==================== block 1
Fig. 1: block 1, placed standard cells
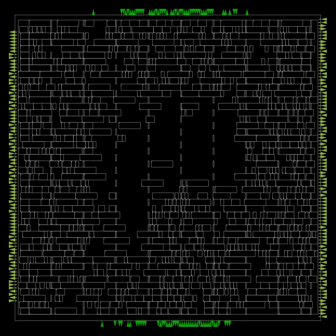
Fig. 2: block 1, clock network drawn from the DEF
The bar under the picture is 50 um long.
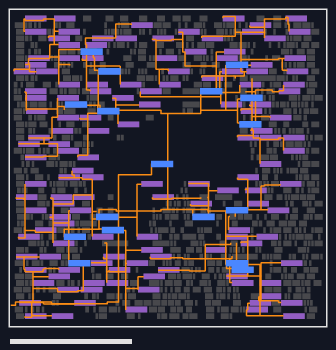
## src/rtl/fetch_mem_arbiter.sv

```systemverilog
// Shares one variable-latency SRAM between IF and MEM; MEM wins unless IF has waited MEM_BURST_MAX grants.
// Round trip is grant N, sram_req N+1..ack M, ready M+1; each port is stalled through its freeze output.
module fetch_mem_arbiter #(
    parameter int ADDR_W        = 32,
    parameter int DATA_W        = 32,
    parameter int MEM_BURST_MAX = 4
) (
    input  logic              clk,
    input  logic              rst,
    input  logic              if_req,
    input  logic [ADDR_W-1:0] if_addr,
    input  logic              if_flush,
    output logic              if_ready,
    output logic [DATA_W-1:0] if_rdata,
    output logic              freeze_if,
    input  logic              mem_req,
    input  logic              mem_we,
    input  logic [ADDR_W-1:0] mem_addr,
    input  logic [DATA_W-1:0] mem_wdata,
    output logic              mem_ready,
    output logic [DATA_W-1:0] mem_rdata,
    output logic              freeze_mem,
    output logic              sram_req,
    output logic              sram_we,
    output logic [ADDR_W-1:0] sram_addr,
    output logic [DATA_W-1:0] sram_wdata,
    input  logic [DATA_W-1:0] sram_rdata,
    input  logic              sram_ack
);

    typedef enum logic [1:0] {
        IDLE     = 2'd0,
        IF_BUSY  = 2'd1,
        MEM_BUSY = 2'd2,
        IF_DRAIN = 2'd3
    } state_e;

    localparam int              CNT_W     = $clog2(MEM_BURST_MAX + 1);
    localparam logic [CNT_W-1:0] BURST_MAX = CNT_W'(MEM_BURST_MAX);

    state_e              state_q, state_d;
    logic [CNT_W-1:0]    starve_cnt_q, starve_cnt_d;
    logic                sram_req_q, sram_req_d;
    logic                sram_we_q, sram_we_d;
    logic [ADDR_W-1:0]   sram_addr_q, sram_addr_d;
    logic [DATA_W-1:0]   sram_wdata_q, sram_wdata_d;
    logic                if_ready_q, if_ready_d;
    logic                mem_ready_q, mem_ready_d;
    logic [DATA_W-1:0]   if_rdata_q, if_rdata_d;
    logic [DATA_W-1:0]   mem_rdata_q, mem_rdata_d;

    logic if_elig, mem_elig, grant_if, grant_mem;

    // A request is not eligible in its own completion cycle, so a held req is never re-granted.
    assign if_elig  = if_req & ~if_ready_q & ~if_flush;
    assign mem_elig = mem_req & ~mem_ready_q;

    always_comb begin
        state_d      = state_q;
        starve_cnt_d = starve_cnt_q;
        sram_req_d   = sram_req_q;
        sram_we_d    = sram_we_q;
        sram_addr_d  = sram_addr_q;
        sram_wdata_d = sram_wdata_q;
        if_ready_d   = 1'b0;
        mem_ready_d  = 1'b0;
        if_rdata_d   = if_rdata_q;
        mem_rdata_d  = mem_rdata_q;
        grant_if     = 1'b0;
        grant_mem    = 1'b0;

        case (state_q)
            IDLE: begin
                if (mem_elig && (!if_elig || (starve_cnt_q < BURST_MAX))) begin
                    grant_mem    = 1'b1;
                    state_d      = MEM_BUSY;
                    sram_req_d   = 1'b1;
                    sram_we_d    = mem_we;
                    sram_addr_d  = mem_addr;
                    sram_wdata_d = mem_wdata;
                end else if (if_elig) begin
                    grant_if    = 1'b1;
                    state_d     = IF_BUSY;
                    sram_req_d  = 1'b1;
                    sram_we_d   = 1'b0;
                    sram_addr_d = if_addr;
                end
            end
            IF_BUSY: begin
                if (sram_ack) begin
                    state_d    = IDLE;
                    sram_req_d = 1'b0;
                    if (!if_flush) begin
                        if_ready_d = 1'b1;
                        if_rdata_d = sram_rdata;
                    end
                end else if (if_flush) begin
                    state_d = IF_DRAIN;
                end
            end
            IF_DRAIN: begin
                if (sram_ack) begin
                    state_d    = IDLE;
                    sram_req_d = 1'b0;
                end
            end
            MEM_BUSY: begin
                if (sram_ack) begin
                    state_d     = IDLE;
                    sram_req_d  = 1'b0;
                    mem_ready_d = 1'b1;
                    mem_rdata_d = sram_rdata;
                end
            end
            default: state_d = IDLE;
        endcase

        if (!if_req || grant_if) begin
            starve_cnt_d = '0;
        end else if (grant_mem && (starve_cnt_q < BURST_MAX)) begin
            starve_cnt_d = starve_cnt_q + CNT_W'(1);
        end
    end

    always_ff @(posedge clk or negedge rst) begin
        if (!rst) begin
            state_q      <= IDLE;
            starve_cnt_q <= '0;
            sram_req_q   <= 1'b0;
            sram_we_q    <= 1'b0;
            sram_addr_q  <= '0;
            sram_wdata_q <= '0;
            if_ready_q   <= 1'b0;
            mem_ready_q  <= 1'b0;
            if_rdata_q   <= '0;
            mem_rdata_q  <= '0;
        end else begin
            state_q      <= state_d;
            starve_cnt_q <= starve_cnt_d;
            sram_req_q   <= sram_req_d;
            sram_we_q    <= sram_we_d;
            sram_addr_q  <= sram_addr_d;
            sram_wdata_q <= sram_wdata_d;
            if_ready_q   <= if_ready_d;
            mem_ready_q  <= mem_ready_d;
            if_rdata_q   <= if_rdata_d;
            mem_rdata_q  <= mem_rdata_d;
        end
    end

    assign sram_req   = sram_req_q;
    assign sram_we    = sram_we_q;
    assign sram_addr  = sram_addr_q;
    assign sram_wdata = sram_wdata_q;
    assign if_ready   = if_ready_q;
    assign mem_ready  = mem_ready_q;
    assign if_rdata   = if_rdata_q;
    assign mem_rdata  = mem_rdata_q;
    assign freeze_if  = if_req & ~if_ready_q & ~if_flush;
    assign freeze_mem = mem_req & ~mem_ready_q;

endmodule

```

## config.mk

```make
export PLATFORM = sky130hd
export DESIGN_NAME = fetch_mem_arbiter
export DESIGN_NICKNAME = d
export VERILOG_FILES = /design/src/rtl/fetch_mem_arbiter.sv
export SDC_FILE = /design/constraint.sdc
export NUM_CORES = 1
export LEC_CHECK = 0
export ABC_AREA = 1
export CAP_MARGIN = 20
export CORE_UTILIZATION = 36
export CTS_CLUSTER_SIZE = 30
export DETAILED_ROUTE_END_ITERATION = 16
export PLACE_DENSITY = 0.71
export SETUP_SLACK_MARGIN = 0.4
export SYNTH_ARGS = -nofsm -noshare
export SYNTH_HDL_FRONTEND = slang
export SYNTH_SLANG_ARGS = --single-unit
```

## constraint.sdc

```tcl
create_clock -name clk -period 2.8 [get_ports clk]
set_clock_uncertainty 0.1 [all_clocks]
set_input_delay 0.84 -clock clk [delete_from_list [all_inputs] [get_ports clk]]
set_output_delay 0.84 -clock clk [all_outputs]
set_load 0.005 [all_outputs]
```

==> impl_metrics.json <==
{
  "gp_congestion": 0.771,
  "slew_headroom": 0.636,
  "yosys.stat.seqShare": 0.581,
  "routed.top_layer": "met4",
  "synth.area.mux_share": 0,
  "cts_inserted_buffers": 17,
  "placed_cell_area_sq_mm": 0.00889,
  "status": "complete, no violations",
  "sh_comb_area": 0.204,
  "r2r_end": "sram_wdata[6]",
  "power_clock_mw": 2.34,
  "holdBufCountCts": 0,
  "peakVddDrop_uv": 545,
  "detail-route-antenna-nets": 0,
  "syn_area_sq_mm": 0.00590,
  "layout.cells.non_filler": 1192,
  "crit_slowest_cell": "dlygate4sd2_1",
  "cts_setup_buffers": 4,
  "clk_share": 0.0640,
  "worst_pin_slew_ns": 0.545,
  "worst-path-buf-inv": 3
}
## Picture notes: Fig. 1
Util after Layout: 0.598
row count: 46

## Picture notes: Fig. 2
flip-flops: shown in purple, count 137. clock wires: shown in orange, length 1,910 um. clock-net drivers: shown in blue, count 17.
Position of the flops: all over the die.
clock latency (worst-skew pair): 0.41 ns
Clk pwr share: 0.242


==================== block 2
## src/rtl/io_map_pkg.sv

```systemverilog
// Shared IO map for the DE1-SoC memory-mapped peripherals and board pin counts.
// Address decoding itself lives in sc_datamem; only the constants are shared.
package io_map_pkg;

  localparam logic [31:0] IO_ADDR_SW   = 32'hffff_ff00;
  localparam logic [31:0] IO_ADDR_KEY  = 32'hffff_ff10;
  localparam logic [31:0] IO_ADDR_HEX0 = 32'hffff_ff20;
  localparam logic [31:0] IO_ADDR_HEX1 = 32'hffff_ff30;
  localparam logic [31:0] IO_ADDR_LED  = 32'hffff_ff80;

  // key0 is the system reset, so only key[3:1] are conditioned here.
  localparam int NUM_SW  = 10;
  localparam int NUM_KEY = 3;

endpackage

```

## src/rtl/debounce_bit.sv

```systemverilog
// One conditioned input bit: two-flop synchroniser, run-length counter and
// the accepted (stable) level. A new level is accepted only after
// DEBOUNCE_CYCLES consecutive synchronised samples differ from the current one.
module debounce_bit #(
  parameter int   DEBOUNCE_CYCLES = 50000,
  parameter int   CNT_W           = 16,
  parameter logic RESET_VAL       = 1'b0
) (
  input  logic dmem_clk,
  input  logic resetn,
  input  logic raw,
  output logic level
);

  localparam logic [CNT_W-1:0] CNT_MAX = CNT_W'(DEBOUNCE_CYCLES - 1);

  logic             sync_p0;
  logic             sync_p1;
  logic [CNT_W-1:0] cnt;

  // Synchroniser into dmem_clk; resets to the inactive level of the input.
  always_ff @(posedge dmem_clk or negedge resetn) begin
    if (!resetn) begin
      sync_p0 <= RESET_VAL;
      sync_p1 <= RESET_VAL;
    end else begin
      sync_p0 <= raw;
      sync_p1 <= sync_p0;
    end
  end

  // Count consecutive differing samples; any agreeing sample restarts the run.
  always_ff @(posedge dmem_clk or negedge resetn) begin
    if (!resetn) begin
      cnt   <= '0;
      level <= RESET_VAL;
    end else if (sync_p1 == level) begin
      cnt <= '0;
    end else if (cnt == CNT_MAX) begin
      level <= sync_p1;
      cnt   <= '0;
    end else begin
      cnt <= cnt + CNT_W'(1);
    end
  end

endmodule

```

## src/rtl/io_input_conditioner.sv

```systemverilog
// Conditions raw slide switches and push-buttons for sc_datamem: every bit is
// synchronised and debounced, and each key gets a one-cycle press pulse plus a
// sticky press flag that software clears explicitly.
module io_input_conditioner
  import io_map_pkg::*;
#(
  parameter int NUM_SW          = io_map_pkg::NUM_SW,
  parameter int NUM_KEY         = io_map_pkg::NUM_KEY,
  parameter int DEBOUNCE_CYCLES = 50000,
  parameter int CNT_W           = 16
) (
  input  logic               dmem_clk,
  input  logic               resetn,
  input  logic [NUM_SW-1:0]  sw_raw,
  input  logic [NUM_KEY-1:0] key_raw,
  input  logic [NUM_KEY-1:0] press_clr,
  output logic [NUM_SW-1:0]  sw,
  output logic [NUM_KEY-1:0] key,
  output logic [NUM_KEY-1:0] key_press,
  output logic [NUM_KEY-1:0] key_event
);

  logic [NUM_KEY-1:0] key_d;
  logic [NUM_KEY-1:0] key_fall;

  for (genvar i = 0; i < NUM_SW; i++) begin : g_sw
    debounce_bit #(
      .DEBOUNCE_CYCLES (DEBOUNCE_CYCLES),
      .CNT_W           (CNT_W),
      .RESET_VAL       (1'b0)
    ) u_db (
      .dmem_clk (dmem_clk),
      .resetn   (resetn),
      .raw      (sw_raw[i]),
      .level    (sw[i])
    );
  end

  // Keys are active-low, so their idle/reset level is 1.
  for (genvar i = 0; i < NUM_KEY; i++) begin : g_key
    debounce_bit #(
      .DEBOUNCE_CYCLES (DEBOUNCE_CYCLES),
      .CNT_W           (CNT_W),
      .RESET_VAL       (1'b1)
    ) u_db (
      .dmem_clk (dmem_clk),
      .resetn   (resetn),
      .raw      (key_raw[i]),
      .level    (key[i])
    );
  end

  // A press is a debounced 1->0 of key; releases are ignored.
  assign key_fall = key_d & ~key;

  // Edge detect and sticky flags; a new press overrides a same-cycle clear.
  always_ff @(posedge dmem_clk or negedge resetn) begin
    if (!resetn) begin
      key_d     <= '1;
      key_event <= '0;
      key_press <= '0;
    end else begin
      key_d     <= key;
      key_event <= key_fall;
      key_press <= (key_press & ~press_clr) | key_fall;
    end
  end

endmodule

```

## config.mk

```make
export PLATFORM = sky130hd
export DESIGN_NAME = io_input_conditioner
export DESIGN_NICKNAME = d
export VERILOG_FILES = /design/src/rtl/io_map_pkg.sv /design/src/rtl/debounce_bit.sv /design/src/rtl/io_input_conditioner.sv
export SDC_FILE = /design/constraint.sdc
export NUM_CORES = 1
export LEC_CHECK = 0
export ABC_AREA = 1
export ABC_CLOCK_PERIOD_IN_PS = 1600
export CAP_MARGIN = 30
export CORE_MARGIN = 2
export CORE_UTILIZATION = 40
export DETAILED_ROUTE_END_ITERATION = 16
export PLACE_DENSITY = 0.58
export SETUP_SLACK_MARGIN = 0.02
export SYNTH_ARGS = -nofsm -noshare
export SYNTH_HDL_FRONTEND = slang
export SYNTH_SLANG_ARGS = --single-unit
```

## constraint.sdc

```tcl
create_clock -name dmem_clk -period 1.6 [get_ports dmem_clk]
set_input_delay 0.24 -clock dmem_clk [delete_from_list [all_inputs] [get_ports dmem_clk]]
set_output_delay 0.24 -clock dmem_clk [all_outputs]
set_load 0.02 [all_outputs]
```

Fig. 3: block 2, placement by cell class
The bar under the picture is 50 um long.
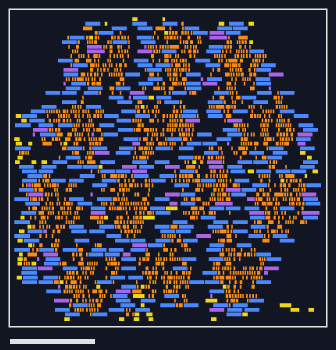
registers: shown in blue, cells 256. remaining logic cells: shown in orange, cells 1,454. remaining buffers and delay cells: shown in yellow, cells 59. clock drivers and dummy loads: shown in purple, cells 56.
Util after Layout: 0.473
core area: 0.0326 sq mm
flop share of the area: 0.417
row count: 66

Fig. 4: block 2, clock network drawn from the DEF
The bar under the picture is 50 um long.
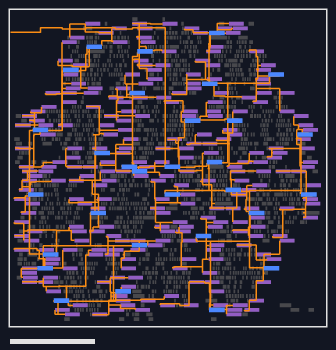
flip-flops: shown in purple, count 256. clock-net drivers: shown in blue, count 30. clock wires: shown in orange, length 3,570 um.
There are 31 routed clock nets.
clock latency (worst-skew pair): 0.55 ns
Clk pwr share: 0.494

Fig. 5: block 2, M2 wires
Cells faint in the background.
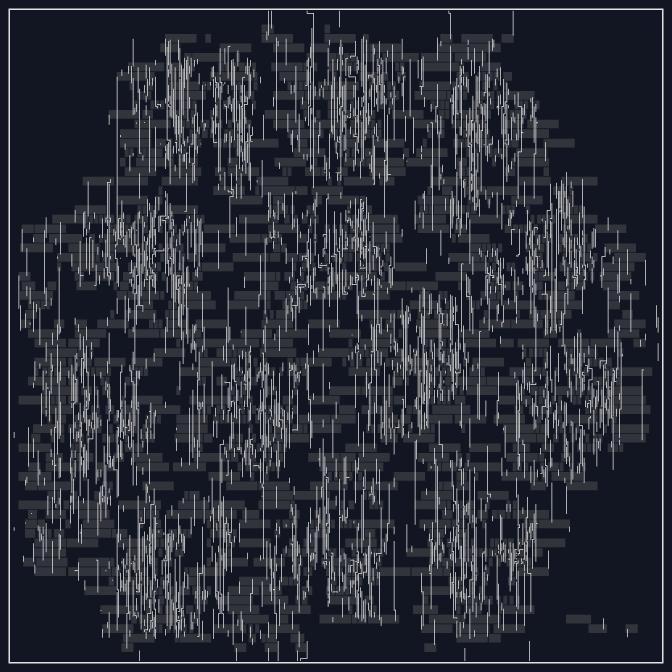
The layer carries 12,000 um of wire. 1,389 nets have wire on it.
Routed Wire Length: 26,500 um
met2 Use GR: 0.266

==> impl_metrics.json <==
{
  "vias": 10600,
  "period_needed_ns": 1.52,
  "p_seq_mw": 6.70,
  "seqCellArea_sq_mm": 0.00642,
  "crit_slowest_cell": "dfstp_2",
  "setup_viol": 0,
  "grt.busiest_layer": "met2",
  "lay_top_count": "nor2_1",
  "dr.first_iter.drc_count": 675,
  "avgSynthCellArea_sq_um": 7.71,
  "peakVddDrop_uv": 1050,
  "largestRegisters": "g_sw.u_db.cnt (160), g_key.u_db.cnt (48)",
  "wl_met3_um": 990,
  "status": "complete, no violations",
  "grt_pass1_vias": 10300
}

==================== block 3
Fig. 6: block 3, placed standard cells
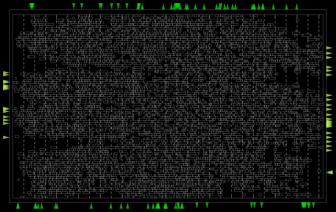
Fig. 7: block 3, placement by cell class
The bar under the picture is 100 um long.
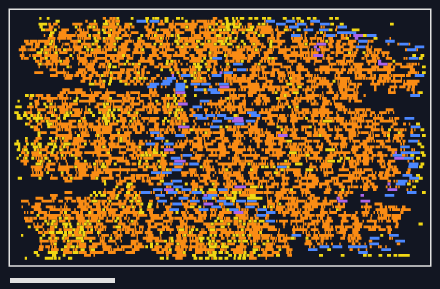
===== config.mk =====
export PLATFORM = sky130hd
export DESIGN_NAME = display_color_pipeline
export DESIGN_NICKNAME = d
export VERILOG_FILES = /design/src/rtl/display_color_pipeline_pkg.sv /design/src/rtl/display_color_channel.sv /design/src/rtl/display_color_pipeline.sv
export SDC_FILE = /design/constraint.sdc
export NUM_CORES = 2
export LEC_CHECK = 0
export CORE_ASPECT_RATIO = 0.6
export CORE_MARGIN = 4
export CORE_UTILIZATION = 40
export DETAILED_ROUTE_END_ITERATION = 8
export GPL_ROUTABILITY_DRIVEN = 0
export PLACE_DENSITY = 0.53
export SETUP_SLACK_MARGIN = 0.3
export SYNTH_ARGS = -nofsm -noshare
export SYNTH_HDL_FRONTEND = slang
export SYNTH_SLANG_ARGS = --single-unit

===== constraint.sdc =====
create_clock -name clk -period 6.11 [get_ports clk]
set_input_delay 1.5275 -clock clk [delete_from_list [all_inputs] [get_ports clk]]
set_output_delay 1.5275 -clock clk [all_outputs]
set_load 0.02 [all_outputs]

===== src/rtl/display_color_pipeline_pkg.sv =====
// Shared definitions for the display colour pipeline: channel ordering inside
// a segment and the MSB-first bit-replication helper used for expansion.
package display_color_pipeline_pkg;

  // Channel positions inside one segment, counted from the LSB end.
  localparam int CH_R   = 2;
  localparam int CH_G   = 1;
  localparam int CH_B   = 0;
  localparam int NUM_CH = 3;

  // Returns which input bit feeds output bit outBit when an inWidth-bit value
  // is widened to outWidth bits by repeating its bits MSB-first.
  function automatic int replSrcBit(input int outBit, input int inWidth, input int outWidth);
    return inWidth - 1 - ((outWidth - 1 - outBit) % inWidth);
  endfunction

endpackage


===== src/rtl/display_color_channel.sv =====
// One colour channel: expansion and optional square-law gamma feeding the
// stage-1 register, brightness scaling feeding the stage-2 register. The
// parent decides when each register loads.
module display_color_channel
  import display_color_pipeline_pkg::*;
#(
  parameter int BITWIDTH    = 8,
  parameter int CYCLEWIDTH  = 10,
  parameter int BRIGHTWIDTH = 8
) (
  input  logic                   clk,
  input  logic                   rst_n,
  input  logic                   stage1En_i,
  input  logic                   stage2En_i,
  input  logic [BITWIDTH-1:0]    chan_i,
  input  logic                   gammaEn_i,
  input  logic [BRIGHTWIDTH-1:0] brightQ_i,
  output logic [CYCLEWIDTH-1:0]  chan_o
);

  localparam int SQW = 2 * CYCLEWIDTH + 1;
  localparam int PRW = CYCLEWIDTH + BRIGHTWIDTH + 1;

  logic [CYCLEWIDTH-1:0] expanded;
  logic [SQW-1:0]        square;
  logic [PRW-1:0]        product;
  logic [CYCLEWIDTH-1:0] gammaD, gammaQ;
  logic [CYCLEWIDTH-1:0] scaledD, scaledQ;

  for (genvar b = 0; b < CYCLEWIDTH; b++) begin : g_expand
    localparam int SRC = replSrcBit(b, BITWIDTH, CYCLEWIDTH);
    assign expanded[b] = chan_i[SRC];
  end

  // Stage-1 arithmetic: (e*e + e) >> C maps full scale exactly to full scale.
  always_comb begin
    square = SQW'(expanded) * SQW'(expanded) + SQW'(expanded);
    gammaD = gammaEn_i ? CYCLEWIDTH'(square >> CYCLEWIDTH) : expanded;
  end

  // Stage-2 arithmetic: scaling by (brightness + 1) keeps all-ones as unity gain.
  always_comb begin
    product = PRW'(gammaQ) * (PRW'(brightQ_i) + PRW'(1));
    scaledD = CYCLEWIDTH'(product >> BRIGHTWIDTH);
  end

  // Pipeline registers, cleared in reset so the output reads zero.
  always_ff @(posedge clk or negedge rst_n) begin
    if (!rst_n) begin
      gammaQ  <= '0;
      scaledQ <= '0;
    end else begin
      if (stage1En_i) gammaQ  <= gammaD;
      if (stage2En_i) scaledQ <= scaledD;
    end
  end

  assign chan_o = scaledQ;

endmodule


===== src/rtl/display_color_pipeline.sv =====
// Two-stage valid/ready colour pipeline. Every channel of every segment runs
// through its own display_color_channel; this level owns the occupancy flags,
// the handshake and the per-word brightness that travels with stage 1.
module display_color_pipeline
  import display_color_pipeline_pkg::*;
#(
  parameter int SEGMENTS    = 2,
  parameter int BITWIDTH    = 8,
  parameter int CYCLEWIDTH  = 10,
  parameter int BRIGHTWIDTH = 8
) (
  input  logic                               clk,
  input  logic                               rst_n,
  input  logic                               in_valid,
  output logic                               in_ready,
  input  logic [SEGMENTS*NUM_CH*BITWIDTH-1:0]   pixel,
  input  logic                               gamma_en,
  input  logic [BRIGHTWIDTH-1:0]             brightness,
  output logic                               out_valid,
  input  logic                               out_ready,
  output logic [SEGMENTS*NUM_CH*CYCLEWIDTH-1:0] cpixel
);

  localparam int LANES = SEGMENTS * NUM_CH;

  logic                   valid1D, valid1Q;
  logic                   valid2D, valid2Q;
  logic                   stage2Free, advance1, load1;
  logic [BRIGHTWIDTH-1:0] bright1Q;

  // Handshake and occupancy: a stage refills when empty or when it drains this cycle.
  always_comb begin
    stage2Free = !valid2Q || out_ready;
    advance1   = valid1Q && stage2Free;
    in_ready   = !valid1Q || advance1;
    load1      = in_valid && in_ready;
    valid1D    = load1 || (valid1Q && !advance1);
    valid2D    = stage2Free ? valid1Q : valid2Q;
  end

  // Valid flags and the brightness captured alongside the stage-1 word.
  always_ff @(posedge clk or negedge rst_n) begin
    if (!rst_n) begin
      valid1Q  <= 1'b0;
      valid2Q  <= 1'b0;
      bright1Q <= '0;
    end else begin
      valid1Q <= valid1D;
      valid2Q <= valid2D;
      if (load1) bright1Q <= brightness;
    end
  end

  assign out_valid = valid2Q;

  for (genvar k = 0; k < LANES; k++) begin : g_lane
    display_color_channel #(
      .BITWIDTH   (BITWIDTH),
      .CYCLEWIDTH (CYCLEWIDTH),
      .BRIGHTWIDTH(BRIGHTWIDTH)
    ) u_channel (
      .clk       (clk),
      .rst_n     (rst_n),
      .stage1En_i(load1),
      .stage2En_i(advance1),
      .chan_i    (pixel[k*BITWIDTH +: BITWIDTH]),
      .gammaEn_i (gamma_en),
      .brightQ_i (bright1Q),
      .chan_o    (cpixel[k*CYCLEWIDTH +: CYCLEWIDTH])
    );
  end

endmodule


==> impl_metrics.json <==
{
  "status": "complete, but fails checks",
  "violations": "negative setup slack",
  "synthTopCellsByArea": "fa_1 35%, ha_1 18%, inv_1 10%",
  "ys_top_cells_by_count": "988 x inv_1, 645 x fa_1, 522 x ha_1",
  "grt_pass1_vias": 29300,
  "setup.worst_path.start_class": "primary input",
  "setup_viol": 3,
  "seqCellArea_sq_mm": 0.00326,
  "drv_cap": 0,
  "finalWorstSetupSlack_ns": -0.0469,
  "sh_comb_area": 0.675,
  "routed_via_density": 4.74,
  "placed_cell_area_sq_mm": 0.0432
}
## Picture notes: Fig. 6
flop share of the area: 0.0703
Filler Cell Count: 8,633

## Picture notes: Fig. 7
registers: shown in blue, cells 130. clock drivers and dummy loads: shown in purple, cells 32. remaining logic cells: shown in orange, cells 3,903. remaining buffers and delay cells: shown in yellow, cells 694.


==================== block 4
Fig. 8: block 4, clock network drawn from the DEF
The bar under the picture is 100 um long.
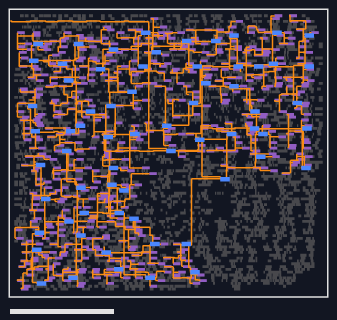
Fig. 9: block 4, M2 wires
Cells faint in the background.
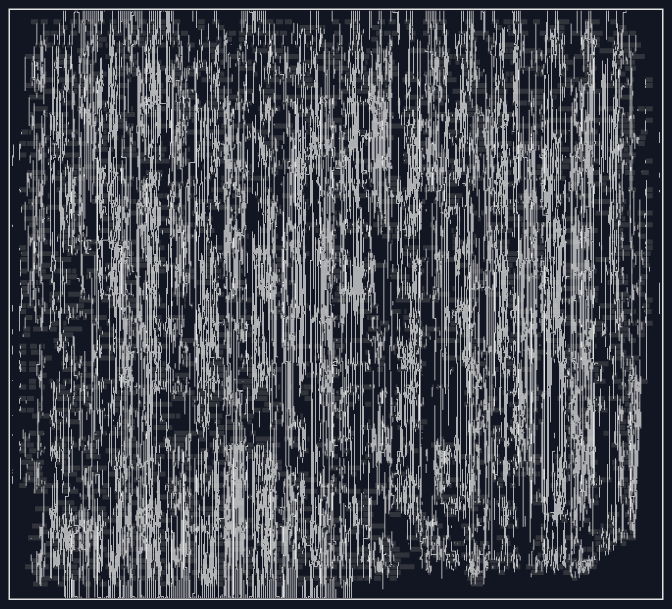
**config.mk**
```make
export PLATFORM = sky130hd
export DESIGN_NAME = iwht_4x4_flat
export DESIGN_NICKNAME = d
export VERILOG_FILES = /design/src/rtl/wht_pkg.sv /design/src/rtl/iwht_4x4_if.sv /design/src/rtl/wht_bfly4.sv /design/src/rtl/iwht_4x4.sv /design/src/flat_wrapper.sv
export SDC_FILE = /design/constraint.sdc
export NUM_CORES = 2
export LEC_CHECK = 0
export ABC_CLOCK_PERIOD_IN_PS = 11900
export CELL_PAD_IN_SITES_DETAIL_PLACEMENT = 0
export CELL_PAD_IN_SITES_GLOBAL_PLACEMENT = 2
export CORE_ASPECT_RATIO = 0.9
export CORE_MARGIN = 4
export CORE_UTILIZATION = 38
export CTS_CLUSTER_SIZE = 24
export DETAILED_ROUTE_END_ITERATION = 16
export GPL_TIMING_DRIVEN = 0
export PLACE_DENSITY_LB_ADDON = 0.1
export SLEW_MARGIN = 20
export SYNTH_ARGS = -nofsm -noshare
export SYNTH_HDL_FRONTEND = slang
export SYNTH_HIERARCHICAL = 1
export SYNTH_SLANG_ARGS = --single-unit
```
**constraint.sdc**
```tcl
create_clock -name clk -period 11.9 [get_ports clk]
set_input_delay 1.19 -clock clk [delete_from_list [all_inputs] [get_ports clk]]
set_output_delay 1.19 -clock clk [all_outputs]
set_load 0.01 [all_outputs]
```
**src/rtl/wht_pkg.sv**
```systemverilog
// Shared constants and types for the 4x4 Walsh-Hadamard transform blocks.
// Latency: n/a (package only).
// Backpressure: n/a (package only).
//
// Contents: pixel/coefficient/intermediate widths, the FSM state encoding
// and the k = row*4 + col element index helper.
package wht_pkg;

  localparam int WIDTH0 = 8;   // output pixel width (unsigned)
  localparam int WIDTH2 = 13;  // input coefficient width (signed)
  localparam int WIDTH3 = 15;  // column-pass intermediate width (signed), >= WIDTH2+2

  localparam int NELEM = 16;   // elements per 4x4 block

  typedef enum logic [1:0] {
    ST_IDLE = 2'd0,
    ST_COL  = 2'd1,
    ST_ROW  = 2'd2,
    ST_OUT  = 2'd3
  } state_t;

  // Element index k = row*4 + col; with 2-bit row/col this is just {row, col}.
  function automatic logic [3:0] idx(input logic [1:0] row, input logic [1:0] col);
    return {row, col};
  endfunction

endpackage

```
**src/rtl/iwht_4x4_if.sv**
```systemverilog
// Coefficient-in / pixel-out stream bundle for the inverse 4x4 WHT.
// Latency: n/a (wiring only).
// Backpressure: valid/ready on both streams; the producer holds data until ready.
//
// Signals: coef_i / coef_ivalid / coef_iready (block in, k = row*4+col),
//          pix_o / pix_ovalid / pix_oready (block out, same k ordering).
// Modports: slave = the transform block, master = the block's environment.
interface iwht_4x4_if;
  import wht_pkg::*;

  logic [NELEM*WIDTH2-1:0] coef_i;
  logic                    coef_ivalid;
  logic                    coef_iready;
  logic [NELEM*WIDTH0-1:0] pix_o;
  logic                    pix_ovalid;
  logic                    pix_oready;

  modport slave (
    input  coef_i, coef_ivalid, pix_oready,
    output coef_iready, pix_o, pix_ovalid
  );

  modport master (
    output coef_i, coef_ivalid, pix_oready,
    input  coef_iready, pix_o, pix_ovalid
  );

endinterface

```
**src/rtl/wht_bfly4.sv**
```systemverilog
// Combinational 4-point Walsh-Hadamard butterfly, shared by forward and inverse paths.
// Latency: 0 cycles (pure combinational).
// Backpressure: none; inputs map straight to outputs.
//
// Ports: a,b,c,d signed W-bit inputs; y0..y3 signed W+2-bit outputs
//   y0=(a+b)+(c+d), y1=(a-b)+(c-d), y2=(a+b)-(c+d), y3=(a-b)-(c-d).
module wht_bfly4 #(
  parameter int W = 15
) (
  input  logic signed [W-1:0] a,
  input  logic signed [W-1:0] b,
  input  logic signed [W-1:0] c,
  input  logic signed [W-1:0] d,
  output logic signed [W+1:0] y0,
  output logic signed [W+1:0] y1,
  output logic signed [W+1:0] y2,
  output logic signed [W+1:0] y3
);

  logic signed [W+1:0] s_ab, d_ab, s_cd, d_cd;

  always_comb begin
    // Everything is carried at W+2 bits so the 4-term sums never wrap.
    s_ab = {{2{a[W-1]}}, a} + {{2{b[W-1]}}, b};
    d_ab = {{2{a[W-1]}}, a} - {{2{b[W-1]}}, b};
    s_cd = {{2{c[W-1]}}, c} + {{2{d[W-1]}}, d};
    d_cd = {{2{c[W-1]}}, c} - {{2{d[W-1]}}, d};
    y0   = s_ab + s_cd;
    y1   = d_ab + d_cd;
    y2   = s_ab - s_cd;
    y3   = d_ab - d_cd;
  end

endmodule

```
**src/rtl/iwht_4x4.sv**
```systemverilog
// Inverse 4x4 WHT: 16 signed coefficients in, 16 clipped 8-bit pixels out, one shared butterfly.
// Latency: accept edge E0 -> pix_ovalid high after E8 (4 column + 4 row passes); min period 10 cycles.
// Backpressure: coef_iready only in IDLE; pix_o/pix_ovalid held in OUT until pix_oready.
//
// Ports: clk, rst (synchronous, active-high), io (iwht_4x4_if.slave: coef_* in, pix_* out).
// Build option: define IWHT_ROUND_EN for round-half-up scaling ((z+8)>>>4);
// otherwise the 1/16 scale truncates (z>>>4). Clipping to [0,255] is always present.
module iwht_4x4
  import wht_pkg::*;
(
  input  logic       clk,
  input  logic       rst,
  iwht_4x4_if.slave  io
);

  localparam int ZW = WIDTH3 + 2;  // row-pass result width
  localparam int TW = WIDTH3 + 3;  // one extra bit so the rounding add cannot overflow
  localparam logic signed [TW-1:0] PIX_MAX = TW'((1 << WIDTH0) - 1);

  state_t                    state_q, state_d;
  logic [1:0]                cnt_q, cnt_d;
  logic signed [WIDTH2-1:0]  coef_q [NELEM];
  logic signed [WIDTH2-1:0]  coef_d [NELEM];
  logic signed [WIDTH3-1:0]  mid_q  [NELEM];
  logic signed [WIDTH3-1:0]  mid_d  [NELEM];
  logic        [WIDTH0-1:0]  pix_q  [NELEM];
  logic        [WIDTH0-1:0]  pix_d  [NELEM];

  logic                      coef_rdy, pix_vld, coef_hs;
  logic signed [WIDTH3-1:0]  bf_in [4];
  logic signed [ZW-1:0]      bf_y  [4];
  logic [NELEM*WIDTH0-1:0]   pix_flat;

  // Divide by 16 (optionally rounded), then clip; out-of-range values saturate.
  function automatic logic [WIDTH0-1:0] scale_clip(input logic signed [ZW-1:0] z);
    logic signed [TW-1:0] t;
    logic signed [TW-1:0] s;
`ifdef IWHT_ROUND_EN
    t = $signed({z[ZW-1], z}) + TW'(8);
`else
    t = $signed({z[ZW-1], z});
`endif
    s = t >>> 4;
    if (s[TW-1])          return '0;
    else if (s > PIX_MAX) return '1;
    else                  return s[WIDTH0-1:0];
  endfunction

  // ---------------- FSM: state register ----------------
  always_ff @(posedge clk) begin
    if (rst) begin
      state_q <= ST_IDLE;
      cnt_q   <= '0;
      coef_q  <= '{default: '0};
      mid_q   <= '{default: '0};
      pix_q   <= '{default: '0};
    end else begin
      state_q <= state_d;
      cnt_q   <= cnt_d;
      coef_q  <= coef_d;
      mid_q   <= mid_d;
      pix_q   <= pix_d;
    end
  end

  // ---------------- FSM: next state ----------------
  always_comb begin
    state_d = state_q;
    cnt_d   = cnt_q;
    case (state_q)
      ST_IDLE: if (coef_hs) begin
        state_d = ST_COL;
        cnt_d   = '0;
      end
      ST_COL: begin
        cnt_d = cnt_q + 2'd1;
        if (cnt_q == 2'd3) state_d = ST_ROW;
      end
      ST_ROW: begin
        cnt_d = cnt_q + 2'd1;
        if (cnt_q == 2'd3) state_d = ST_OUT;
      end
      ST_OUT: if (io.pix_oready) state_d = ST_IDLE;
      default: state_d = ST_IDLE;
    endcase
  end

  // ---------------- FSM: outputs ----------------
  always_comb begin
    // Gated by rst so the block never advertises ready while being reset.
    coef_rdy = (state_q == ST_IDLE) && !rst;
    pix_vld  = (state_q == ST_OUT);
    coef_hs  = io.coef_ivalid && coef_rdy;
  end

  assign io.coef_iready = coef_rdy;
  assign io.pix_ovalid  = pix_vld;

  // ---------------- Datapath ----------------
  // Butterfly operand mux: column cnt of coef_buf (sign-extended) or row cnt of mid_buf.
  always_comb begin
    for (int j = 0; j < 4; j++) begin
      if (state_q == ST_ROW) begin
        bf_in[j] = mid_q[idx(cnt_q, 2'(j))];
      end else begin
        bf_in[j] = {{(WIDTH3-WIDTH2){coef_q[idx(2'(j), cnt_q)][WIDTH2-1]}},
                    coef_q[idx(2'(j), cnt_q)]};
      end
    end
  end

  wht_bfly4 #(.W(WIDTH3)) u_bfly (
    .a  (bf_in[0]),
    .b  (bf_in[1]),
    .c  (bf_in[2]),
    .d  (bf_in[3]),
    .y0 (bf_y[0]),
    .y1 (bf_y[1]),
    .y2 (bf_y[2]),
    .y3 (bf_y[3])
  );

  always_comb begin
    coef_d = coef_q;
    mid_d  = mid_q;
    pix_d  = pix_q;
    case (state_q)
      ST_IDLE: if (coef_hs) begin
        for (int k = 0; k < NELEM; k++) coef_d[k] = io.coef_i[k*WIDTH2 +: WIDTH2];
      end
      // Column outputs fit in WIDTH2+2 <= WIDTH3 bits, so dropping the top bits is lossless.
      ST_COL: for (int j = 0; j < 4; j++) mid_d[idx(2'(j), cnt_q)] = bf_y[j][WIDTH3-1:0];
      ST_ROW: for (int j = 0; j < 4; j++) pix_d[idx(cnt_q, 2'(j))] = scale_clip(bf_y[j]);
      default: ;
    endcase
  end

  always_comb begin
    for (int k = 0; k < NELEM; k++) pix_flat[k*WIDTH0 +: WIDTH0] = pix_q[k];
  end

  assign io.pix_o = pix_flat;

endmodule

```
**src/flat_wrapper.sv**
```systemverilog
// flat-port wrapper written by rule: the top's interface ports become plain ports
module iwht_4x4_flat import wht_pkg::*;
  (clk, rst, io_coef_i, io_coef_ivalid, io_pix_oready, io_coef_iready, io_pix_o, io_pix_ovalid);
  iwht_4x4_if io_i ();
  input  logic clk;
  input  logic rst;
  input wire logic [$bits(io_i.coef_i)-1:0] io_coef_i;
  input wire logic [$bits(io_i.coef_ivalid)-1:0] io_coef_ivalid;
  input wire logic [$bits(io_i.pix_oready)-1:0] io_pix_oready;
  output wire logic [$bits(io_i.coef_iready)-1:0] io_coef_iready;
  output wire logic [$bits(io_i.pix_o)-1:0] io_pix_o;
  output wire logic [$bits(io_i.pix_ovalid)-1:0] io_pix_ovalid;
  assign io_i.coef_i = io_coef_i;
  assign io_i.coef_ivalid = io_coef_ivalid;
  assign io_i.pix_oready = io_pix_oready;
  assign io_coef_iready = io_i.coef_iready;
  assign io_pix_o = io_i.pix_o;
  assign io_pix_ovalid = io_i.pix_ovalid;
  iwht_4x4 u_core (.clk(clk), .rst(rst), .io(io_i));
endmodule
```
==> impl_metrics.json <==
{
  "status": "complete, no violations",
  "critical-path-top-delay-family": "simple AND/OR/NAND/NOR gates",
  "slew_headroom": 0.207,
  "layout.cells.non_filler": 5005,
  "grt.busiest_layer": "met2",
  "diodes": 5,
  "warning_count": 95,
  "drc_errors": 0,
  "fp_nets": 3838,
  "largest_reg_flops": 240,
  "dr.pass1.iters": 8,
  "ys_cells": 3485
}
## Picture notes: Fig. 8
clock wires: shown in orange, length 7,930 um. clock-net drivers: shown in blue, count 66. flip-flops: shown in purple, count 580.
Position of the flops: all over the die.

## Picture notes: Fig. 9
3,482 nets have wire on it. The layer holds 45% of the routed length. The longest straight run is 176 um.
DR vias: 27,900
Routed Wire Length: 136,000 um
met2 Use GR: 0.486


==================== block 5
`src/rtl/mem_port_arbiter.sv`:
```
// Merges the IF fetch port and the MEM load/store port onto one physical memory port.
// Data has priority; a saturating starvation counter forces a waiting fetch through.
module mem_port_arbiter #(
  parameter int STARVE_LIMIT = 4,
  parameter int ADDR_W       = 16
) (
  input  logic              clk,
  input  logic              rst_n,
  input  logic [ADDR_W-1:0] i_addr,
  input  logic              i_read,
  output logic [ADDR_W-1:0] i_rdata,
  output logic              i_resp,
  input  logic [ADDR_W-1:0] d_addr,
  input  logic              d_read,
  input  logic              d_write,
  input  logic [ADDR_W-1:0] d_wdata,
  input  logic [1:0]        d_byte_enable,
  output logic [ADDR_W-1:0] d_rdata,
  output logic              d_resp,
  output logic [ADDR_W-1:0] pmem_addr,
  output logic              pmem_read,
  output logic              pmem_write,
  output logic [ADDR_W-1:0] pmem_wdata,
  output logic [1:0]        pmem_byte_enable,
  input  logic [ADDR_W-1:0] pmem_rdata,
  input  logic              pmem_resp,
  output logic              busy
);

  typedef enum logic [1:0] {IDLE, SERVE_I, SERVE_D} state_t;

  localparam logic [3:0] LIMIT = 4'(STARVE_LIMIT);

  state_t     state, state_nxt;
  logic [3:0] starve_cnt, starve_cnt_nxt;
  logic       d_req;

  function automatic logic [3:0] sat_inc(input logic [3:0] cnt);
    return (cnt >= LIMIT) ? LIMIT : cnt + 4'd1;
  endfunction

  assign d_req = d_read | d_write;

  always_comb begin
    state_nxt      = state;
    starve_cnt_nxt = starve_cnt;
    case (state)
      IDLE: begin
        if (d_req && i_read && (starve_cnt == LIMIT)) begin
          state_nxt      = SERVE_I;
          starve_cnt_nxt = 4'd0;
        end else if (d_req) begin
          state_nxt = SERVE_D;
          if (i_read) starve_cnt_nxt = sat_inc(starve_cnt);
        end else if (i_read) begin
          state_nxt      = SERVE_I;
          starve_cnt_nxt = 4'd0;
        end
      end
      SERVE_I, SERVE_D: begin
        if (pmem_resp) state_nxt = IDLE;
      end
      default: state_nxt = IDLE;
    endcase
  end

  // Responses are steered combinationally to the granted side only
  always_comb begin
    i_resp  = (state == SERVE_I) && pmem_resp;
    d_resp  = (state == SERVE_D) && pmem_resp;
    i_rdata = i_resp ? pmem_rdata : '0;
    d_rdata = d_resp ? pmem_rdata : '0;
  end

  always_ff @(posedge clk or negedge rst_n) begin
    if (!rst_n) begin
      state            <= IDLE;
      starve_cnt       <= 4'd0;
      pmem_addr        <= '0;
      pmem_wdata       <= '0;
      pmem_read        <= 1'b0;
      pmem_write       <= 1'b0;
      pmem_byte_enable <= 2'b00;
      busy             <= 1'b0;
    end else begin
      state      <= state_nxt;
      starve_cnt <= starve_cnt_nxt;
      if (state == IDLE) begin
        // Grant latch: requester inputs are sampled only on the edge leaving IDLE
        if (state_nxt == SERVE_I) begin
          pmem_addr        <= i_addr;
          pmem_wdata       <= '0;
          pmem_read        <= 1'b1;
          pmem_write       <= 1'b0;
          pmem_byte_enable <= 2'b11;
          busy             <= 1'b1;
        end else if (state_nxt == SERVE_D) begin
          pmem_addr        <= d_addr;
          pmem_wdata       <= d_wdata;
          pmem_read        <= d_read & ~d_write;
          pmem_write       <= d_write;
          pmem_byte_enable <= d_byte_enable;
          busy             <= 1'b1;
        end
      end else if (pmem_resp) begin
        pmem_read  <= 1'b0;
        pmem_write <= 1'b0;
        busy       <= 1'b0;
      end
    end
  end

endmodule

```
`config.mk`:
```
export PLATFORM = sky130hd
export DESIGN_NAME = mem_port_arbiter
export DESIGN_NICKNAME = d
export VERILOG_FILES = /design/src/rtl/mem_port_arbiter.sv
export SDC_FILE = /design/constraint.sdc
export NUM_CORES = 1
export LEC_CHECK = 0
export ABC_AREA = 1
export CAP_MARGIN = 10
export CORE_MARGIN = 2
export CORE_UTILIZATION = 33
export DETAILED_ROUTE_END_ITERATION = 16
export PLACE_DENSITY = 0.83
export SETUP_SLACK_MARGIN = 0.1
export SYNTH_ARGS = -nofsm -noshare
export SYNTH_HDL_FRONTEND = slang
export SYNTH_SLANG_ARGS = --single-unit
```
`constraint.sdc`:
```
create_clock -name clk -period 1.85 [get_ports clk]
set_input_delay 0.555 -clock clk [delete_from_list [all_inputs] [get_ports clk]]
set_output_delay 0.555 -clock clk [all_outputs]
set_load 0.005 [all_outputs]
```
Fig. 10: block 5, placement by cell class
The bar under the picture is 20 um long.
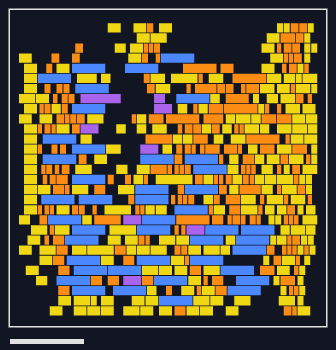
registers: shown in blue, cells 43. remaining buffers and delay cells: shown in yellow, cells 213. remaining logic cells: shown in orange, cells 206. clock drivers and dummy loads: shown in purple, cells 8.
core area: 0.00635 sq mm
row count: 29
flop share of the area: 0.233
post-route cell area: 0.00462 sq mm

Fig. 11: block 5, M2 wires
Cells faint in the background.
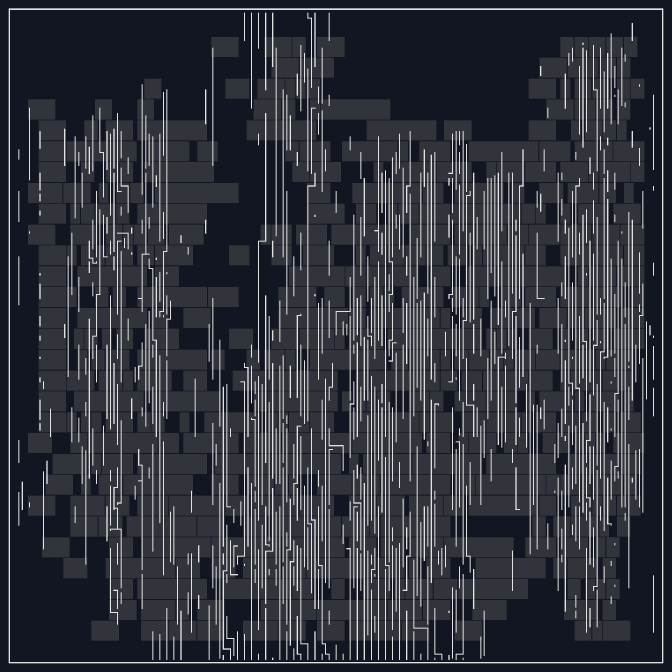
The wires run mostly vertical. The layer holds 53% of the routed length. 474 nets have wire on it. The layer carries 4,590 um of wire. The longest straight run is 37.4 um.

==> impl_metrics.json <==
{
  "violations": "negative setup slack",
  "power.total_mw": 7.12,
  "grtUsageMet3": 0.0700,
  "drive_gt1_frac": 0.409,
  "n_tap_cell": 77,
  "cts_inserted_buffers": 5,
  "clk_pin_slew_ns": 0.09,
  "drv_slew": 0,
  "skew_ns": 0.00723,
  "status": "complete, but fails checks",
  "finalWorstSetupSlack_ns": -0.260,
  "setup_viol": 70,
  "detail-route-antenna-nets": 0,
  "ys_top_cells_by_count": "59 x nor2_1, 43 x dfrtp_1, 36 x nand2_1",
  "syn_area_sq_mm": 0.00217,
  "wl_um": 8700,
  "max_freq_mhz": 474
}

==================== block 6
Fig. 12: block 6, selected gate families
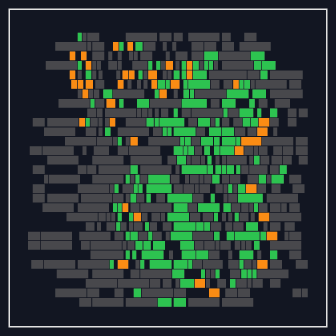
Fig. 13: block 6, placed standard cells
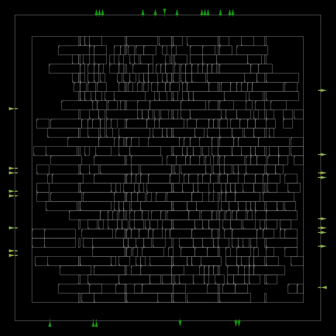
[src/rtl/gray_pkg.sv]
`timescale 1ns/1ps
// Shared defaults, FSM encoding and Gray->binary decode for the Gray-count receiver.
package gray_pkg;

  localparam int GRAY_W_DEF = 10;
  localparam int STABLE_DEF = 4;
  localparam int STAB_CNT_W = 4;
  localparam int GRAY_MAX_W = 32;

  typedef enum logic {
    ST_UNLOCKED = 1'b0,
    ST_TRACK    = 1'b1
  } rx_state_e;

  // Callers zero-extend narrower codes; leading zeros leave the low bits unchanged.
  function automatic logic [GRAY_MAX_W-1:0] gray2bin(input logic [GRAY_MAX_W-1:0] g);
    logic [GRAY_MAX_W-1:0] b;
    b[GRAY_MAX_W-1] = g[GRAY_MAX_W-1];
    for (int i = GRAY_MAX_W - 2; i >= 0; i--) begin
      b[i] = b[i+1] ^ g[i];
    end
    return b;
  endfunction

endpackage

[src/rtl/gray_filter.sv]
`timescale 1ns/1ps
// Two-flop synchronizer plus stability filter; accept strobe fires once per stable code,
// combinationally on the cycle the run count goes STABLE-1 -> STABLE.
module gray_filter
  import gray_pkg::*;
#(
  parameter int W      = GRAY_W_DEF,
  parameter int STABLE = STABLE_DEF
) (
  input  logic         clk,
  input  logic         rst_n,
  input  logic [W-1:0] gray_in,
  output logic [W-1:0] cand_dat,
  output logic         acc_vld
);

  localparam logic [STAB_CNT_W-1:0] CNT_MAX = STAB_CNT_W'(STABLE);
  localparam logic [STAB_CNT_W-1:0] CNT_ACC = STAB_CNT_W'(STABLE - 1);

  logic [W-1:0]          sync1_q, sync1_d;
  logic [W-1:0]          sync2_q, sync2_d;
  logic [W-1:0]          prev_q, prev_d;
  logic [1:0]            fill_q, fill_d;
  logic [STAB_CNT_W-1:0] cnt_q, cnt_d;
  logic                  same;

  // fill_q marks when the synchronizer holds real samples rather than reset zeros.
  always_comb begin
    sync1_d = gray_in;
    sync2_d = sync1_q;
    prev_d  = sync2_q;
    fill_d  = {fill_q[0], 1'b1};
    same    = fill_q[1] && (sync2_q == prev_q);
    cnt_d   = '0;
    if (same) begin
      cnt_d = (cnt_q == CNT_MAX) ? cnt_q : cnt_q + STAB_CNT_W'(1);
    end
    acc_vld = same && (cnt_q == CNT_ACC);
  end

  assign cand_dat = prev_q;

  always_ff @(posedge clk or negedge rst_n) begin
    if (!rst_n) begin
      sync1_q <= '0;
      sync2_q <= '0;
      prev_q  <= '0;
      fill_q  <= '0;
      cnt_q   <= '0;
    end else begin
      sync1_q <= sync1_d;
      sync2_q <= sync2_d;
      prev_q  <= prev_d;
      fill_q  <= fill_d;
      cnt_q   <= cnt_d;
    end
  end

endmodule

[src/rtl/gray_rx.sv]
`timescale 1ns/1ps
// Gray-count receiver: filters, decodes and classifies each accepted code as +1/-1/jump.
// Outputs registered, updating STABLE+2 edges after the input settles.
module gray_rx
  import gray_pkg::*;
#(
  parameter int W      = GRAY_W_DEF,
  parameter int STABLE = STABLE_DEF
) (
  input  logic         clk,
  input  logic         rst_n,
  input  logic [W-1:0] gray_in,
  input  logic         clr_err,
  output logic [W-1:0] bin_out,
  output logic         valid,
  output logic         dir,
  output logic         jump,
  output logic         step_err,
  output logic [7:0]   err_cnt,
  output logic         locked
);

  logic [W-1:0] cand_dat;
  logic         acc_vld;
  logic [W-1:0] cand_bin, bin_inc, bin_dec;

  rx_state_e    state_q, state_d;
  logic [W-1:0] bin_q, bin_d;
  logic         valid_q, valid_d, dir_q, dir_d, jump_q, jump_d;
  logic         step_err_q, step_err_d, locked_q, locked_d;
  logic [7:0]   err_cnt_q, err_cnt_d;

  gray_filter #(.W(W), .STABLE(STABLE)) u_filter (
    .clk      (clk),
    .rst_n    (rst_n),
    .gray_in  (gray_in),
    .cand_dat (cand_dat),
    .acc_vld  (acc_vld)
  );

  assign cand_bin = W'(gray2bin(GRAY_MAX_W'(cand_dat)));
  assign bin_inc  = bin_q + W'(1);
  assign bin_dec  = bin_q - W'(1);

  always_comb begin
    state_d    = state_q;
    bin_d      = bin_q;
    dir_d      = dir_q;
    locked_d   = locked_q;
    valid_d    = 1'b0;
    jump_d     = 1'b0;
    step_err_d = clr_err ? 1'b0 : step_err_q;
    err_cnt_d  = clr_err ? 8'd0 : err_cnt_q;
    if (acc_vld) begin
      case (state_q)
        ST_UNLOCKED: begin
          bin_d    = cand_bin;
          locked_d = 1'b1;
          state_d  = ST_TRACK;
        end
        default: begin
          if (cand_bin == bin_inc) begin
            bin_d   = cand_bin;
            dir_d   = 1'b1;
            valid_d = 1'b1;
          end else if (cand_bin == bin_dec) begin
            bin_d   = cand_bin;
            dir_d   = 1'b0;
            valid_d = 1'b1;
          end else if (cand_bin != bin_q) begin
            // Resync to the new value; an error coincident with a clear still counts.
            bin_d      = cand_bin;
            jump_d     = 1'b1;
            step_err_d = 1'b1;
            if (clr_err) begin
              err_cnt_d = 8'd1;
            end else if (err_cnt_q != 8'hFF) begin
              err_cnt_d = err_cnt_q + 8'd1;
            end
          end
        end
      endcase
    end
  end

  always_ff @(posedge clk or negedge rst_n) begin
    if (!rst_n) begin
      state_q    <= ST_UNLOCKED;
      bin_q      <= '0;
      valid_q    <= 1'b0;
      dir_q      <= 1'b0;
      jump_q     <= 1'b0;
      step_err_q <= 1'b0;
      err_cnt_q  <= 8'd0;
      locked_q   <= 1'b0;
    end else begin
      state_q    <= state_d;
      bin_q      <= bin_d;
      valid_q    <= valid_d;
      dir_q      <= dir_d;
      jump_q     <= jump_d;
      step_err_q <= step_err_d;
      err_cnt_q  <= err_cnt_d;
      locked_q   <= locked_d;
    end
  end

  assign bin_out  = bin_q;
  assign valid    = valid_q;
  assign dir      = dir_q;
  assign jump     = jump_q;
  assign step_err = step_err_q;
  assign err_cnt  = err_cnt_q;
  assign locked   = locked_q;

endmodule

[config.mk]
export PLATFORM = sky130hd
export DESIGN_NAME = gray_rx
export DESIGN_NICKNAME = d
export VERILOG_FILES = /design/src/rtl/gray_pkg.sv /design/src/rtl/gray_filter.sv /design/src/rtl/gray_rx.sv
export SDC_FILE = /design/constraint.sdc
export NUM_CORES = 1
export LEC_CHECK = 0
export ABC_AREA = 1
export CAP_MARGIN = 20
export CORE_MARGIN = 5
export CORE_UTILIZATION = 53
export CTS_BUF_LIST = sky130_fd_sc_hd__clkbuf_4
export DETAILED_ROUTE_END_ITERATION = 16
export MAX_ROUTING_LAYER = met4
export PLACE_DENSITY = 0.78
export SLEW_MARGIN = 20
export SYNTH_ARGS = -nofsm -noshare
export SYNTH_HDL_FRONTEND = slang
export SYNTH_SLANG_ARGS = --single-unit
[constraint.sdc]
create_clock -name clk -period 2.5 [get_ports clk]
set_input_delay 0.5 -clock clk [delete_from_list [all_inputs] [get_ports clk]]
set_output_delay 0.5 -clock clk [all_outputs]
set_load 0.005 [all_outputs]
==> impl_metrics.json <==
{
  "status": "complete, but fails checks",
  "violations": "negative setup slack",
  "diodes": 0,
  "setup_viol": 20,
  "clkSinkCount": 60,
  "swShare": 0.298,
  "ys_top_cells_by_count": "79 x nand2_1, 60 x dfrtp_1, 53 x inv_1",
  "endpoint_kind": "flip-flop",
  "dr.first_iter.drc_count": 192,
  "n_sequential_cell": 60,
  "wl_met3_um": 463,
  "vias": 3107,
  "worst-path-buf-inv": 1,
  "cts_setup_buffers": 6,
  "die-area_sq_mm": 0.00823,
  "clk_pin_slew_ns": 0.13,
  "finalWorstSetupSlack_ns": -0.131,
  "area_share_nonclk_buffers": 0.149,
  "seqPwrFrac": 0.486
}
Notes on Fig. 12 above:
aoi and oai cells: shown in orange, cells 38. nand cells: shown in green, cells 152, most used nand2_1.
non-filler cells, final: 571
most instantiated logic cell after routing: nand2_1

Notes on Fig. 13 above:
flop share of the area: 0.324
Util after Layout: 0.731


==================== block 7
[src/rtl/forwarding_unit.sv]
// Purpose: operand-forwarding selects and hazard stall for the EXE stage, tracking write metadata for EXE/MEM/WB.
// Latency: selects and hazard_stall are combinational; the EXE/MEM/WB slots advance on every clock edge.
// Backpressure: hazard_stall freezes PC and IF/ID and puts a bubble into EXE; flush overrides the stall.
module forwarding_unit #(
  parameter int REG_ADDR_LEN   = 4,
  parameter int FORW_SEL_LEN   = 2,
  parameter int CNT_LEN        = 16,
  parameter int ZERO_REG_FIXED = 1
) (
  input  logic                    clk,
  input  logic                    rst,
  input  logic                    forward_en,
  input  logic [REG_ADDR_LEN-1:0] id_src1,
  input  logic [REG_ADDR_LEN-1:0] id_src2,
  input  logic [REG_ADDR_LEN-1:0] id_st_src,
  input  logic                    id_use_src2,
  input  logic                    id_is_store,
  input  logic [REG_ADDR_LEN-1:0] id_dest,
  input  logic                    id_wb_en,
  input  logic                    id_mem_r_en,
  input  logic                    flush,
  output logic [FORW_SEL_LEN-1:0] val1_sel,
  output logic [FORW_SEL_LEN-1:0] val2_sel,
  output logic [FORW_SEL_LEN-1:0] ST_val_sel,
  output logic                    hazard_stall,
  output logic [CNT_LEN-1:0]      stall_count
);

  localparam logic [FORW_SEL_LEN-1:0] SEL_OWN = FORW_SEL_LEN'(0);
  localparam logic [FORW_SEL_LEN-1:0] SEL_MEM = FORW_SEL_LEN'(1);
  localparam logic [FORW_SEL_LEN-1:0] SEL_WB  = FORW_SEL_LEN'(2);

  // EXE slot
  logic [REG_ADDR_LEN-1:0] r_exe_src1, r_exe_src2, r_exe_st_src, r_exe_dest;
  logic                    r_exe_use_src2, r_exe_is_store, r_exe_wb_en, r_exe_mem_r_en;
  // MEM slot
  logic [REG_ADDR_LEN-1:0] r_mem_dest;
  logic                    r_mem_wb_en, r_mem_mem_r_en;
  // WB slot
  logic [REG_ADDR_LEN-1:0] r_wb_dest;
  logic                    r_wb_wb_en;

  logic [CNT_LEN-1:0]      r_cnt;
  logic                    w_bubble;
  logic                    w_mem_fwd_en;
  logic                    w_id_hit_exe, w_id_hit_mem, w_id_hit_wb;

  // A slot matches a source when it writes that register; r0 is never a match when hard-wired.
  function automatic logic f_match(input logic wb_en, input logic [REG_ADDR_LEN-1:0] dest,
                                   input logic [REG_ADDR_LEN-1:0] src);
    return wb_en && (dest == src) && !((ZERO_REG_FIXED != 0) && (src == '0));
  endfunction

  // Youngest producer wins: MEM ahead of WB.
  function automatic logic [FORW_SEL_LEN-1:0] f_sel(input logic hit_mem, input logic hit_wb);
    if (hit_mem) return SEL_MEM;
    if (hit_wb)  return SEL_WB;
    return SEL_OWN;
  endfunction

  // Load data is not available in MEM, so a load there is never a forwarding source.
  assign w_mem_fwd_en = r_mem_wb_en && !r_mem_mem_r_en;

  // Operand selects from registered slot state only.
  always_comb begin
    val1_sel   = SEL_OWN;
    val2_sel   = SEL_OWN;
    ST_val_sel = SEL_OWN;
    if (forward_en) begin
      val1_sel = f_sel(f_match(w_mem_fwd_en, r_mem_dest, r_exe_src1),
                       f_match(r_wb_wb_en, r_wb_dest, r_exe_src1));
      if (r_exe_use_src2)
        val2_sel = f_sel(f_match(w_mem_fwd_en, r_mem_dest, r_exe_src2),
                         f_match(r_wb_wb_en, r_wb_dest, r_exe_src2));
      if (r_exe_is_store)
        ST_val_sel = f_sel(f_match(w_mem_fwd_en, r_mem_dest, r_exe_st_src),
                           f_match(r_wb_wb_en, r_wb_dest, r_exe_st_src));
    end
  end

  // Does any source read by the ID instruction match each slot.
  always_comb begin
    w_id_hit_exe = f_match(r_exe_wb_en, r_exe_dest, id_src1)
                || (id_use_src2 && f_match(r_exe_wb_en, r_exe_dest, id_src2))
                || (id_is_store && f_match(r_exe_wb_en, r_exe_dest, id_st_src));
    w_id_hit_mem = f_match(r_mem_wb_en, r_mem_dest, id_src1)
                || (id_use_src2 && f_match(r_mem_wb_en, r_mem_dest, id_src2))
                || (id_is_store && f_match(r_mem_wb_en, r_mem_dest, id_st_src));
    w_id_hit_wb  = f_match(r_wb_wb_en, r_wb_dest, id_src1)
                || (id_use_src2 && f_match(r_wb_wb_en, r_wb_dest, id_src2))
                || (id_is_store && f_match(r_wb_wb_en, r_wb_dest, id_st_src));
  end

  // Load-use stall with forwarding; full interlock without. A squashed instruction never stalls.
  always_comb begin
    hazard_stall = 1'b0;
    if (!flush) begin
      if (forward_en) hazard_stall = r_exe_mem_r_en && w_id_hit_exe;
      else            hazard_stall = w_id_hit_exe || w_id_hit_mem || w_id_hit_wb;
    end
  end

  assign w_bubble    = hazard_stall || flush;
  assign stall_count = r_cnt;

  // Advance the shadow pipeline; EXE takes a bubble on stall or flush.
  always_ff @(posedge clk or negedge rst) begin
    if (!rst) begin
      r_exe_src1     <= '0;
      r_exe_src2     <= '0;
      r_exe_st_src   <= '0;
      r_exe_dest     <= '0;
      r_exe_use_src2 <= 1'b0;
      r_exe_is_store <= 1'b0;
      r_exe_wb_en    <= 1'b0;
      r_exe_mem_r_en <= 1'b0;
      r_mem_dest     <= '0;
      r_mem_wb_en    <= 1'b0;
      r_mem_mem_r_en <= 1'b0;
      r_wb_dest      <= '0;
      r_wb_wb_en     <= 1'b0;
    end else begin
      r_wb_dest      <= r_mem_dest;
      r_wb_wb_en     <= r_mem_wb_en;
      r_mem_dest     <= r_exe_dest;
      r_mem_wb_en    <= r_exe_wb_en;
      r_mem_mem_r_en <= r_exe_mem_r_en;
      if (w_bubble) begin
        r_exe_src1     <= '0;
        r_exe_src2     <= '0;
        r_exe_st_src   <= '0;
        r_exe_dest     <= '0;
        r_exe_use_src2 <= 1'b0;
        r_exe_is_store <= 1'b0;
        r_exe_wb_en    <= 1'b0;
        r_exe_mem_r_en <= 1'b0;
      end else begin
        r_exe_src1     <= id_src1;
        r_exe_src2     <= id_src2;
        r_exe_st_src   <= id_st_src;
        r_exe_dest     <= id_dest;
        r_exe_use_src2 <= id_use_src2;
        r_exe_is_store <= id_is_store;
        r_exe_wb_en    <= id_wb_en;
        r_exe_mem_r_en <= id_mem_r_en;
      end
    end
  end

  // Saturating count of stalled cycles.
  always_ff @(posedge clk or negedge rst) begin
    if (!rst)                          r_cnt <= '0;
    else if (hazard_stall && r_cnt != '1) r_cnt <= r_cnt + 1'b1;
  end

endmodule

[config.mk]
export PLATFORM = sky130hd
export DESIGN_NAME = forwarding_unit
export DESIGN_NICKNAME = d
export VERILOG_FILES = /design/src/rtl/forwarding_unit.sv
export SDC_FILE = /design/constraint.sdc
export NUM_CORES = 1
export LEC_CHECK = 0
export CORE_MARGIN = 4
export CORE_UTILIZATION = 47
export DETAILED_ROUTE_END_ITERATION = 10
export GPL_TIMING_DRIVEN = 0
export PLACE_DENSITY_LB_ADDON = 0.25
export SKIP_CTS_REPAIR_TIMING = 1
export SLEW_MARGIN = 20
export SYNTH_ARGS = -nofsm -noshare
export SYNTH_HDL_FRONTEND = slang
export SYNTH_SLANG_ARGS = --single-unit
[constraint.sdc]
create_clock -name clk -period 2 [get_ports clk]
set_input_delay 0.2 -clock clk [delete_from_list [all_inputs] [get_ports clk]]
set_output_delay 0.2 -clock clk [all_outputs]
set_load 0.02 [all_outputs]
Fig. 14: block 7, placed standard cells
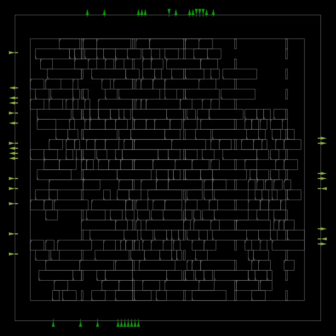
num tapcells: 70
Util after Layout: 0.668
row count: 26
sequential cell count: 47

Fig. 15: block 7, selected gate families
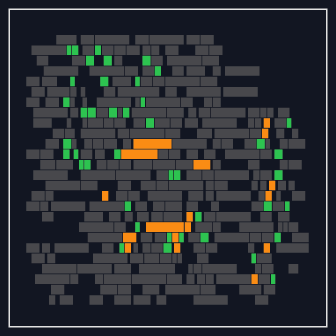
aoi and oai cells: shown in orange, cells 17, most used a21oi_1. nand cells: shown in green, cells 42, most used nand2_1.

Fig. 16: block 7, placement by cell class
The bar under the picture is 20 um long.
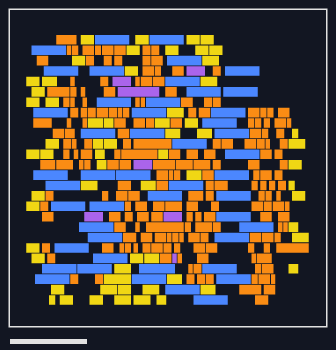
clock drivers and dummy loads: shown in purple, cells 7. registers: shown in blue, cells 47. remaining logic cells: shown in orange, cells 200. remaining buffers and delay cells: shown in yellow, cells 63.

==> impl_metrics.json <==
{
  "insertion_delay_ns": 0.30,
  "clkSinkCount": 47,
  "sh_comb_area": 0.420,
  "status": "complete, but fails checks",
  "violations": "negative setup slack",
  "grtUsageMet1": 0.257,
  "cts_buffer_depth": 2,
  "power.internal_mw": 1.62,
  "pre_cts_ws_ns": -1.19,
  "drive_gt1_frac": 0.158,
  "finalWorstSetupSlack_ns": -0.322,
  "p_leak_nw": 1.54,
  "hold_path_end": "r_exe_st_src[1]",
  "cp_max_fo": 6,
  "synth.cellmix.simpleShare": 0.229,
  "ys_chip_area_sq_mm": 0.00262,
  "die-area_sq_mm": 0.00682,
  "ys.flops": 47,
  "slew_headroom": 0.689,
  "grt_max_degree": 33,
  "adder_share": 0.00478,
  "setup_viol": 36
}

==================== block 8
===== config.mk =====
export PLATFORM = sky130hd
export DESIGN_NAME = dominant_orientation_scanner_flat
export DESIGN_NICKNAME = d
export VERILOG_FILES = /design/src/rtl/dominant_orientation_scanner_if.sv /design/src/rtl/dominant_orientation_scanner.sv /design/src/flat_wrapper.sv
export SDC_FILE = /design/constraint.sdc
export NUM_CORES = 2
export LEC_CHECK = 0
export ABC_CLOCK_PERIOD_IN_PS = 6800
export CAP_MARGIN = 30
export CORE_MARGIN = 5
export CORE_UTILIZATION = 45
export DETAILED_ROUTE_END_ITERATION = 10
export PLACE_DENSITY = 0.68
export SLEW_MARGIN = 5
export SYNTH_ARGS = -nofsm -noshare
export SYNTH_HDL_FRONTEND = slang
export SYNTH_SLANG_ARGS = --single-unit

===== constraint.sdc =====
create_clock -name iclk -period 6.8 [get_ports iclk]
set_input_delay 1.36 -clock iclk [delete_from_list [all_inputs] [get_ports iclk]]
set_output_delay 1.36 -clock iclk [all_outputs]
set_load 0.005 [all_outputs]

===== src/rtl/dominant_orientation_scanner_if.sv =====
//------------------------------------------------------------------------------
// Module   : dominant_orientation_scanner_if
// Purpose  : Valid/ready peak-record channel from the orientation scanner.
// Revision : 1.0 - initial release
//------------------------------------------------------------------------------
`default_nettype none

interface dominant_orientation_scanner_if #(
   parameter int IDX_W = 6,
   parameter int BIN_W = 16
);
   logic             opeak_valid;
   logic             opeak_ready;
   logic [IDX_W-1:0] opeak_index;
   logic [BIN_W-1:0] opeak_value;
   logic             opeak_primary;

   modport master (
      output opeak_valid,
      output opeak_index,
      output opeak_value,
      output opeak_primary,
      input  opeak_ready
   );

   modport slave (
      input  opeak_valid,
      input  opeak_index,
      input  opeak_value,
      input  opeak_primary,
      output opeak_ready
   );
endinterface

`default_nettype wire


===== src/rtl/dominant_orientation_scanner.sv =====
//------------------------------------------------------------------------------
// Module   : dominant_orientation_scanner
// Purpose  : Snapshots a 36-bin orientation histogram, finds the dominant bin
//            and streams the dominant plus strong secondary local peaks.
// Revision : 1.0 - initial release
//------------------------------------------------------------------------------
`default_nettype none

module dominant_orientation_scanner #(
   parameter int NBINS    = 36,
   parameter int BIN_W    = 16,
   parameter int IDX_W    = 6,
   parameter int PEAK_NUM = 205
) (
   input  wire logic                   iclk,
   input  wire logic                   ireset,
   input  wire logic                   istart,
   input  wire logic [NBINS*BIN_W-1:0] ibins,
   output logic                        obusy,
   output logic                        odone,
   output logic [IDX_W-1:0]            opeak_count,
   dominant_orientation_scanner_if.master opeak
);

   localparam int PROD_W = BIN_W + 8;

   localparam logic [2:0] S_IDLE   = 3'd0;
   localparam logic [2:0] S_LOAD   = 3'd1;
   localparam logic [2:0] S_MAX    = 3'd2;
   localparam logic [2:0] S_THRESH = 3'd3;
   localparam logic [2:0] S_PEAK   = 3'd4;
   localparam logic [2:0] S_DRAIN  = 3'd5;
   localparam logic [2:0] S_DONE   = 3'd6;

   localparam logic [IDX_W-1:0] c_LAST  = IDX_W'(NBINS - 1);
   localparam logic [IDX_W-1:0] c_NBINS = IDX_W'(NBINS);

   logic [2:0]       r_state;
   logic [2:0]       w_next;
   logic [BIN_W-1:0] r_bins [NBINS];
   logic [IDX_W-1:0] r_i;
   logic [BIN_W-1:0] r_max;
   logic [IDX_W-1:0] r_maxidx;
   logic [BIN_W-1:0] r_thr;
   logic             r_valid;
   logic [IDX_W-1:0] r_index;
   logic [BIN_W-1:0] r_value;
   logic             r_primary;
   logic [IDX_W-1:0] r_count;

   logic [IDX_W-1:0] w_il;
   logic [IDX_W-1:0] w_ir;
   logic [BIN_W-1:0] w_cur;
   logic [BIN_W-1:0] w_left;
   logic [BIN_W-1:0] w_right;
   logic             w_is_max;
   logic             w_qual;
   logic             w_xfer;
   logic             w_stall;
   logic             w_load;
   logic             w_last;

   // Circular neighbours: bin 0 sees bin NBINS-1 on its left and vice versa.
   assign w_il    = (r_i == '0)     ? c_LAST : r_i - IDX_W'(1);
   assign w_ir    = (r_i == c_LAST) ? '0     : r_i + IDX_W'(1);
   assign w_cur   = r_bins[r_i];
   assign w_left  = r_bins[w_il];
   assign w_right = r_bins[w_ir];
   assign w_last  = (r_i == c_LAST);

   assign w_is_max = (r_i == r_maxidx);
   assign w_qual   = w_is_max ||
                     ((w_cur >= r_thr) && (w_cur > w_left) &&
                      (w_cur >= w_right) && (w_cur != '0));
   assign w_xfer   = r_valid && opeak.opeak_ready;
   assign w_stall  = w_qual && r_valid && !opeak.opeak_ready;
   assign w_load   = (r_state == S_PEAK) && w_qual && !w_stall;

   always_ff @(posedge iclk or negedge ireset) begin
      if (!ireset) begin
         r_state <= S_IDLE;
      end else begin
         r_state <= w_next;
      end
   end

   always_comb begin
      w_next = r_state;
      case (r_state)
         S_IDLE:   if (istart) w_next = S_LOAD;
         S_LOAD:   w_next = S_MAX;
         S_MAX:    if (w_last) w_next = S_THRESH;
         S_THRESH: w_next = S_PEAK;
         S_PEAK:   if (!w_stall && w_last) w_next = S_DRAIN;
         S_DRAIN:  if (!r_valid || w_xfer) w_next = S_DONE;
         S_DONE:   w_next = S_IDLE;
         default:  w_next = S_IDLE;
      endcase
   end

   always_comb begin
      obusy = (r_state != S_IDLE);
      odone = (r_state == S_DONE);
   end

   always_ff @(posedge iclk or negedge ireset) begin
      if (!ireset) begin
         for (int k = 0; k < NBINS; k++) begin
            r_bins[k] <= '0;
         end
         r_i       <= '0;
         r_max     <= '0;
         r_maxidx  <= '0;
         r_thr     <= '0;
         r_valid   <= 1'b0;
         r_index   <= '0;
         r_value   <= '0;
         r_primary <= 1'b0;
         r_count   <= '0;
      end else begin
         case (r_state)
            S_LOAD: begin
               for (int k = 0; k < NBINS; k++) begin
                  r_bins[k] <= ibins[k*BIN_W +: BIN_W];
               end
               r_i      <= '0;
               r_max    <= '0;
               r_maxidx <= '0;
               r_count  <= '0;
            end
            S_MAX: begin
               // Strict compare keeps the lowest index on ties.
               if (w_cur > r_max) begin
                  r_max    <= w_cur;
                  r_maxidx <= r_i;
               end
               r_i <= w_last ? '0 : r_i + IDX_W'(1);
            end
            S_THRESH: begin
               r_thr <= BIN_W'((PROD_W'(r_max) * PROD_W'(PEAK_NUM)) >> 8);
               r_i   <= '0;
            end
            S_PEAK: begin
               if (!w_stall) begin
                  r_i <= w_last ? '0 : r_i + IDX_W'(1);
                  if (w_qual) begin
                     r_index   <= r_i;
                     r_value   <= w_cur;
                     r_primary <= w_is_max;
                     if (r_count != c_NBINS) begin
                        r_count <= r_count + IDX_W'(1);
                     end
                  end
               end
            end
            default: ;
         endcase

         if (w_load) begin
            r_valid <= 1'b1;
         end else if (w_xfer) begin
            r_valid <= 1'b0;
         end
      end
   end

   assign opeak.opeak_valid   = r_valid;
   assign opeak.opeak_index   = r_index;
   assign opeak.opeak_value   = r_value;
   assign opeak.opeak_primary = r_primary;
   assign opeak_count         = r_count;

endmodule

`default_nettype wire


===== src/flat_wrapper.sv =====
// flat-port wrapper written by rule: the top's interface ports become plain ports
module dominant_orientation_scanner_flat 
#(
   parameter int NBINS    = 36,
   parameter int BIN_W    = 16,
   parameter int IDX_W    = 6,
   parameter int PEAK_NUM = 205
)
  (iclk, ireset, istart, ibins, obusy, odone, opeak_count, opeak_opeak_valid, opeak_opeak_index, opeak_opeak_value, opeak_opeak_primary, opeak_opeak_ready);
  dominant_orientation_scanner_if #(.IDX_W(IDX_W), .BIN_W(BIN_W)) opeak_i ();
  input  wire logic iclk;
  input  wire logic ireset;
  input  wire logic istart;
  input  wire logic [NBINS*BIN_W-1:0] ibins;
  output logic obusy;
  output logic odone;
  output logic [IDX_W-1:0] opeak_count;
  output wire logic [$bits(opeak_i.opeak_valid)-1:0] opeak_opeak_valid;
  output wire logic [$bits(opeak_i.opeak_index)-1:0] opeak_opeak_index;
  output wire logic [$bits(opeak_i.opeak_value)-1:0] opeak_opeak_value;
  output wire logic [$bits(opeak_i.opeak_primary)-1:0] opeak_opeak_primary;
  input wire logic [$bits(opeak_i.opeak_ready)-1:0] opeak_opeak_ready;
  assign opeak_opeak_valid = opeak_i.opeak_valid;
  assign opeak_opeak_index = opeak_i.opeak_index;
  assign opeak_opeak_value = opeak_i.opeak_value;
  assign opeak_opeak_primary = opeak_i.opeak_primary;
  assign opeak_i.opeak_ready = opeak_opeak_ready;
  dominant_orientation_scanner #(.NBINS(NBINS), .BIN_W(BIN_W), .IDX_W(IDX_W), .PEAK_NUM(PEAK_NUM)) u_core (.iclk(iclk), .ireset(ireset), .istart(istart), .ibins(ibins), .obusy(obusy), .odone(odone), .opeak_count(opeak_count), .opeak(opeak_i));
endmodule

Fig. 17: block 8, M2 wires
Cells faint in the background.
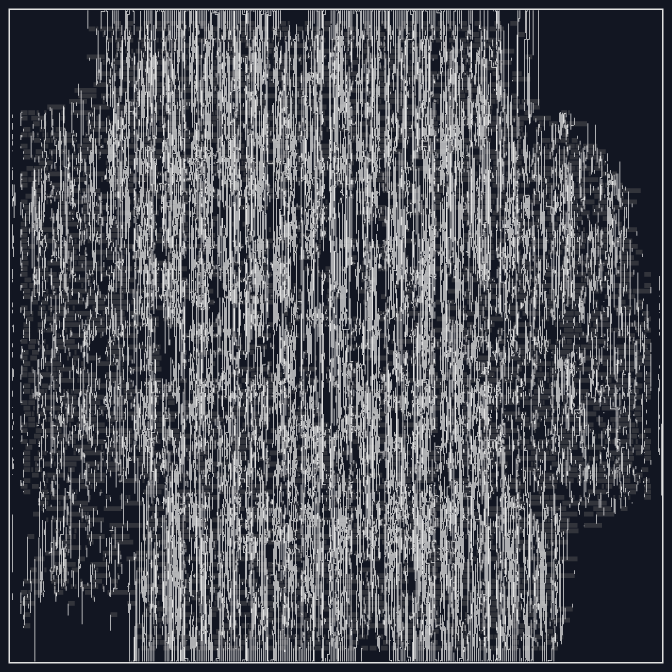
4,606 nets have wire on it. The layer carries 78.2 mm of wire. The layer holds 45% of the routed length. The wires run mostly vertical. The longest straight run is 116 um.

Fig. 18: block 8, placed standard cells
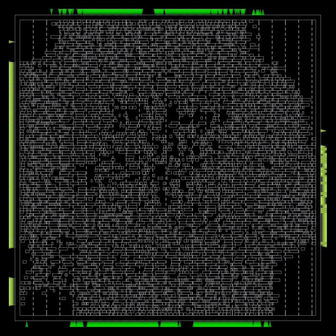
sequential cell count: 653
Util after Layout: 0.558

==> impl_metrics.json <==
{
  "area_share_nonclk_buffers": 0.137,
  "ys_chip_area_sq_mm": 0.0427,
  "lay_top_count": "nand2_1",
  "detail-route-antenna-nets": 0,
  "die-area_sq_mm": 0.101,
  "drc_errors": 0,
  "period_used_share": 0.903,
  "grt_use_met2": 0.515,
  "status": "complete, no violations",
  "synthTopCellsByArea": "dfrtp_1 38%, mux4_2 22%, nand2_1 17%",
  "hold_viol_final": 0,
  "peakVddDrop_uv": 392,
  "cp_num_cells": 18,
  "syn_area_sq_mm": 0.0427,
  "drv_slew": 0,
  "seqCellArea_sq_mm": 0.0163
}

==================== block 9
<file path="src/rtl/seg7_pkg.sv">
// Shared definitions for the seven-segment scan controller.
//   DIGITS     : number of scanned digit positions on the board
//   SEG_OFF    : all segments dark, bit order {CA..CG} with CA in the MSB
//   hex_to_seg : active-low segment pattern for one hex nibble
package seg7_pkg;

  localparam int DIGITS = 8;
  localparam logic [6:0] SEG_OFF = 7'h7F;

  // Active-low {a,b,c,d,e,f,g}. The letters b and d use lowercase shapes so
  // they cannot be confused with 8 and 0.
  function automatic logic [6:0] hex_to_seg(input logic [3:0] hex);
    logic [6:0] seg;
    case (hex)
      4'h0: seg = 7'b0000001;
      4'h1: seg = 7'b1001111;
      4'h2: seg = 7'b0010010;
      4'h3: seg = 7'b0000110;
      4'h4: seg = 7'b1001100;
      4'h5: seg = 7'b0100100;
      4'h6: seg = 7'b0100000;
      4'h7: seg = 7'b0001111;
      4'h8: seg = 7'b0000000;
      4'h9: seg = 7'b0000100;
      4'hA: seg = 7'b0001000;
      4'hB: seg = 7'b1100000;
      4'hC: seg = 7'b0110001;
      4'hD: seg = 7'b1000010;
      4'hE: seg = 7'b0110000;
      default: seg = 7'b0111000;
    endcase
    return seg;
  endfunction

endpackage

</file>
<file path="src/rtl/hex7seg_decoder.sv">
// Combinational hex-to-seven-segment decoder.
//   hex_i : 4-bit hex digit
//   seg_o : active-low segments {CA..CG}, CA in the MSB
module hex7seg_decoder
  import seg7_pkg::*;
(
  input  logic [3:0] hex_i,
  output logic [6:0] seg_o
);

  assign seg_o = hex_to_seg(hex_i);

endmodule

</file>
<file path="src/rtl/seg7_scan_ctrl.sv">
// Time-multiplexed scan controller for an 8-digit common-anode display.
// A shadow image (hex nibbles, decimal points, digit enables) is scanned one
// digit per slot; a new image is staged through LOAD and committed only at
// the end of a frame so a frame never shows a mix of two images.
//   CLK100MHZ, RST    : clock, synchronous active-high reset
//   DATA_IN, DP_IN    : hex image (digit i = DATA_IN[4i+3:4i]) and DP enables
//   EN_MASK, LOAD     : digit enables, capture strobe for the pending image
//   BUSY, LOAD_ACK    : pending image waiting, one-cycle commit pulse
//   AN, CA..CG, DP    : registered, active-low display pins
module seg7_scan_ctrl
  import seg7_pkg::*;
#(
  parameter int CLK_DIV   = 100000,
  parameter int BLANK_CYC = 16
) (
  input  logic        CLK100MHZ,
  input  logic        RST,
  input  logic [31:0] DATA_IN,
  input  logic [7:0]  DP_IN,
  input  logic [7:0]  EN_MASK,
  input  logic        LOAD,
  output logic        BUSY,
  output logic        LOAD_ACK,
  output logic [7:0]  AN,
  output logic        CA,
  output logic        CB,
  output logic        CC,
  output logic        CD,
  output logic        CE,
  output logic        CF,
  output logic        CG,
  output logic        DP
);

  localparam int PW = (CLK_DIV > 1) ? $clog2(CLK_DIV) : 1;
  localparam int IW = $clog2(DIGITS);
  localparam logic [PW-1:0] PRESC_LAST = PW'(CLK_DIV - 1);
  localparam logic [PW-1:0] BLANK_END  = PW'(BLANK_CYC);
  localparam logic [IW-1:0] IDX_LAST   = IW'(DIGITS - 1);

  logic [PW-1:0] presc_q;
  logic [IW-1:0] idx_q;
  logic [31:0]   shadow_data_q, pend_data_q;
  logic [7:0]    shadow_dp_q, pend_dp_q;
  logic [7:0]    shadow_en_q, pend_en_q;
  logic          busy_q, ack_q;
  logic [7:0]    an_q;
  logic [6:0]    seg_q;
  logic          dp_q;

  logic          tick, frame_end, slot_lit;
  logic [3:0]    nibble;
  logic [6:0]    seg_dec;
  logic [7:0]    an_d;
  logic [6:0]    seg_d;
  logic          dp_d;

  assign tick      = (presc_q == PRESC_LAST);
  assign frame_end = tick && (idx_q == IDX_LAST);

  // The first BLANK_CYC clocks of every slot keep all anodes off so the
  // previous digit's segment pattern cannot ghost onto the new digit.
  assign slot_lit = (presc_q >= BLANK_END) && shadow_en_q[idx_q];

  assign nibble = shadow_data_q[{idx_q, 2'b00} +: 4];

  hex7seg_decoder u_dec (
    .hex_i (nibble),
    .seg_o (seg_dec)
  );

  generate
    for (genvar gi = 0; gi < DIGITS; gi++) begin : g_an
      assign an_d[gi] = ~(slot_lit && (idx_q == IW'(gi)));
    end
  endgenerate

  assign seg_d = slot_lit ? seg_dec : SEG_OFF;
  assign dp_d  = slot_lit ? ~shadow_dp_q[idx_q] : 1'b1;

  always_ff @(posedge CLK100MHZ) begin
    if (RST) begin
      presc_q       <= '0;
      idx_q         <= '0;
      shadow_data_q <= '0;
      shadow_dp_q   <= '0;
      shadow_en_q   <= '0;
      pend_data_q   <= '0;
      pend_dp_q     <= '0;
      pend_en_q     <= '0;
      busy_q        <= 1'b0;
      ack_q         <= 1'b0;
      an_q          <= 8'hFF;
      seg_q         <= SEG_OFF;
      dp_q          <= 1'b1;
    end else begin
      presc_q <= tick ? '0 : presc_q + PW'(1);
      if (tick) begin
        idx_q <= (idx_q == IDX_LAST) ? '0 : idx_q + IW'(1);
      end

      ack_q <= frame_end && busy_q;
      if (frame_end && busy_q) begin
        shadow_data_q <= pend_data_q;
        shadow_dp_q   <= pend_dp_q;
        shadow_en_q   <= pend_en_q;
        busy_q        <= 1'b0;
      end

      // Placed after the commit so a LOAD on the frame-end edge re-arms BUSY
      // while the commit above still consumes the previous pending image.
      if (LOAD) begin
        pend_data_q <= DATA_IN;
        pend_dp_q   <= DP_IN;
        pend_en_q   <= EN_MASK;
        busy_q      <= 1'b1;
      end

      an_q  <= an_d;
      seg_q <= seg_d;
      dp_q  <= dp_d;
    end
  end

  assign AN       = an_q;
  assign {CA, CB, CC, CD, CE, CF, CG} = seg_q;
  assign DP       = dp_q;
  assign BUSY     = busy_q;
  assign LOAD_ACK = ack_q;

endmodule

</file>
<file path="config.mk">
export PLATFORM = sky130hd
export DESIGN_NAME = seg7_scan_ctrl
export DESIGN_NICKNAME = d
export VERILOG_FILES = /design/src/rtl/seg7_pkg.sv /design/src/rtl/hex7seg_decoder.sv /design/src/rtl/seg7_scan_ctrl.sv
export SDC_FILE = /design/constraint.sdc
export NUM_CORES = 1
export LEC_CHECK = 0
export CAP_MARGIN = 20
export CORE_ASPECT_RATIO = 1.4
export CORE_MARGIN = 4
export CORE_UTILIZATION = 52
export CTS_BUF_LIST = sky130_fd_sc_hd__clkbuf_2
export DETAILED_ROUTE_END_ITERATION = 10
export GPL_ROUTABILITY_DRIVEN = 0
export HOLD_SLACK_MARGIN = 0.06
export MAX_ROUTING_LAYER = met4
export PLACE_DENSITY = 0.78
export SLEW_MARGIN = 20
export SYNTH_ARGS = -nofsm -noshare
export SYNTH_HDL_FRONTEND = slang
export SYNTH_HIERARCHICAL = 1
export SYNTH_SLANG_ARGS = --single-unit
</file>
<file path="constraint.sdc">
create_clock -name CLK100MHZ -period 2.7 [get_ports CLK100MHZ]
set_clock_uncertainty 0.15 [all_clocks]
set_input_delay 0.81 -clock CLK100MHZ [delete_from_list [all_inputs] [get_ports CLK100MHZ]]
set_output_delay 0.81 -clock CLK100MHZ [all_outputs]
set_load 0.02 [all_outputs]
</file>
Fig. 19: block 9, clock network drawn from the DEF
The bar under the picture is 20 um long.
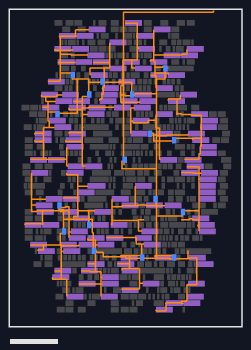
clock wires: shown in orange, length 1,400 um. flip-flops: shown in purple, count 134. clock-net drivers: shown in blue, count 17.
Position of the flops: all over the die.

Fig. 20: block 9, selected gate families
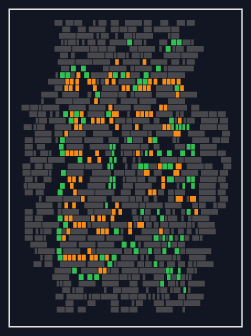
nand cells: shown in green, cells 103, most used nand4_1. aoi and oai cells: shown in orange, cells 115, most used a21oi_1.
most instantiated logic cell after routing: dfxtp_1
non-filler cells, final: 822

==> impl_metrics.json <==
{
  "required_ns": 1.74,
  "area_share_nonclk_buffers": 0.124,
  "synthDistinctLibCells": 38,
  "status": "complete, no violations",
  "hold_viol_final": 0,
  "ff_type": "dfxtp_1",
  "ctsRootBufferMaster": "clkbuf_2",
  "yosys.cell_count.top_type": "dfxtp_1",
  "power.density_mw_per_mm2": 549,
  "grtUsageMet1": 0.246,
  "syn_area_sq_mm": 0.00570,
  "comb_cell_power_mw": 0.205,
  "crit_type": "reg2out",
  "cts_tree": "built",
  "period_used_share": 0.957,
  "port_buffers": 68,
  "signal_buffers": 86,
  "synthCells": 615,
  "post-route-cell-area_sq_mm": 0.00684,
  "routed.top_layer": "met4",
  "die-area_sq_mm": 0.0127,
  "wl_met3_um": 555,
  "area_delta_synth_final_pct": 20.0
}
Fig. 21: block 9, placed standard cells
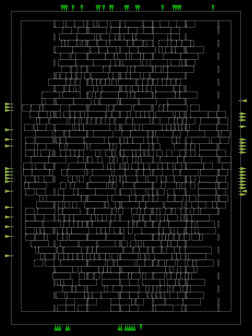
row count: 45
sequential cell count: 134
flop share of the area: 0.393
num tapcells: 141
core area: 0.0108 sq mm


==================== block 10
Fig. 22: block 10, selected gate families
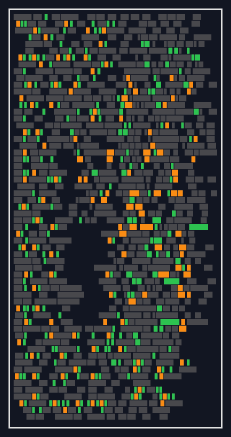
==> config.mk <==
export PLATFORM = sky130hd
export DESIGN_NAME = dfr_reservoir_sequencer
export DESIGN_NICKNAME = d
export VERILOG_FILES = /design/src/rtl/dfr_pkg.sv /design/src/rtl/dfr_reservoir_sequencer.sv
export SDC_FILE = /design/constraint.sdc
export NUM_CORES = 1
export LEC_CHECK = 0
export CORE_ASPECT_RATIO = 2
export CORE_MARGIN = 1
export CORE_UTILIZATION = 41
export CTS_CLUSTER_DIAMETER = 100
export DETAILED_ROUTE_END_ITERATION = 16
export PLACE_DENSITY = 0.76
export SLEW_MARGIN = 20
export SYNTH_ARGS = -nofsm -noshare
export SYNTH_HDL_FRONTEND = slang
export SYNTH_SLANG_ARGS = --single-unit
==> constraint.sdc <==
create_clock -name S_AXI_ACLK -period 2.39 [get_ports S_AXI_ACLK]
set_input_delay 0.5975 -clock S_AXI_ACLK [delete_from_list [all_inputs] [get_ports S_AXI_ACLK]]
set_output_delay 0.5975 -clock S_AXI_ACLK [all_outputs]
set_load 0.01 [all_outputs]
==> src/rtl/dfr_pkg.sv <==
// Shared types and default sizes for the DFR reservoir sequencer.
package dfr_pkg;

  typedef enum logic [2:0] {
    IDLE      = 3'd0,
    FETCH     = 3'd1,
    LOAD      = 3'd2,
    DRIVE     = 3'd3,
    WAIT_NODE = 3'd4,
    WRITE     = 3'd5
  } seq_state_t;

  localparam int unsigned DefVirtualNodes     = 10;
  localparam int unsigned DefDataWidth        = 32;
  localparam int unsigned DefInputAddrWidth   = 16;
  localparam int unsigned DefHistAddrWidth    = 20;
  localparam int unsigned DefTimeoutCycles    = 1024;

  // Index width that stays at least one bit wide when only one value exists.
  function automatic int unsigned idx_width(input int unsigned n);
    return (n > 1) ? $clog2(n) : 1;
  endfunction

endpackage

==> src/rtl/dfr_reservoir_sequencer.sv <==
// Steps each input sample through all virtual nodes and logs node outputs to history memory.
// Optional node-response watchdog enabled by defining DFR_SEQ_TIMEOUT_EN.
module dfr_reservoir_sequencer
  import dfr_pkg::*;
#(
  parameter int unsigned VIRTUAL_NODES                = DefVirtualNodes,
  parameter int unsigned RESERVOIR_DATA_WIDTH         = DefDataWidth,
  parameter int unsigned INPUT_ADDR_WIDTH             = DefInputAddrWidth,
  parameter int unsigned RESERVOIR_HISTORY_ADDR_WIDTH = DefHistAddrWidth,
  parameter int unsigned TIMEOUT_CYCLES               = DefTimeoutCycles,
  parameter int unsigned NodeIdxW                     = idx_width(VIRTUAL_NODES)
) (
  input  logic                                    S_AXI_ACLK,
  input  logic                                    S_AXI_ARESET,
  input  logic                                    start,
  input  logic [INPUT_ADDR_WIDTH-1:0]             num_samples,
  output logic                                    busy,
  output logic                                    done,
  output logic                                    error,
  output logic                                    in_mem_rd_en,
  output logic [INPUT_ADDR_WIDTH-1:0]             in_mem_addr,
  input  logic [RESERVOIR_DATA_WIDTH-1:0]         in_mem_rd_data,
  output logic                                    res_en,
  output logic [NodeIdxW-1:0]                     res_node_idx,
  output logic [RESERVOIR_DATA_WIDTH-1:0]         res_data_in,
  input  logic                                    res_valid,
  input  logic [RESERVOIR_DATA_WIDTH-1:0]         res_data_out,
  output logic                                    hist_wr_en,
  output logic [RESERVOIR_HISTORY_ADDR_WIDTH-1:0] hist_addr,
  output logic [RESERVOIR_DATA_WIDTH-1:0]         hist_wr_data
);

  localparam int unsigned Iaw = INPUT_ADDR_WIDTH;
  localparam int unsigned Haw = RESERVOIR_HISTORY_ADDR_WIDTH;
  localparam int unsigned Dw  = RESERVOIR_DATA_WIDTH;

  localparam logic [NodeIdxW-1:0] NodeOne   = NodeIdxW'(1);
  localparam logic [NodeIdxW-1:0] NodeLast  = NodeIdxW'(VIRTUAL_NODES - 1);
  localparam logic [Iaw-1:0]      SampleOne = Iaw'(1);
  localparam logic [Haw-1:0]      HistOne   = Haw'(1);

  if (VIRTUAL_NODES < 1 || TIMEOUT_CYCLES < 1) begin : g_param_check
    $error("VIRTUAL_NODES and TIMEOUT_CYCLES must both be at least 1");
  end

  seq_state_t          state_q, state_d;
  logic [Iaw-1:0]      sample_q, sample_d;
  logic [Iaw-1:0]      num_q, num_d;
  logic [NodeIdxW-1:0] node_q, node_d;
  logic [Haw-1:0]      hist_addr_q, hist_addr_d;
  logic [Dw-1:0]       sample_data_q, sample_data_d;
  logic [Dw-1:0]       node_out_q, node_out_d;
  logic                done_q, done_d;
  logic                error_q, error_d;

`ifdef DFR_SEQ_TIMEOUT_EN
  localparam int unsigned ToW = idx_width(TIMEOUT_CYCLES);
  localparam logic [ToW-1:0] ToOne  = ToW'(1);
  localparam logic [ToW-1:0] ToLast = ToW'(TIMEOUT_CYCLES - 1);

  logic [ToW-1:0] to_cnt_q, to_cnt_d;
  logic           to_hit;

  // Counts consecutive WAIT_NODE cycles without a node response.
  assign to_hit = (state_q == WAIT_NODE) && !res_valid && (to_cnt_q == ToLast);

  always_comb begin
    to_cnt_d = '0;
    if (state_q == WAIT_NODE && !res_valid && !to_hit) begin
      to_cnt_d = to_cnt_q + ToOne;
    end
  end

  always_ff @(posedge S_AXI_ACLK) begin
    if (S_AXI_ARESET) begin
      to_cnt_q <= '0;
    end else begin
      to_cnt_q <= to_cnt_d;
    end
  end
`else
  logic to_hit;
  assign to_hit = 1'b0;
`endif

  always_comb begin
    state_d       = state_q;
    sample_d      = sample_q;
    num_d         = num_q;
    node_d        = node_q;
    hist_addr_d   = hist_addr_q;
    sample_data_d = sample_data_q;
    node_out_d    = node_out_q;
    done_d        = done_q;
    error_d       = error_q;

    unique case (state_q)
      IDLE: begin
        if (start) begin
          num_d       = num_samples;
          sample_d    = '0;
          node_d      = '0;
          hist_addr_d = '0;
          error_d     = 1'b0;
          if (num_samples == '0) begin
            done_d = 1'b1;
          end else begin
            done_d  = 1'b0;
            state_d = FETCH;
          end
        end
      end
      FETCH: state_d = LOAD;
      LOAD: begin
        sample_data_d = in_mem_rd_data;
        state_d       = DRIVE;
      end
      DRIVE: state_d = WAIT_NODE;
      WAIT_NODE: begin
        if (res_valid) begin
          node_out_d = res_data_out;
          state_d    = WRITE;
        end else if (to_hit) begin
          state_d = IDLE;
          error_d = 1'b1;
          done_d  = 1'b1;
        end
      end
      WRITE: begin
        // The last history slot is still written; the run stops instead of wrapping.
        if (&hist_addr_q) begin
          state_d = IDLE;
          error_d = 1'b1;
          done_d  = 1'b1;
        end else begin
          hist_addr_d = hist_addr_q + HistOne;
          if (node_q != NodeLast) begin
            node_d  = node_q + NodeOne;
            state_d = DRIVE;
          end else if (sample_q + SampleOne != num_q) begin
            sample_d = sample_q + SampleOne;
            node_d   = '0;
            state_d  = FETCH;
          end else begin
            state_d = IDLE;
            done_d  = 1'b1;
          end
        end
      end
      default: state_d = IDLE;
    endcase
  end

  always_ff @(posedge S_AXI_ACLK) begin
    if (S_AXI_ARESET) begin
      state_q       <= IDLE;
      sample_q      <= '0;
      num_q         <= '0;
      node_q        <= '0;
      hist_addr_q   <= '0;
      sample_data_q <= '0;
      node_out_q    <= '0;
      done_q        <= 1'b0;
      error_q       <= 1'b0;
    end else begin
      state_q       <= state_d;
      sample_q      <= sample_d;
      num_q         <= num_d;
      node_q        <= node_d;
      hist_addr_q   <= hist_addr_d;
      sample_data_q <= sample_data_d;
      node_out_q    <= node_out_d;
      done_q        <= done_d;
      error_q       <= error_d;
    end
  end

  assign busy         = (state_q != IDLE);
  assign done         = done_q;
  assign error        = error_q;
  assign in_mem_rd_en = (state_q == FETCH);
  assign in_mem_addr  = sample_q;
  assign res_en       = (state_q == DRIVE);
  assign res_node_idx = node_q;
  assign res_data_in  = sample_data_q;
  assign hist_wr_en   = (state_q == WRITE);
  assign hist_addr    = hist_addr_q;
  assign hist_wr_data = node_out_q;

endmodule

==> impl_metrics.json <==
{
  "routed_via_density": 5.36,
  "grt.busiest_layer": "met2",
  "holdPathStages": 2,
  "ctsRootBufferMaster": "clkbuf_16",
  "area_delta_synth_final_pct": 58.6,
  "status": "complete, no violations",
  "drv_slew": 0,
  "synth_warnings": 0,
  "hold_ws_ns": 0.451,
  "worst_pin_slew_ns": 0.514,
  "setup.worst_path.end": "in_mem_addr[5]",
  "wl_met2_um": 9820,
  "pre_cts_ws_ns": -0.126,
  "ctsHtreeMaxLevel": 4,
  "worstPathArrival_ns": 2.70,
  "top_cell_area_share": 0.447,
  "ys_cells": 709,
  "power.density_mw_per_mm2": 639,
  "finalWorstSetupSlack_ns": 0.0152,
  "dominant-cell-class": "combinational gates",
  "coreArea_sq_mm": 0.0134,
  "yosys.cell_count.top_type": "nand2_1",
  "grt_max_degree": 45,
  "vias": 5929,
  "crit_slowest_cell": "or4_1"
}
## Picture notes: Fig. 22
aoi and oai cells: shown in orange, cells 138, most used a21oi_1, where all over the die. nand cells: shown in green, cells 235, most used nand2_1, where all over the die.
most instantiated logic cell after routing: nand2_1
Comb/total area: 0.338
non-filler cells, final: 1,107


==================== block 11
===== config.mk =====
export PLATFORM = sky130hd
export DESIGN_NAME = tdm_deframer
export DESIGN_NICKNAME = d
export VERILOG_FILES = /design/src/rtl/tdm_deframer.sv
export SDC_FILE = /design/constraint.sdc
export NUM_CORES = 1
export LEC_CHECK = 0
export CAP_MARGIN = 20
export CORE_ASPECT_RATIO = 0.8
export CORE_MARGIN = 1
export CORE_UTILIZATION = 30
export CTS_CLUSTER_SIZE = 16
export DETAILED_ROUTE_END_ITERATION = 16
export HOLD_SLACK_MARGIN = 0.03
export PLACE_DENSITY = 0.59
export SLEW_MARGIN = 15
export SYNTH_ARGS = -nofsm -noshare
export SYNTH_HDL_FRONTEND = slang
export SYNTH_SLANG_ARGS = --single-unit

===== constraint.sdc =====
create_clock -name clk -period 6.15 [get_ports clk]
set_clock_uncertainty 0.2 [all_clocks]
set_input_delay 1.5375 -clock clk [delete_from_list [all_inputs] [get_ports clk]]
set_output_delay 1.5375 -clock clk [all_outputs]
set_load 0.01 [all_outputs]

===== src/rtl/tdm_deframer.sv =====
// tdm_deframer: serial TDM frame deframer, 4 channels x 8 bits per frame.
// Frame bits are bit-interleaved MSB first: frame bit k belongs to channel
// k mod 4 at bit position 7 - (k div 4). Bit 0 is marked by sync.
//
// Ports:
//   clk         - single clock, rising edge
//   rst         - asynchronous active-high reset
//   x_in        - serial data bit
//   x_valid     - qualifies x_in and sync on the current edge
//   sync        - marks the accepted bit as frame bit 0
//   sel[1:0]    - channel slot of the next bit to be accepted
//   ch0..ch3    - bytes of the last completed frame
//   frame_valid - one-cycle pulse, ch0..ch3 just updated
//   sync_err    - one-cycle pulse, sync arrived mid-frame
//   locked      - high while receiving frames
//
// state | meaning
// HUNT  | waiting for the first sync, incoming bits are dropped
// RECV  | frame aligned, cnt tracks the next frame bit index

module tdm_deframer #(
  parameter int FRAME_BITS = 32
) (
  input  logic       clk,
  input  logic       rst,
  input  logic       x_in,
  input  logic       x_valid,
  input  logic       sync,
  output logic [1:0] sel,
  output logic [7:0] ch0,
  output logic [7:0] ch1,
  output logic [7:0] ch2,
  output logic [7:0] ch3,
  output logic       frame_valid,
  output logic       sync_err,
  output logic       locked
);

  typedef enum logic {HUNT, RECV} state_t;

  localparam logic [4:0] LAST_BIT = 5'(FRAME_BITS - 1);

  state_t          state;
  logic [4:0]      cnt;
  logic [3:0][7:0] sr;

  // cnt only leaves zero in RECV, so its low bits already read 0 in HUNT.
  assign sel    = cnt[1:0];
  assign locked = (state == RECV);

  always_ff @(posedge clk or posedge rst) begin
    if (rst) begin
      state       <= HUNT;
      cnt         <= 5'd0;
      sr          <= '0;
      ch0         <= 8'h00;
      ch1         <= 8'h00;
      ch2         <= 8'h00;
      ch3         <= 8'h00;
      frame_valid <= 1'b0;
      sync_err    <= 1'b0;
    end else begin
      frame_valid <= 1'b0;
      sync_err    <= 1'b0;
      if (x_valid) begin
        if (state == HUNT) begin
          if (sync) begin
            sr[0] <= {sr[0][6:0], x_in};
            cnt   <= 5'd1;
            state <= RECV;
          end
        end else if (sync) begin
          // Realign on any sync; a partial frame is dropped and the stale
          // shift register contents are overwritten over the next 32 bits.
          sync_err <= (cnt != 5'd0);
          sr[0]    <= {sr[0][6:0], x_in};
          cnt      <= 5'd1;
        end else begin
          sr[cnt[1:0]] <= {sr[cnt[1:0]][6:0], x_in};
          cnt          <= cnt + 5'd1;
          if (cnt == LAST_BIT) begin
            // Bit 31 is the LSB of channel 3; fold it in directly.
            ch0         <= sr[0];
            ch1         <= sr[1];
            ch2         <= sr[2];
            ch3         <= {sr[3][6:0], x_in};
            frame_valid <= 1'b1;
          end
        end
      end
    end
  end

endmodule

Fig. 23: block 11, M2 wires
Cells faint in the background.
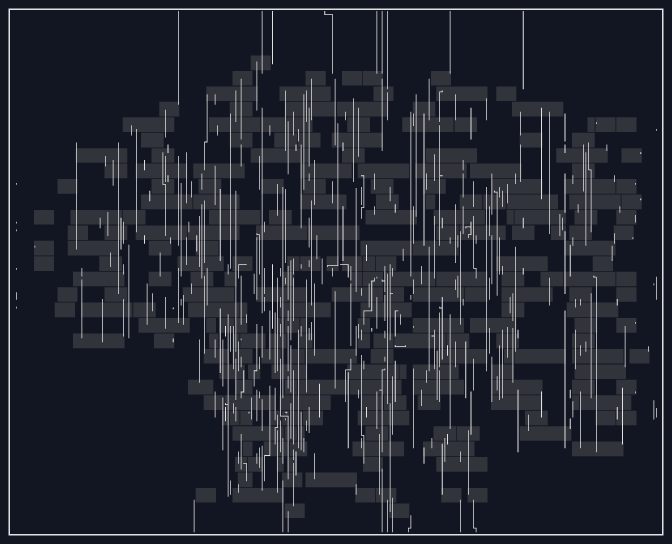
The layer carries 2,570 um of wire. The longest straight run is 37.1 um.
Routed Wire Length: 5840 um
DR vias: 1,779

==> impl_metrics.json <==
{
  "insertion_delay_ns": 0.32,
  "cpPeakStageDelay_ns": 0.69,
  "routed.top_layer": "met4",
  "crit_type": "in2reg",
  "critical-path-top-delay-family": "simple AND/OR/NAND/NOR gates",
  "status": "complete, no violations",
  "clk_share": 0.0677,
  "synth-edff-count": 0,
  "ios": 42,
  "ctsHtreeMaxLevel": 3,
  "timing.rr.start": "cnt[1]",
  "post-place-cells": 367,
  "crit_chain": "clkdlybuf4s50_1 > nor2b_1 > nand3_4 > mux2_1",
  "p_seq_mw": 0.627,
  "wl_met1_um": 2980,
  "required_ns": 6.15,
  "ys_top_cells_by_count": "71 x dfrtp_1, 29 x mux2_1, 27 x mux2_2",
  "largest_area_cell": "dfrtp_1",
  "worst-path-buf-inv": 1,
  "grtUsageMet1": 0.167,
  "port_buffers": 41,
  "holdBufCountCts": 0,
  "max_flop_register": "sr",
  "comb_cell_power_mw": 0.200,
  "wl_met2_um": 2570
}

==================== block 12
Fig. 24: block 12, clock network drawn from the DEF
The bar under the picture is 20 um long.
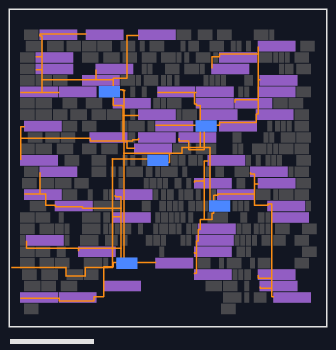
Fig. 25: block 12, M2 wires
Cells faint in the background.
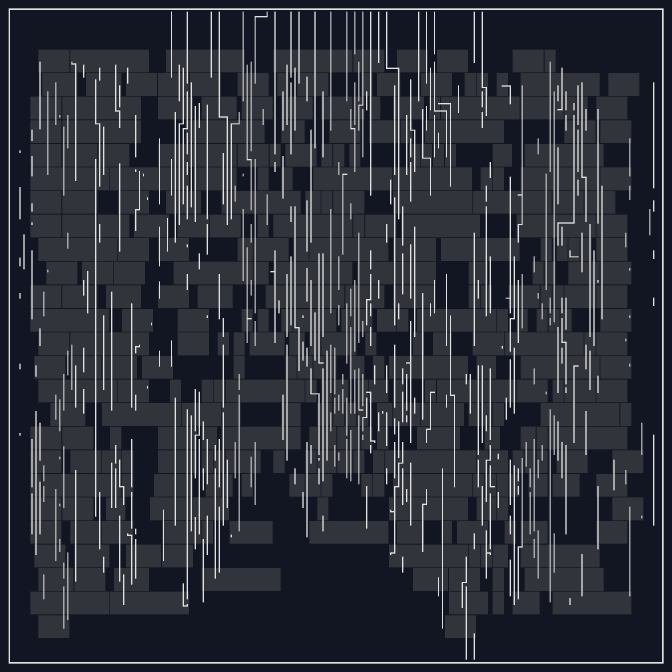
Fig. 26: block 12, placed standard cells
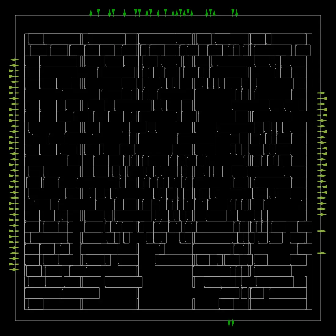
## src/rtl/alu_host_ctrl.sv

```systemverilog
// Host-side controller for a multi-cycle ALU.
// Accepts one command at a time, issues it to the ALU and waits for completion
// or timeout, then holds the response until downstream takes it.
module alu_host_ctrl #(
  parameter int unsigned TIMEOUT_CYCLES = 64
) (
  input  logic        clk,
  input  logic        reset,
  input  logic        cmd_valid,
  output logic        cmd_ready,
  input  logic [1:0]  cmd_op,
  input  logic [7:0]  cmd_a,
  input  logic [7:0]  cmd_b,
  output logic        alu_start,
  output logic [1:0]  alu_op_code,
  output logic [7:0]  alu_operand_A,
  output logic [7:0]  alu_operand_B,
  input  logic [15:0] alu_result,
  input  logic        alu_done,
  output logic        rsp_valid,
  input  logic        rsp_ready,
  output logic [15:0] rsp_data,
  output logic [1:0]  rsp_op,
  output logic        rsp_err,
  output logic        busy,
  output logic [7:0]  done_count
);

  // Last count value of WAIT; the cycle that would bring the counter to
  // TIMEOUT_CYCLES is the one that times out.
  localparam logic [7:0] TmoLast = 8'(TIMEOUT_CYCLES - 1);

  typedef enum logic [1:0] {StIdle, StIssue, StWait, StResp} state_e;

  state_e      state_q, state_d;
  logic [7:0]  tmo_q, tmo_d;
  logic [1:0]  op_q, op_d;
  logic [7:0]  a_q, a_d;
  logic [7:0]  b_q, b_d;
  logic [15:0] data_q, data_d;
  logic [1:0]  rop_q, rop_d;
  logic        err_q, err_d;
  logic [7:0]  cnt_q, cnt_d;

  // Next-state and datapath capture decisions.
  always_comb begin
    state_d = state_q;
    tmo_d   = tmo_q;
    op_d    = op_q;
    a_d     = a_q;
    b_d     = b_q;
    data_d  = data_q;
    rop_d   = rop_q;
    err_d   = err_q;
    cnt_d   = cnt_q;
    case (state_q)
      StIdle: begin
        if (cmd_valid) begin
          op_d    = cmd_op;
          a_d     = cmd_a;
          b_d     = cmd_b;
          state_d = StIssue;
        end
      end
      StIssue: begin
        tmo_d   = 8'd0;
        state_d = StWait;
      end
      StWait: begin
        // Completion takes priority over a simultaneous timeout.
        if (alu_done) begin
          data_d  = alu_result;
          err_d   = 1'b0;
          rop_d   = op_q;
          state_d = StResp;
        end else if (tmo_q == TmoLast) begin
          tmo_d   = tmo_q + 8'd1;
          data_d  = 16'h0000;
          err_d   = 1'b1;
          rop_d   = op_q;
          state_d = StResp;
        end else begin
          tmo_d = tmo_q + 8'd1;
        end
      end
      StResp: begin
        if (rsp_ready) begin
          cnt_d   = cnt_q + 8'd1;
          state_d = StIdle;
        end
      end
      default: state_d = StIdle;
    endcase
  end

  // State and captured-data registers; reset discards any in-flight work.
  always_ff @(posedge clk or posedge reset) begin
    if (reset) begin
      state_q <= StIdle;
      tmo_q   <= 8'd0;
      op_q    <= 2'd0;
      a_q     <= 8'd0;
      b_q     <= 8'd0;
      data_q  <= 16'h0000;
      rop_q   <= 2'd0;
      err_q   <= 1'b0;
      cnt_q   <= 8'd0;
    end else begin
      state_q <= state_d;
      tmo_q   <= tmo_d;
      op_q    <= op_d;
      a_q     <= a_d;
      b_q     <= b_d;
      data_q  <= data_d;
      rop_q   <= rop_d;
      err_q   <= err_d;
      cnt_q   <= cnt_d;
    end
  end

  assign cmd_ready     = (state_q == StIdle);
  assign alu_start     = (state_q == StIssue);
  assign rsp_valid     = (state_q == StResp);
  assign busy          = (state_q != StIdle);
  assign alu_op_code   = op_q;
  assign alu_operand_A = a_q;
  assign alu_operand_B = b_q;
  assign rsp_data      = data_q;
  assign rsp_op        = rop_q;
  assign rsp_err       = err_q;
  assign done_count    = cnt_q;

endmodule
```

## config.mk

```make
export PLATFORM = sky130hd
export DESIGN_NAME = alu_host_ctrl
export DESIGN_NICKNAME = d
export VERILOG_FILES = /design/src/rtl/alu_host_ctrl.sv
export SDC_FILE = /design/constraint.sdc
export NUM_CORES = 1
export LEC_CHECK = 0
export ABC_AREA = 1
export CORE_MARGIN = 2
export CORE_UTILIZATION = 48
export DETAILED_ROUTE_END_ITERATION = 8
export PLACE_DENSITY = 0.82
export SYNTH_ARGS = -nofsm -noshare
export SYNTH_HDL_FRONTEND = slang
export SYNTH_SLANG_ARGS = --single-unit
```

## constraint.sdc

```tcl
create_clock -name clk -period 4.74 [get_ports clk]
set_input_delay 0.948 -clock clk [delete_from_list [all_inputs] [get_ports clk]]
set_output_delay 0.948 -clock clk [all_outputs]
set_load 0.01 [all_outputs]
```

==> impl_metrics.json <==
{
  "status": "complete, no violations",
  "logic_area_sq_um": 918,
  "synth.area.mux_share": 0.0878,
  "yosys.stat.seqShare": 0.565,
  "seqPwrFrac": 0.398,
  "wl_met3_um": 511,
  "ff_type": "dfrtp_1",
  "sh_comb_area": 0.265,
  "layout.cells.non_filler": 407,
  "dr.pass1.iters": 4,
  "comb_cell_power_mw": 0.897,
  "avgSynthCellArea_sq_um": 9.78,
  "power.internal_mw": 1.30,
  "fp.dieH_um": 75.2,
  "cts_tree": "built",
  "pre_cts_ws_ns": 2.43,
  "yosys.area_share.xor_xnor": 0.0144,
  "synthDistinctLibCells": 23,
  "p_seq_mw": 0.779,
  "power_frac_comb": 0.459,
  "startpoint": "state_q[0]",
  "synth-edff-count": 0,
  "synthCells": 249,
  "drv_cap": 0,
  "holdPathStages": 2
}
About Fig. 24:
flip-flops: shown in purple, count 55. clock-net drivers: shown in blue, count 5. clock wires: shown in orange, length 609 um.
Position of the flops: all over the die.
Clock Skew: 0.00751 ns
Clk pwr share: 0.143
clock latency (worst-skew pair): 0.31 ns

About Fig. 25:
322 nets have wire on it. The longest straight run is 41.1 um. The wires run mostly vertical. The layer holds 47% of the routed length. The layer carries 2,430 um of wire.

About Fig. 26:
num tapcells: 67
flop share of the area: 0.397
sequential cell count: 55
Util after Layout: 0.720


==================== block 13
Fig. 27: block 13, clock network drawn from the DEF
The bar under the picture is 100 um long.
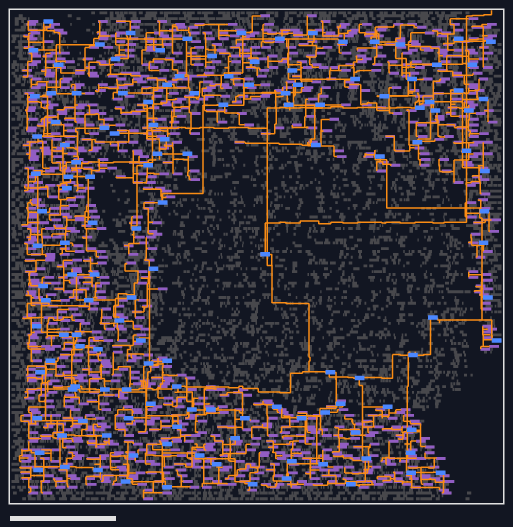
**src/rtl/zaap_pkg.sv**
```systemverilog
// zaap_pkg: shared widths, types, FSM states and LFSR step for the PUF key pipeline
package zaap_pkg;
    localparam int N = 128;
    localparam int IDXW = 7;
    localparam logic [15:0] LFSR_TAPS = 16'hB400;
    localparam logic [15:0] LFSR_ZERO_SUB = 16'h0001;
    typedef logic [IDXW-1:0] hd_t;
    typedef logic [N-1:0] vec_t;
    typedef enum logic [1:0] {IDLE, GEN, DONE} state_t;
    // Fibonacci step: taps b15^b13^b12^b10 fed into bit 0
    function automatic logic [15:0] lfsr_step(input logic [15:0] s);
        return {s[14:0], ^(s & LFSR_TAPS)};
    endfunction
endpackage

```
**src/rtl/mask_gen.sv**
```systemverilog
// mask_gen: thermometer of h ones rotated left by rot over N bits
module mask_gen
    import zaap_pkg::*;
(
    input  hd_t             h,
    input  logic [IDXW-1:0] rot,
    output vec_t            mask
);
    vec_t           therm;
    logic [2*N-1:0] dbl;
    assign therm = (vec_t'(1) << h) - vec_t'(1);
    // upper half of the doubled word shifted left is the rotation
    assign dbl = {therm, therm} << rot;
    assign mask = dbl[2*N-1:N];
endmodule

```
**src/rtl/helper_data_gen.sv**
```systemverilog
// helper_data_gen: streams helper vectors F[i] = Pr ^ rotl(therm(H[i]), lfsr[6:0])
module helper_data_gen
    import zaap_pkg::*;
(
    input  logic            clk,
    input  logic            rst,
    input  logic            start,
    input  logic [N-1:0]    Pr,
    input  logic [IDXW-1:0] H [0:N-1],
    input  logic [15:0]     seed,
    input  logic            f_ready,
    output logic            f_valid,
    output logic [N-1:0]    f_data,
    output logic [IDXW-1:0] f_idx,
    output logic            f_last,
    output logic            busy,
    output logic            done
);
    state_t      state_q;
    vec_t        pr_q;
    hd_t         h_q [0:N-1];
    logic [15:0] lfsr_q;
    logic        f_valid_q, f_last_q, busy_q, done_q;
    vec_t        f_data_q;
    hd_t         f_idx_q;
    logic        accept;
    logic [15:0] seed_eff, lfsr_d;
    hd_t         idx_d, h_sel;
    vec_t        pr_sel, mask;
    assign accept   = f_valid_q & f_ready;
    assign seed_eff = (seed == 16'd0) ? LFSR_ZERO_SUB : seed;
    // one mask generator serves both the first beat (from inputs) and later beats (from captured state)
    assign lfsr_d = (state_q == IDLE) ? seed_eff : lfsr_step(lfsr_q);
    assign idx_d  = (state_q == IDLE) ? '0 : f_idx_q + hd_t'(1);
    assign h_sel  = (state_q == IDLE) ? H[0] : h_q[idx_d];
    assign pr_sel = (state_q == IDLE) ? Pr : pr_q;
    mask_gen u_mask (
        .h    (h_sel),
        .rot  (lfsr_d[6:0]),
        .mask (mask)
    );
    always_ff @(posedge clk or posedge rst) begin
        if (rst) begin
            state_q   <= IDLE;
            pr_q      <= '0;
            h_q       <= '{default: '0};
            lfsr_q    <= '0;
            f_valid_q <= 1'b0;
            f_data_q  <= '0;
            f_idx_q   <= '0;
            f_last_q  <= 1'b0;
            busy_q    <= 1'b0;
            done_q    <= 1'b0;
        end else begin
            case (state_q)
                IDLE: if (start) begin
                    state_q   <= GEN;
                    pr_q      <= Pr;
                    h_q       <= H;
                    lfsr_q    <= lfsr_d;
                    f_valid_q <= 1'b1;
                    f_data_q  <= pr_sel ^ mask;
                    f_idx_q   <= '0;
                    f_last_q  <= 1'b0;
                    busy_q    <= 1'b1;
                end
                GEN: if (accept) begin
                    if (f_last_q) begin
                        state_q   <= DONE;
                        f_valid_q <= 1'b0;
                        f_data_q  <= '0;
                        f_idx_q   <= '0;
                        f_last_q  <= 1'b0;
                        busy_q    <= 1'b0;
                        done_q    <= 1'b1;
                    end else begin
                        lfsr_q   <= lfsr_d;
                        f_idx_q  <= idx_d;
                        f_data_q <= pr_sel ^ mask;
                        f_last_q <= (idx_d == hd_t'(N-1));
                    end
                end
                DONE: begin
                    state_q <= IDLE;
                    done_q  <= 1'b0;
                end
                default: state_q <= IDLE;
            endcase
        end
    end
    assign f_valid = f_valid_q;
    assign f_data  = f_data_q;
    assign f_idx   = f_idx_q;
    assign f_last  = f_last_q;
    assign busy    = busy_q;
    assign done    = done_q;
endmodule
```
**config.mk**
```make
export PLATFORM = sky130hd
export DESIGN_NAME = helper_data_gen
export DESIGN_NICKNAME = d
export VERILOG_FILES = /design/src/rtl/zaap_pkg.sv /design/src/rtl/mask_gen.sv /design/src/rtl/helper_data_gen.sv
export SDC_FILE = /design/constraint.sdc
export NUM_CORES = 2
export LEC_CHECK = 0
export CORE_UTILIZATION = 35
export DETAILED_ROUTE_END_ITERATION = 7
export SYNTH_ARGS = -nofsm -noshare
export SYNTH_HDL_FRONTEND = slang
export SYNTH_SLANG_ARGS = --single-unit
```
**constraint.sdc**
```tcl
create_clock -name clk -period 52.4 [get_ports clk]
set_clock_uncertainty 0.15 [all_clocks]
set_input_delay 7.86 -clock clk [delete_from_list [all_inputs] [get_ports clk]]
set_output_delay 7.86 -clock clk [all_outputs]
set_load 0.01 [all_outputs]
```
==> impl_metrics.json <==
{
  "drv_slew": 6,
  "drc_errors": 6,
  "status": "complete, but fails checks",
  "critical-path-top-delay-family": "AND-OR/OR-AND gates",
  "die-area_sq_mm": 0.218,
  "drv_cap": 2,
  "crit_slowest_cell": "a21oi_1",
  "ys_top_cells_by_count": "3,660 x nand2_1, 1,180 x dfrtp_1, 538 x clkbuf_1",
  "cpMostUsedCell": "buf_4",
  "wl_met3_um": 54200,
  "adder_share": 0.000331,
  "period_needed_ns": 15.76,
  "avgSynthCellArea_sq_um": 7.90,
  "violations": "design-rule violations, max-capacitance violations, max-slew violations"
}
About Fig. 27:
clock wires: shown in orange, length 18,100 um. clock-net drivers: shown in blue, count 140. flip-flops: shown in purple, count 1,180.
Position of the flops: all over the die. There are 141 routed clock nets.


==================== block 14
Fig. 28: block 14, placement by cell class
The bar under the picture is 20 um long.
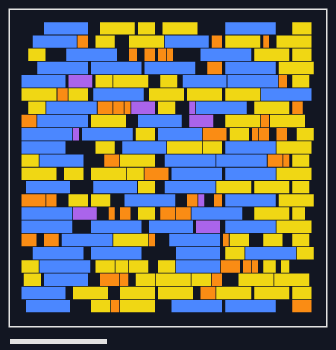
Fig. 29: block 14, selected gate families
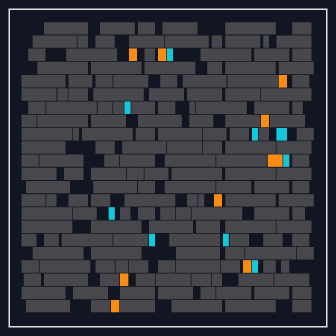
Fig. 30: block 14, clock network drawn from the DEF
The bar under the picture is 20 um long.
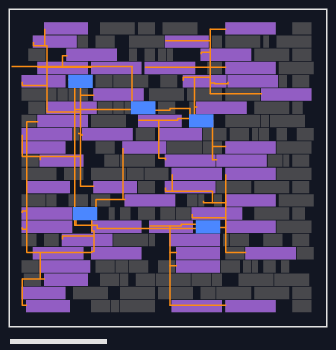
==> config.mk <==
export PLATFORM = sky130hd
export DESIGN_NAME = input_conditioner
export DESIGN_NICKNAME = d
export VERILOG_FILES = /design/src/rtl/input_conditioner_pkg.sv /design/src/rtl/input_conditioner_channel.sv /design/src/rtl/input_conditioner.sv
export SDC_FILE = /design/constraint.sdc
export NUM_CORES = 1
export LEC_CHECK = 0
export CAP_MARGIN = 20
export CORE_MARGIN = 2
export CORE_UTILIZATION = 43
export DETAILED_ROUTE_END_ITERATION = 10
export PLACE_DENSITY_LB_ADDON = 0.08
export SLEW_MARGIN = 20
export SYNTH_ARGS = -nofsm -noshare
export SYNTH_HDL_FRONTEND = slang
export SYNTH_HIERARCHICAL = 1
export SYNTH_SLANG_ARGS = --single-unit
==> constraint.sdc <==
create_clock -name clk -period 0.9 [get_ports clk]
set_clock_uncertainty 0.15 [all_clocks]
set_input_delay 0.18 -clock clk [delete_from_list [all_inputs] [get_ports clk]]
set_output_delay 0.18 -clock clk [all_outputs]
set_load 0.1 [all_outputs]
==> src/rtl/input_conditioner_pkg.sv <==
// Shared constants and helpers for the input conditioner.
//   EDGE_*  : per-channel edge-mode encodings (which edges set the sticky event)
//   clog2   : ceiling log2, used to size the debounce counter
package input_conditioner_pkg;

  localparam logic [1:0] EDGE_NONE = 2'b00;
  localparam logic [1:0] EDGE_RISE = 2'b01;
  localparam logic [1:0] EDGE_FALL = 2'b10;
  localparam logic [1:0] EDGE_BOTH = 2'b11;

  // Ceiling log2; clog2(1) == 0.
  function automatic int unsigned clog2(input int unsigned v);
    int unsigned r;
    r = 0;
    for (int unsigned i = 0; i < 32; i++) begin
      if ((64'd1 << i) < 64'(v)) r = i + 1;
    end
    return r;
  endfunction

endpackage

==> src/rtl/input_conditioner_channel.sv <==
// One conditioner channel: synchroniser, optional debounce, edge detect and
// sticky event flag.
// Build option: INPUT_CONDITIONER_DEBOUNCE_EN instantiates the debounce counter;
// when undefined, s is a single register after the sync chain.
// Ports:
//   clk, nreset : clock, asynchronous active-low reset
//   u           : raw asynchronous input
//   evt_clr     : synchronous clear of evt
//   s           : conditioned level
//   rise, fall  : one-cycle pulses aligned with the new s value
//   evt         : sticky event flag (edges selected by EDGE_MODE)
module cond_channel
  import input_conditioner_pkg::*;
#(
  parameter int unsigned SYNC_STAGES     = 2,
  parameter int unsigned DEBOUNCE_CYCLES = 16,
  parameter logic        RESET_VALUE     = 1'b0,
  parameter logic [1:0]  EDGE_MODE       = EDGE_BOTH
) (
  input  logic clk,
  input  logic nreset,
  input  logic u,
  input  logic evt_clr,
  output logic s,
  output logic rise,
  output logic fall,
  output logic evt
);

  // Elaboration-time parameter sanity.
  if (SYNC_STAGES < 2) begin : g_bad_sync
    $error("cond_channel: SYNC_STAGES must be >= 2");
  end
  if (DEBOUNCE_CYCLES < 1) begin : g_bad_deb
    $error("cond_channel: DEBOUNCE_CYCLES must be >= 1");
  end

  localparam logic SET_ON_RISE = (EDGE_MODE == EDGE_RISE) || (EDGE_MODE == EDGE_BOTH);
  localparam logic SET_ON_FALL = (EDGE_MODE == EDGE_FALL) || (EDGE_MODE == EDGE_BOTH);

  logic [SYNC_STAGES-1:0] sync_q, sync_d;
  logic                   y;
  logic                   s_q, s_d;
  logic                   rise_q, rise_d;
  logic                   fall_q, fall_d;
  logic                   evt_q, evt_d;

  // Synchroniser shift chain; last stage is the clk-domain level.
  always_comb begin
    sync_d = {sync_q[SYNC_STAGES-2:0], u};
  end

  assign y = sync_q[SYNC_STAGES-1];

`ifdef INPUT_CONDITIONER_DEBOUNCE_EN
  localparam int unsigned      CNT_W   = clog2(DEBOUNCE_CYCLES) + 1;
  localparam logic [CNT_W-1:0] CNT_MAX = CNT_W'(DEBOUNCE_CYCLES - 1);

  logic [CNT_W-1:0] cnt_q, cnt_d;

  // Count consecutive cycles of y disagreeing with s; any agreement restarts.
  always_comb begin
    cnt_d = '0;
    s_d   = s_q;
    if (y != s_q) begin
      if (cnt_q == CNT_MAX) begin
        s_d = y;
      end else begin
        cnt_d = cnt_q + CNT_W'(1);
      end
    end
  end

  always_ff @(posedge clk or negedge nreset) begin
    if (!nreset) cnt_q <= '0;
    else         cnt_q <= cnt_d;
  end
`else
  // No debounce: every synchronised transition is taken.
  always_comb begin
    s_d = y;
  end
`endif

  // Edges are detected on the next-state value so pulses line up with new s.
  always_comb begin
    rise_d = s_d & ~s_q;
    fall_d = ~s_d & s_q;
    // Set has priority over a simultaneous clear.
    evt_d  = (evt_q & ~evt_clr) | (rise_q & SET_ON_RISE) | (fall_q & SET_ON_FALL);
  end

  always_ff @(posedge clk or negedge nreset) begin
    if (!nreset) begin
      sync_q <= {SYNC_STAGES{RESET_VALUE}};
      s_q    <= RESET_VALUE;
      rise_q <= 1'b0;
      fall_q <= 1'b0;
      evt_q  <= 1'b0;
    end else begin
      sync_q <= sync_d;
      s_q    <= s_d;
      rise_q <= rise_d;
      fall_q <= fall_d;
      evt_q  <= evt_d;
    end
  end

  assign s    = s_q;
  assign rise = rise_q;
  assign fall = fall_q;
  assign evt  = evt_q;

endmodule

==> src/rtl/input_conditioner.sv <==
// N-channel conditioner for asynchronous board inputs.
// Build option: INPUT_CONDITIONER_DEBOUNCE_EN enables per-channel debounce.
// Ports:
//   clk, nreset : clock, asynchronous active-low reset
//   u           : raw asynchronous inputs, one bit per channel
//   evt_clr     : synchronous per-channel clear of evt
//   s           : conditioned levels
//   rise, fall  : one-cycle edge pulses
//   evt         : sticky event flags, edges selected per channel by EDGE_MODE
module input_conditioner
  import input_conditioner_pkg::*;
#(
  parameter int unsigned               CHANNELS        = 9,
  parameter int unsigned               SYNC_STAGES     = 2,
  parameter int unsigned               DEBOUNCE_CYCLES = 16,
  parameter logic [CHANNELS-1:0]       RESET_VALUE     = '0,
  parameter logic [2*CHANNELS-1:0]     EDGE_MODE       = {CHANNELS{EDGE_BOTH}}
) (
  input  logic                clk,
  input  logic                nreset,
  input  logic [CHANNELS-1:0] u,
  output logic [CHANNELS-1:0] s,
  output logic [CHANNELS-1:0] rise,
  output logic [CHANNELS-1:0] fall,
  output logic [CHANNELS-1:0] evt,
  input  logic [CHANNELS-1:0] evt_clr
);

  // Independent channels; per-channel parameters are sliced from the vectors.
  for (genvar i = 0; i < CHANNELS; i++) begin : g_ch
    cond_channel #(
      .SYNC_STAGES    (SYNC_STAGES),
      .DEBOUNCE_CYCLES(DEBOUNCE_CYCLES),
      .RESET_VALUE    (RESET_VALUE[i]),
      .EDGE_MODE      (EDGE_MODE[2*i +: 2])
    ) u_ch (
      .clk    (clk),
      .nreset (nreset),
      .u      (u[i]),
      .evt_clr(evt_clr[i]),
      .s      (s[i]),
      .rise   (rise[i]),
      .fall   (fall[i]),
      .evt    (evt[i])
    );
  end

endmodule

==> impl_metrics.json <==
{
  "status": "complete, but fails checks",
  "violations": "negative setup slack",
  "track_usage": 0.168,
  "yosys.stat.seqShare": 0.845,
  "dr.pass1.iters": 2,
  "p_seq_mw": 2.78,
  "cts_buffer_depth": 2,
  "gp_congestion": 0.698,
  "detail-route-antenna-nets": 0,
  "ios": 56,
  "hold_ws_ns": 0.163,
  "diodes": 0,
  "fp.dieH_um": 65.0,
  "crit_chain": "buf_12",
  "synthCells": 99,
  "rsz0062_at_grt": "true",
  "cts_tree": "built",
  "setup_viol": 61,
  "ys_async_sr_fraction": 1.00,
  "post-route-cell-area_sq_mm": 0.00312,
  "antenna_found_initial": 0,
  "dr.first_iter.drc_count": 27,
  "port_buffers": 55,
  "finalWorstSetupSlack_ns": -0.416,
  "placed_cell_area_sq_mm": 0.00272,
  "wl_um": 3700,
  "hp-start": "u[3]"
}
About Fig. 28:
registers: shown in blue, cells 54. remaining buffers and delay cells: shown in yellow, cells 80. clock drivers and dummy loads: shown in purple, cells 8. remaining logic cells: shown in orange, cells 45.

About Fig. 29:
aoi and oai cells: shown in orange, cells 9, most used o21ai_1. inv cells: shown in cyan, cells 9, most used inv_1.

About Fig. 30:
clock-net drivers: shown in blue, count 5. flip-flops: shown in purple, count 54. clock wires: shown in orange, length 520 um.
Position of the flops: all over the die.
clock latency (worst-skew pair): 0.30 ns
Clk. pwr: 1.25 mW



==> gallery <==
Placed standard cells.
Plate I
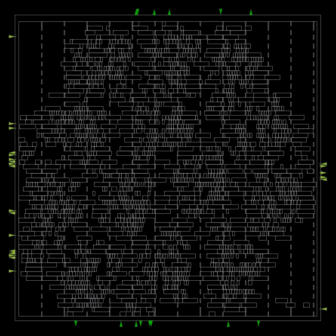
Plate II
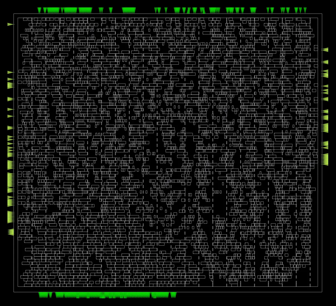
Plate III
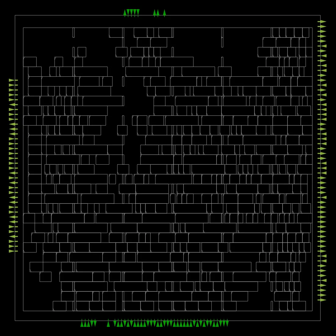
Plate IV
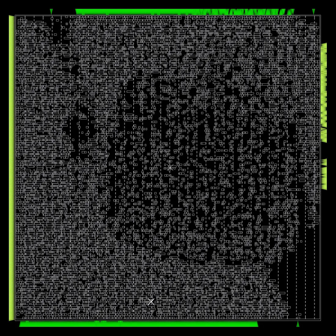
Plate V
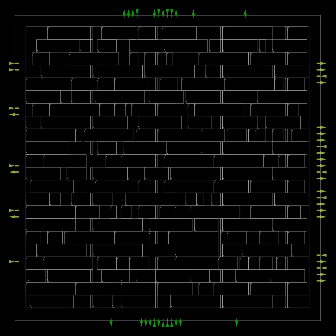
Plate VI
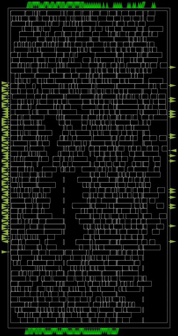
| from | picture |
|---|---|
| block 4 | Plate II |
| block 2 | Plate I |
| block 5 | Plate III |
| block 13 | Plate IV |
| block 10 | Plate VI |
| block 14 | Plate V |
- fewest cells: Plate V


==> gallery <==
Placement by cell class.
picture 1
The bar under the picture is 20 um long.
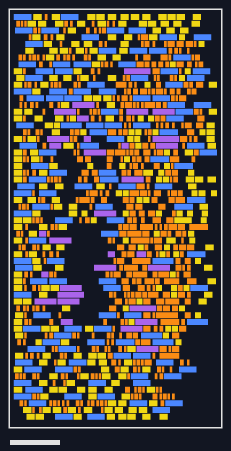
picture 2
The bar under the picture is 20 um long.
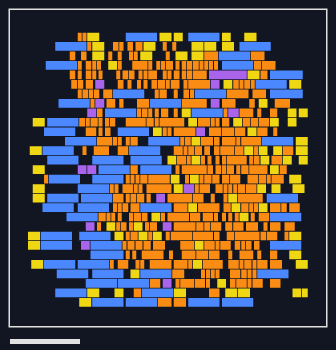
picture 3
The bar under the picture is 100 um long.
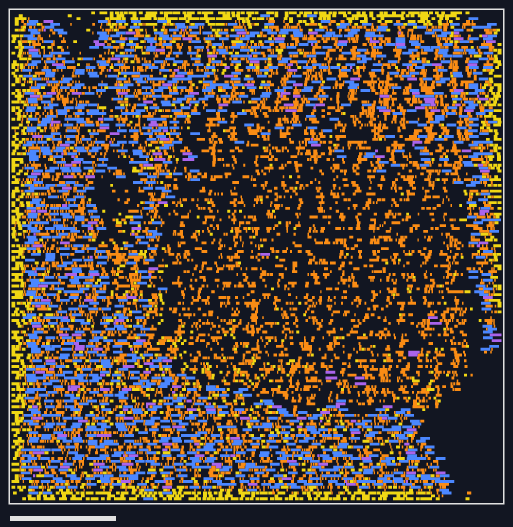
picture 4
The bar under the picture is 100 um long.
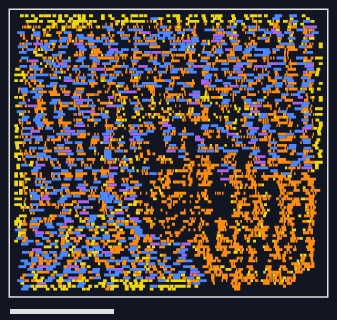
picture 5
The bar under the picture is 20 um long.
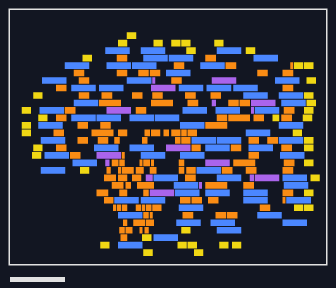
picture 6
The bar under the picture is 50 um long.
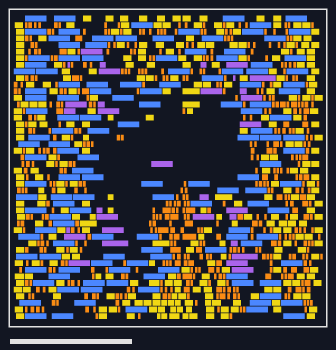
For block 10, see picture 1.
For block 11, see picture 5.
For block 6, see picture 2.
For block 1, see picture 6.
For block 13, see picture 3.
For block 4, see picture 4.
Of these, fewest cells: picture 5
Of these, most cells: picture 3

Power and IR drop assume default switching activity.
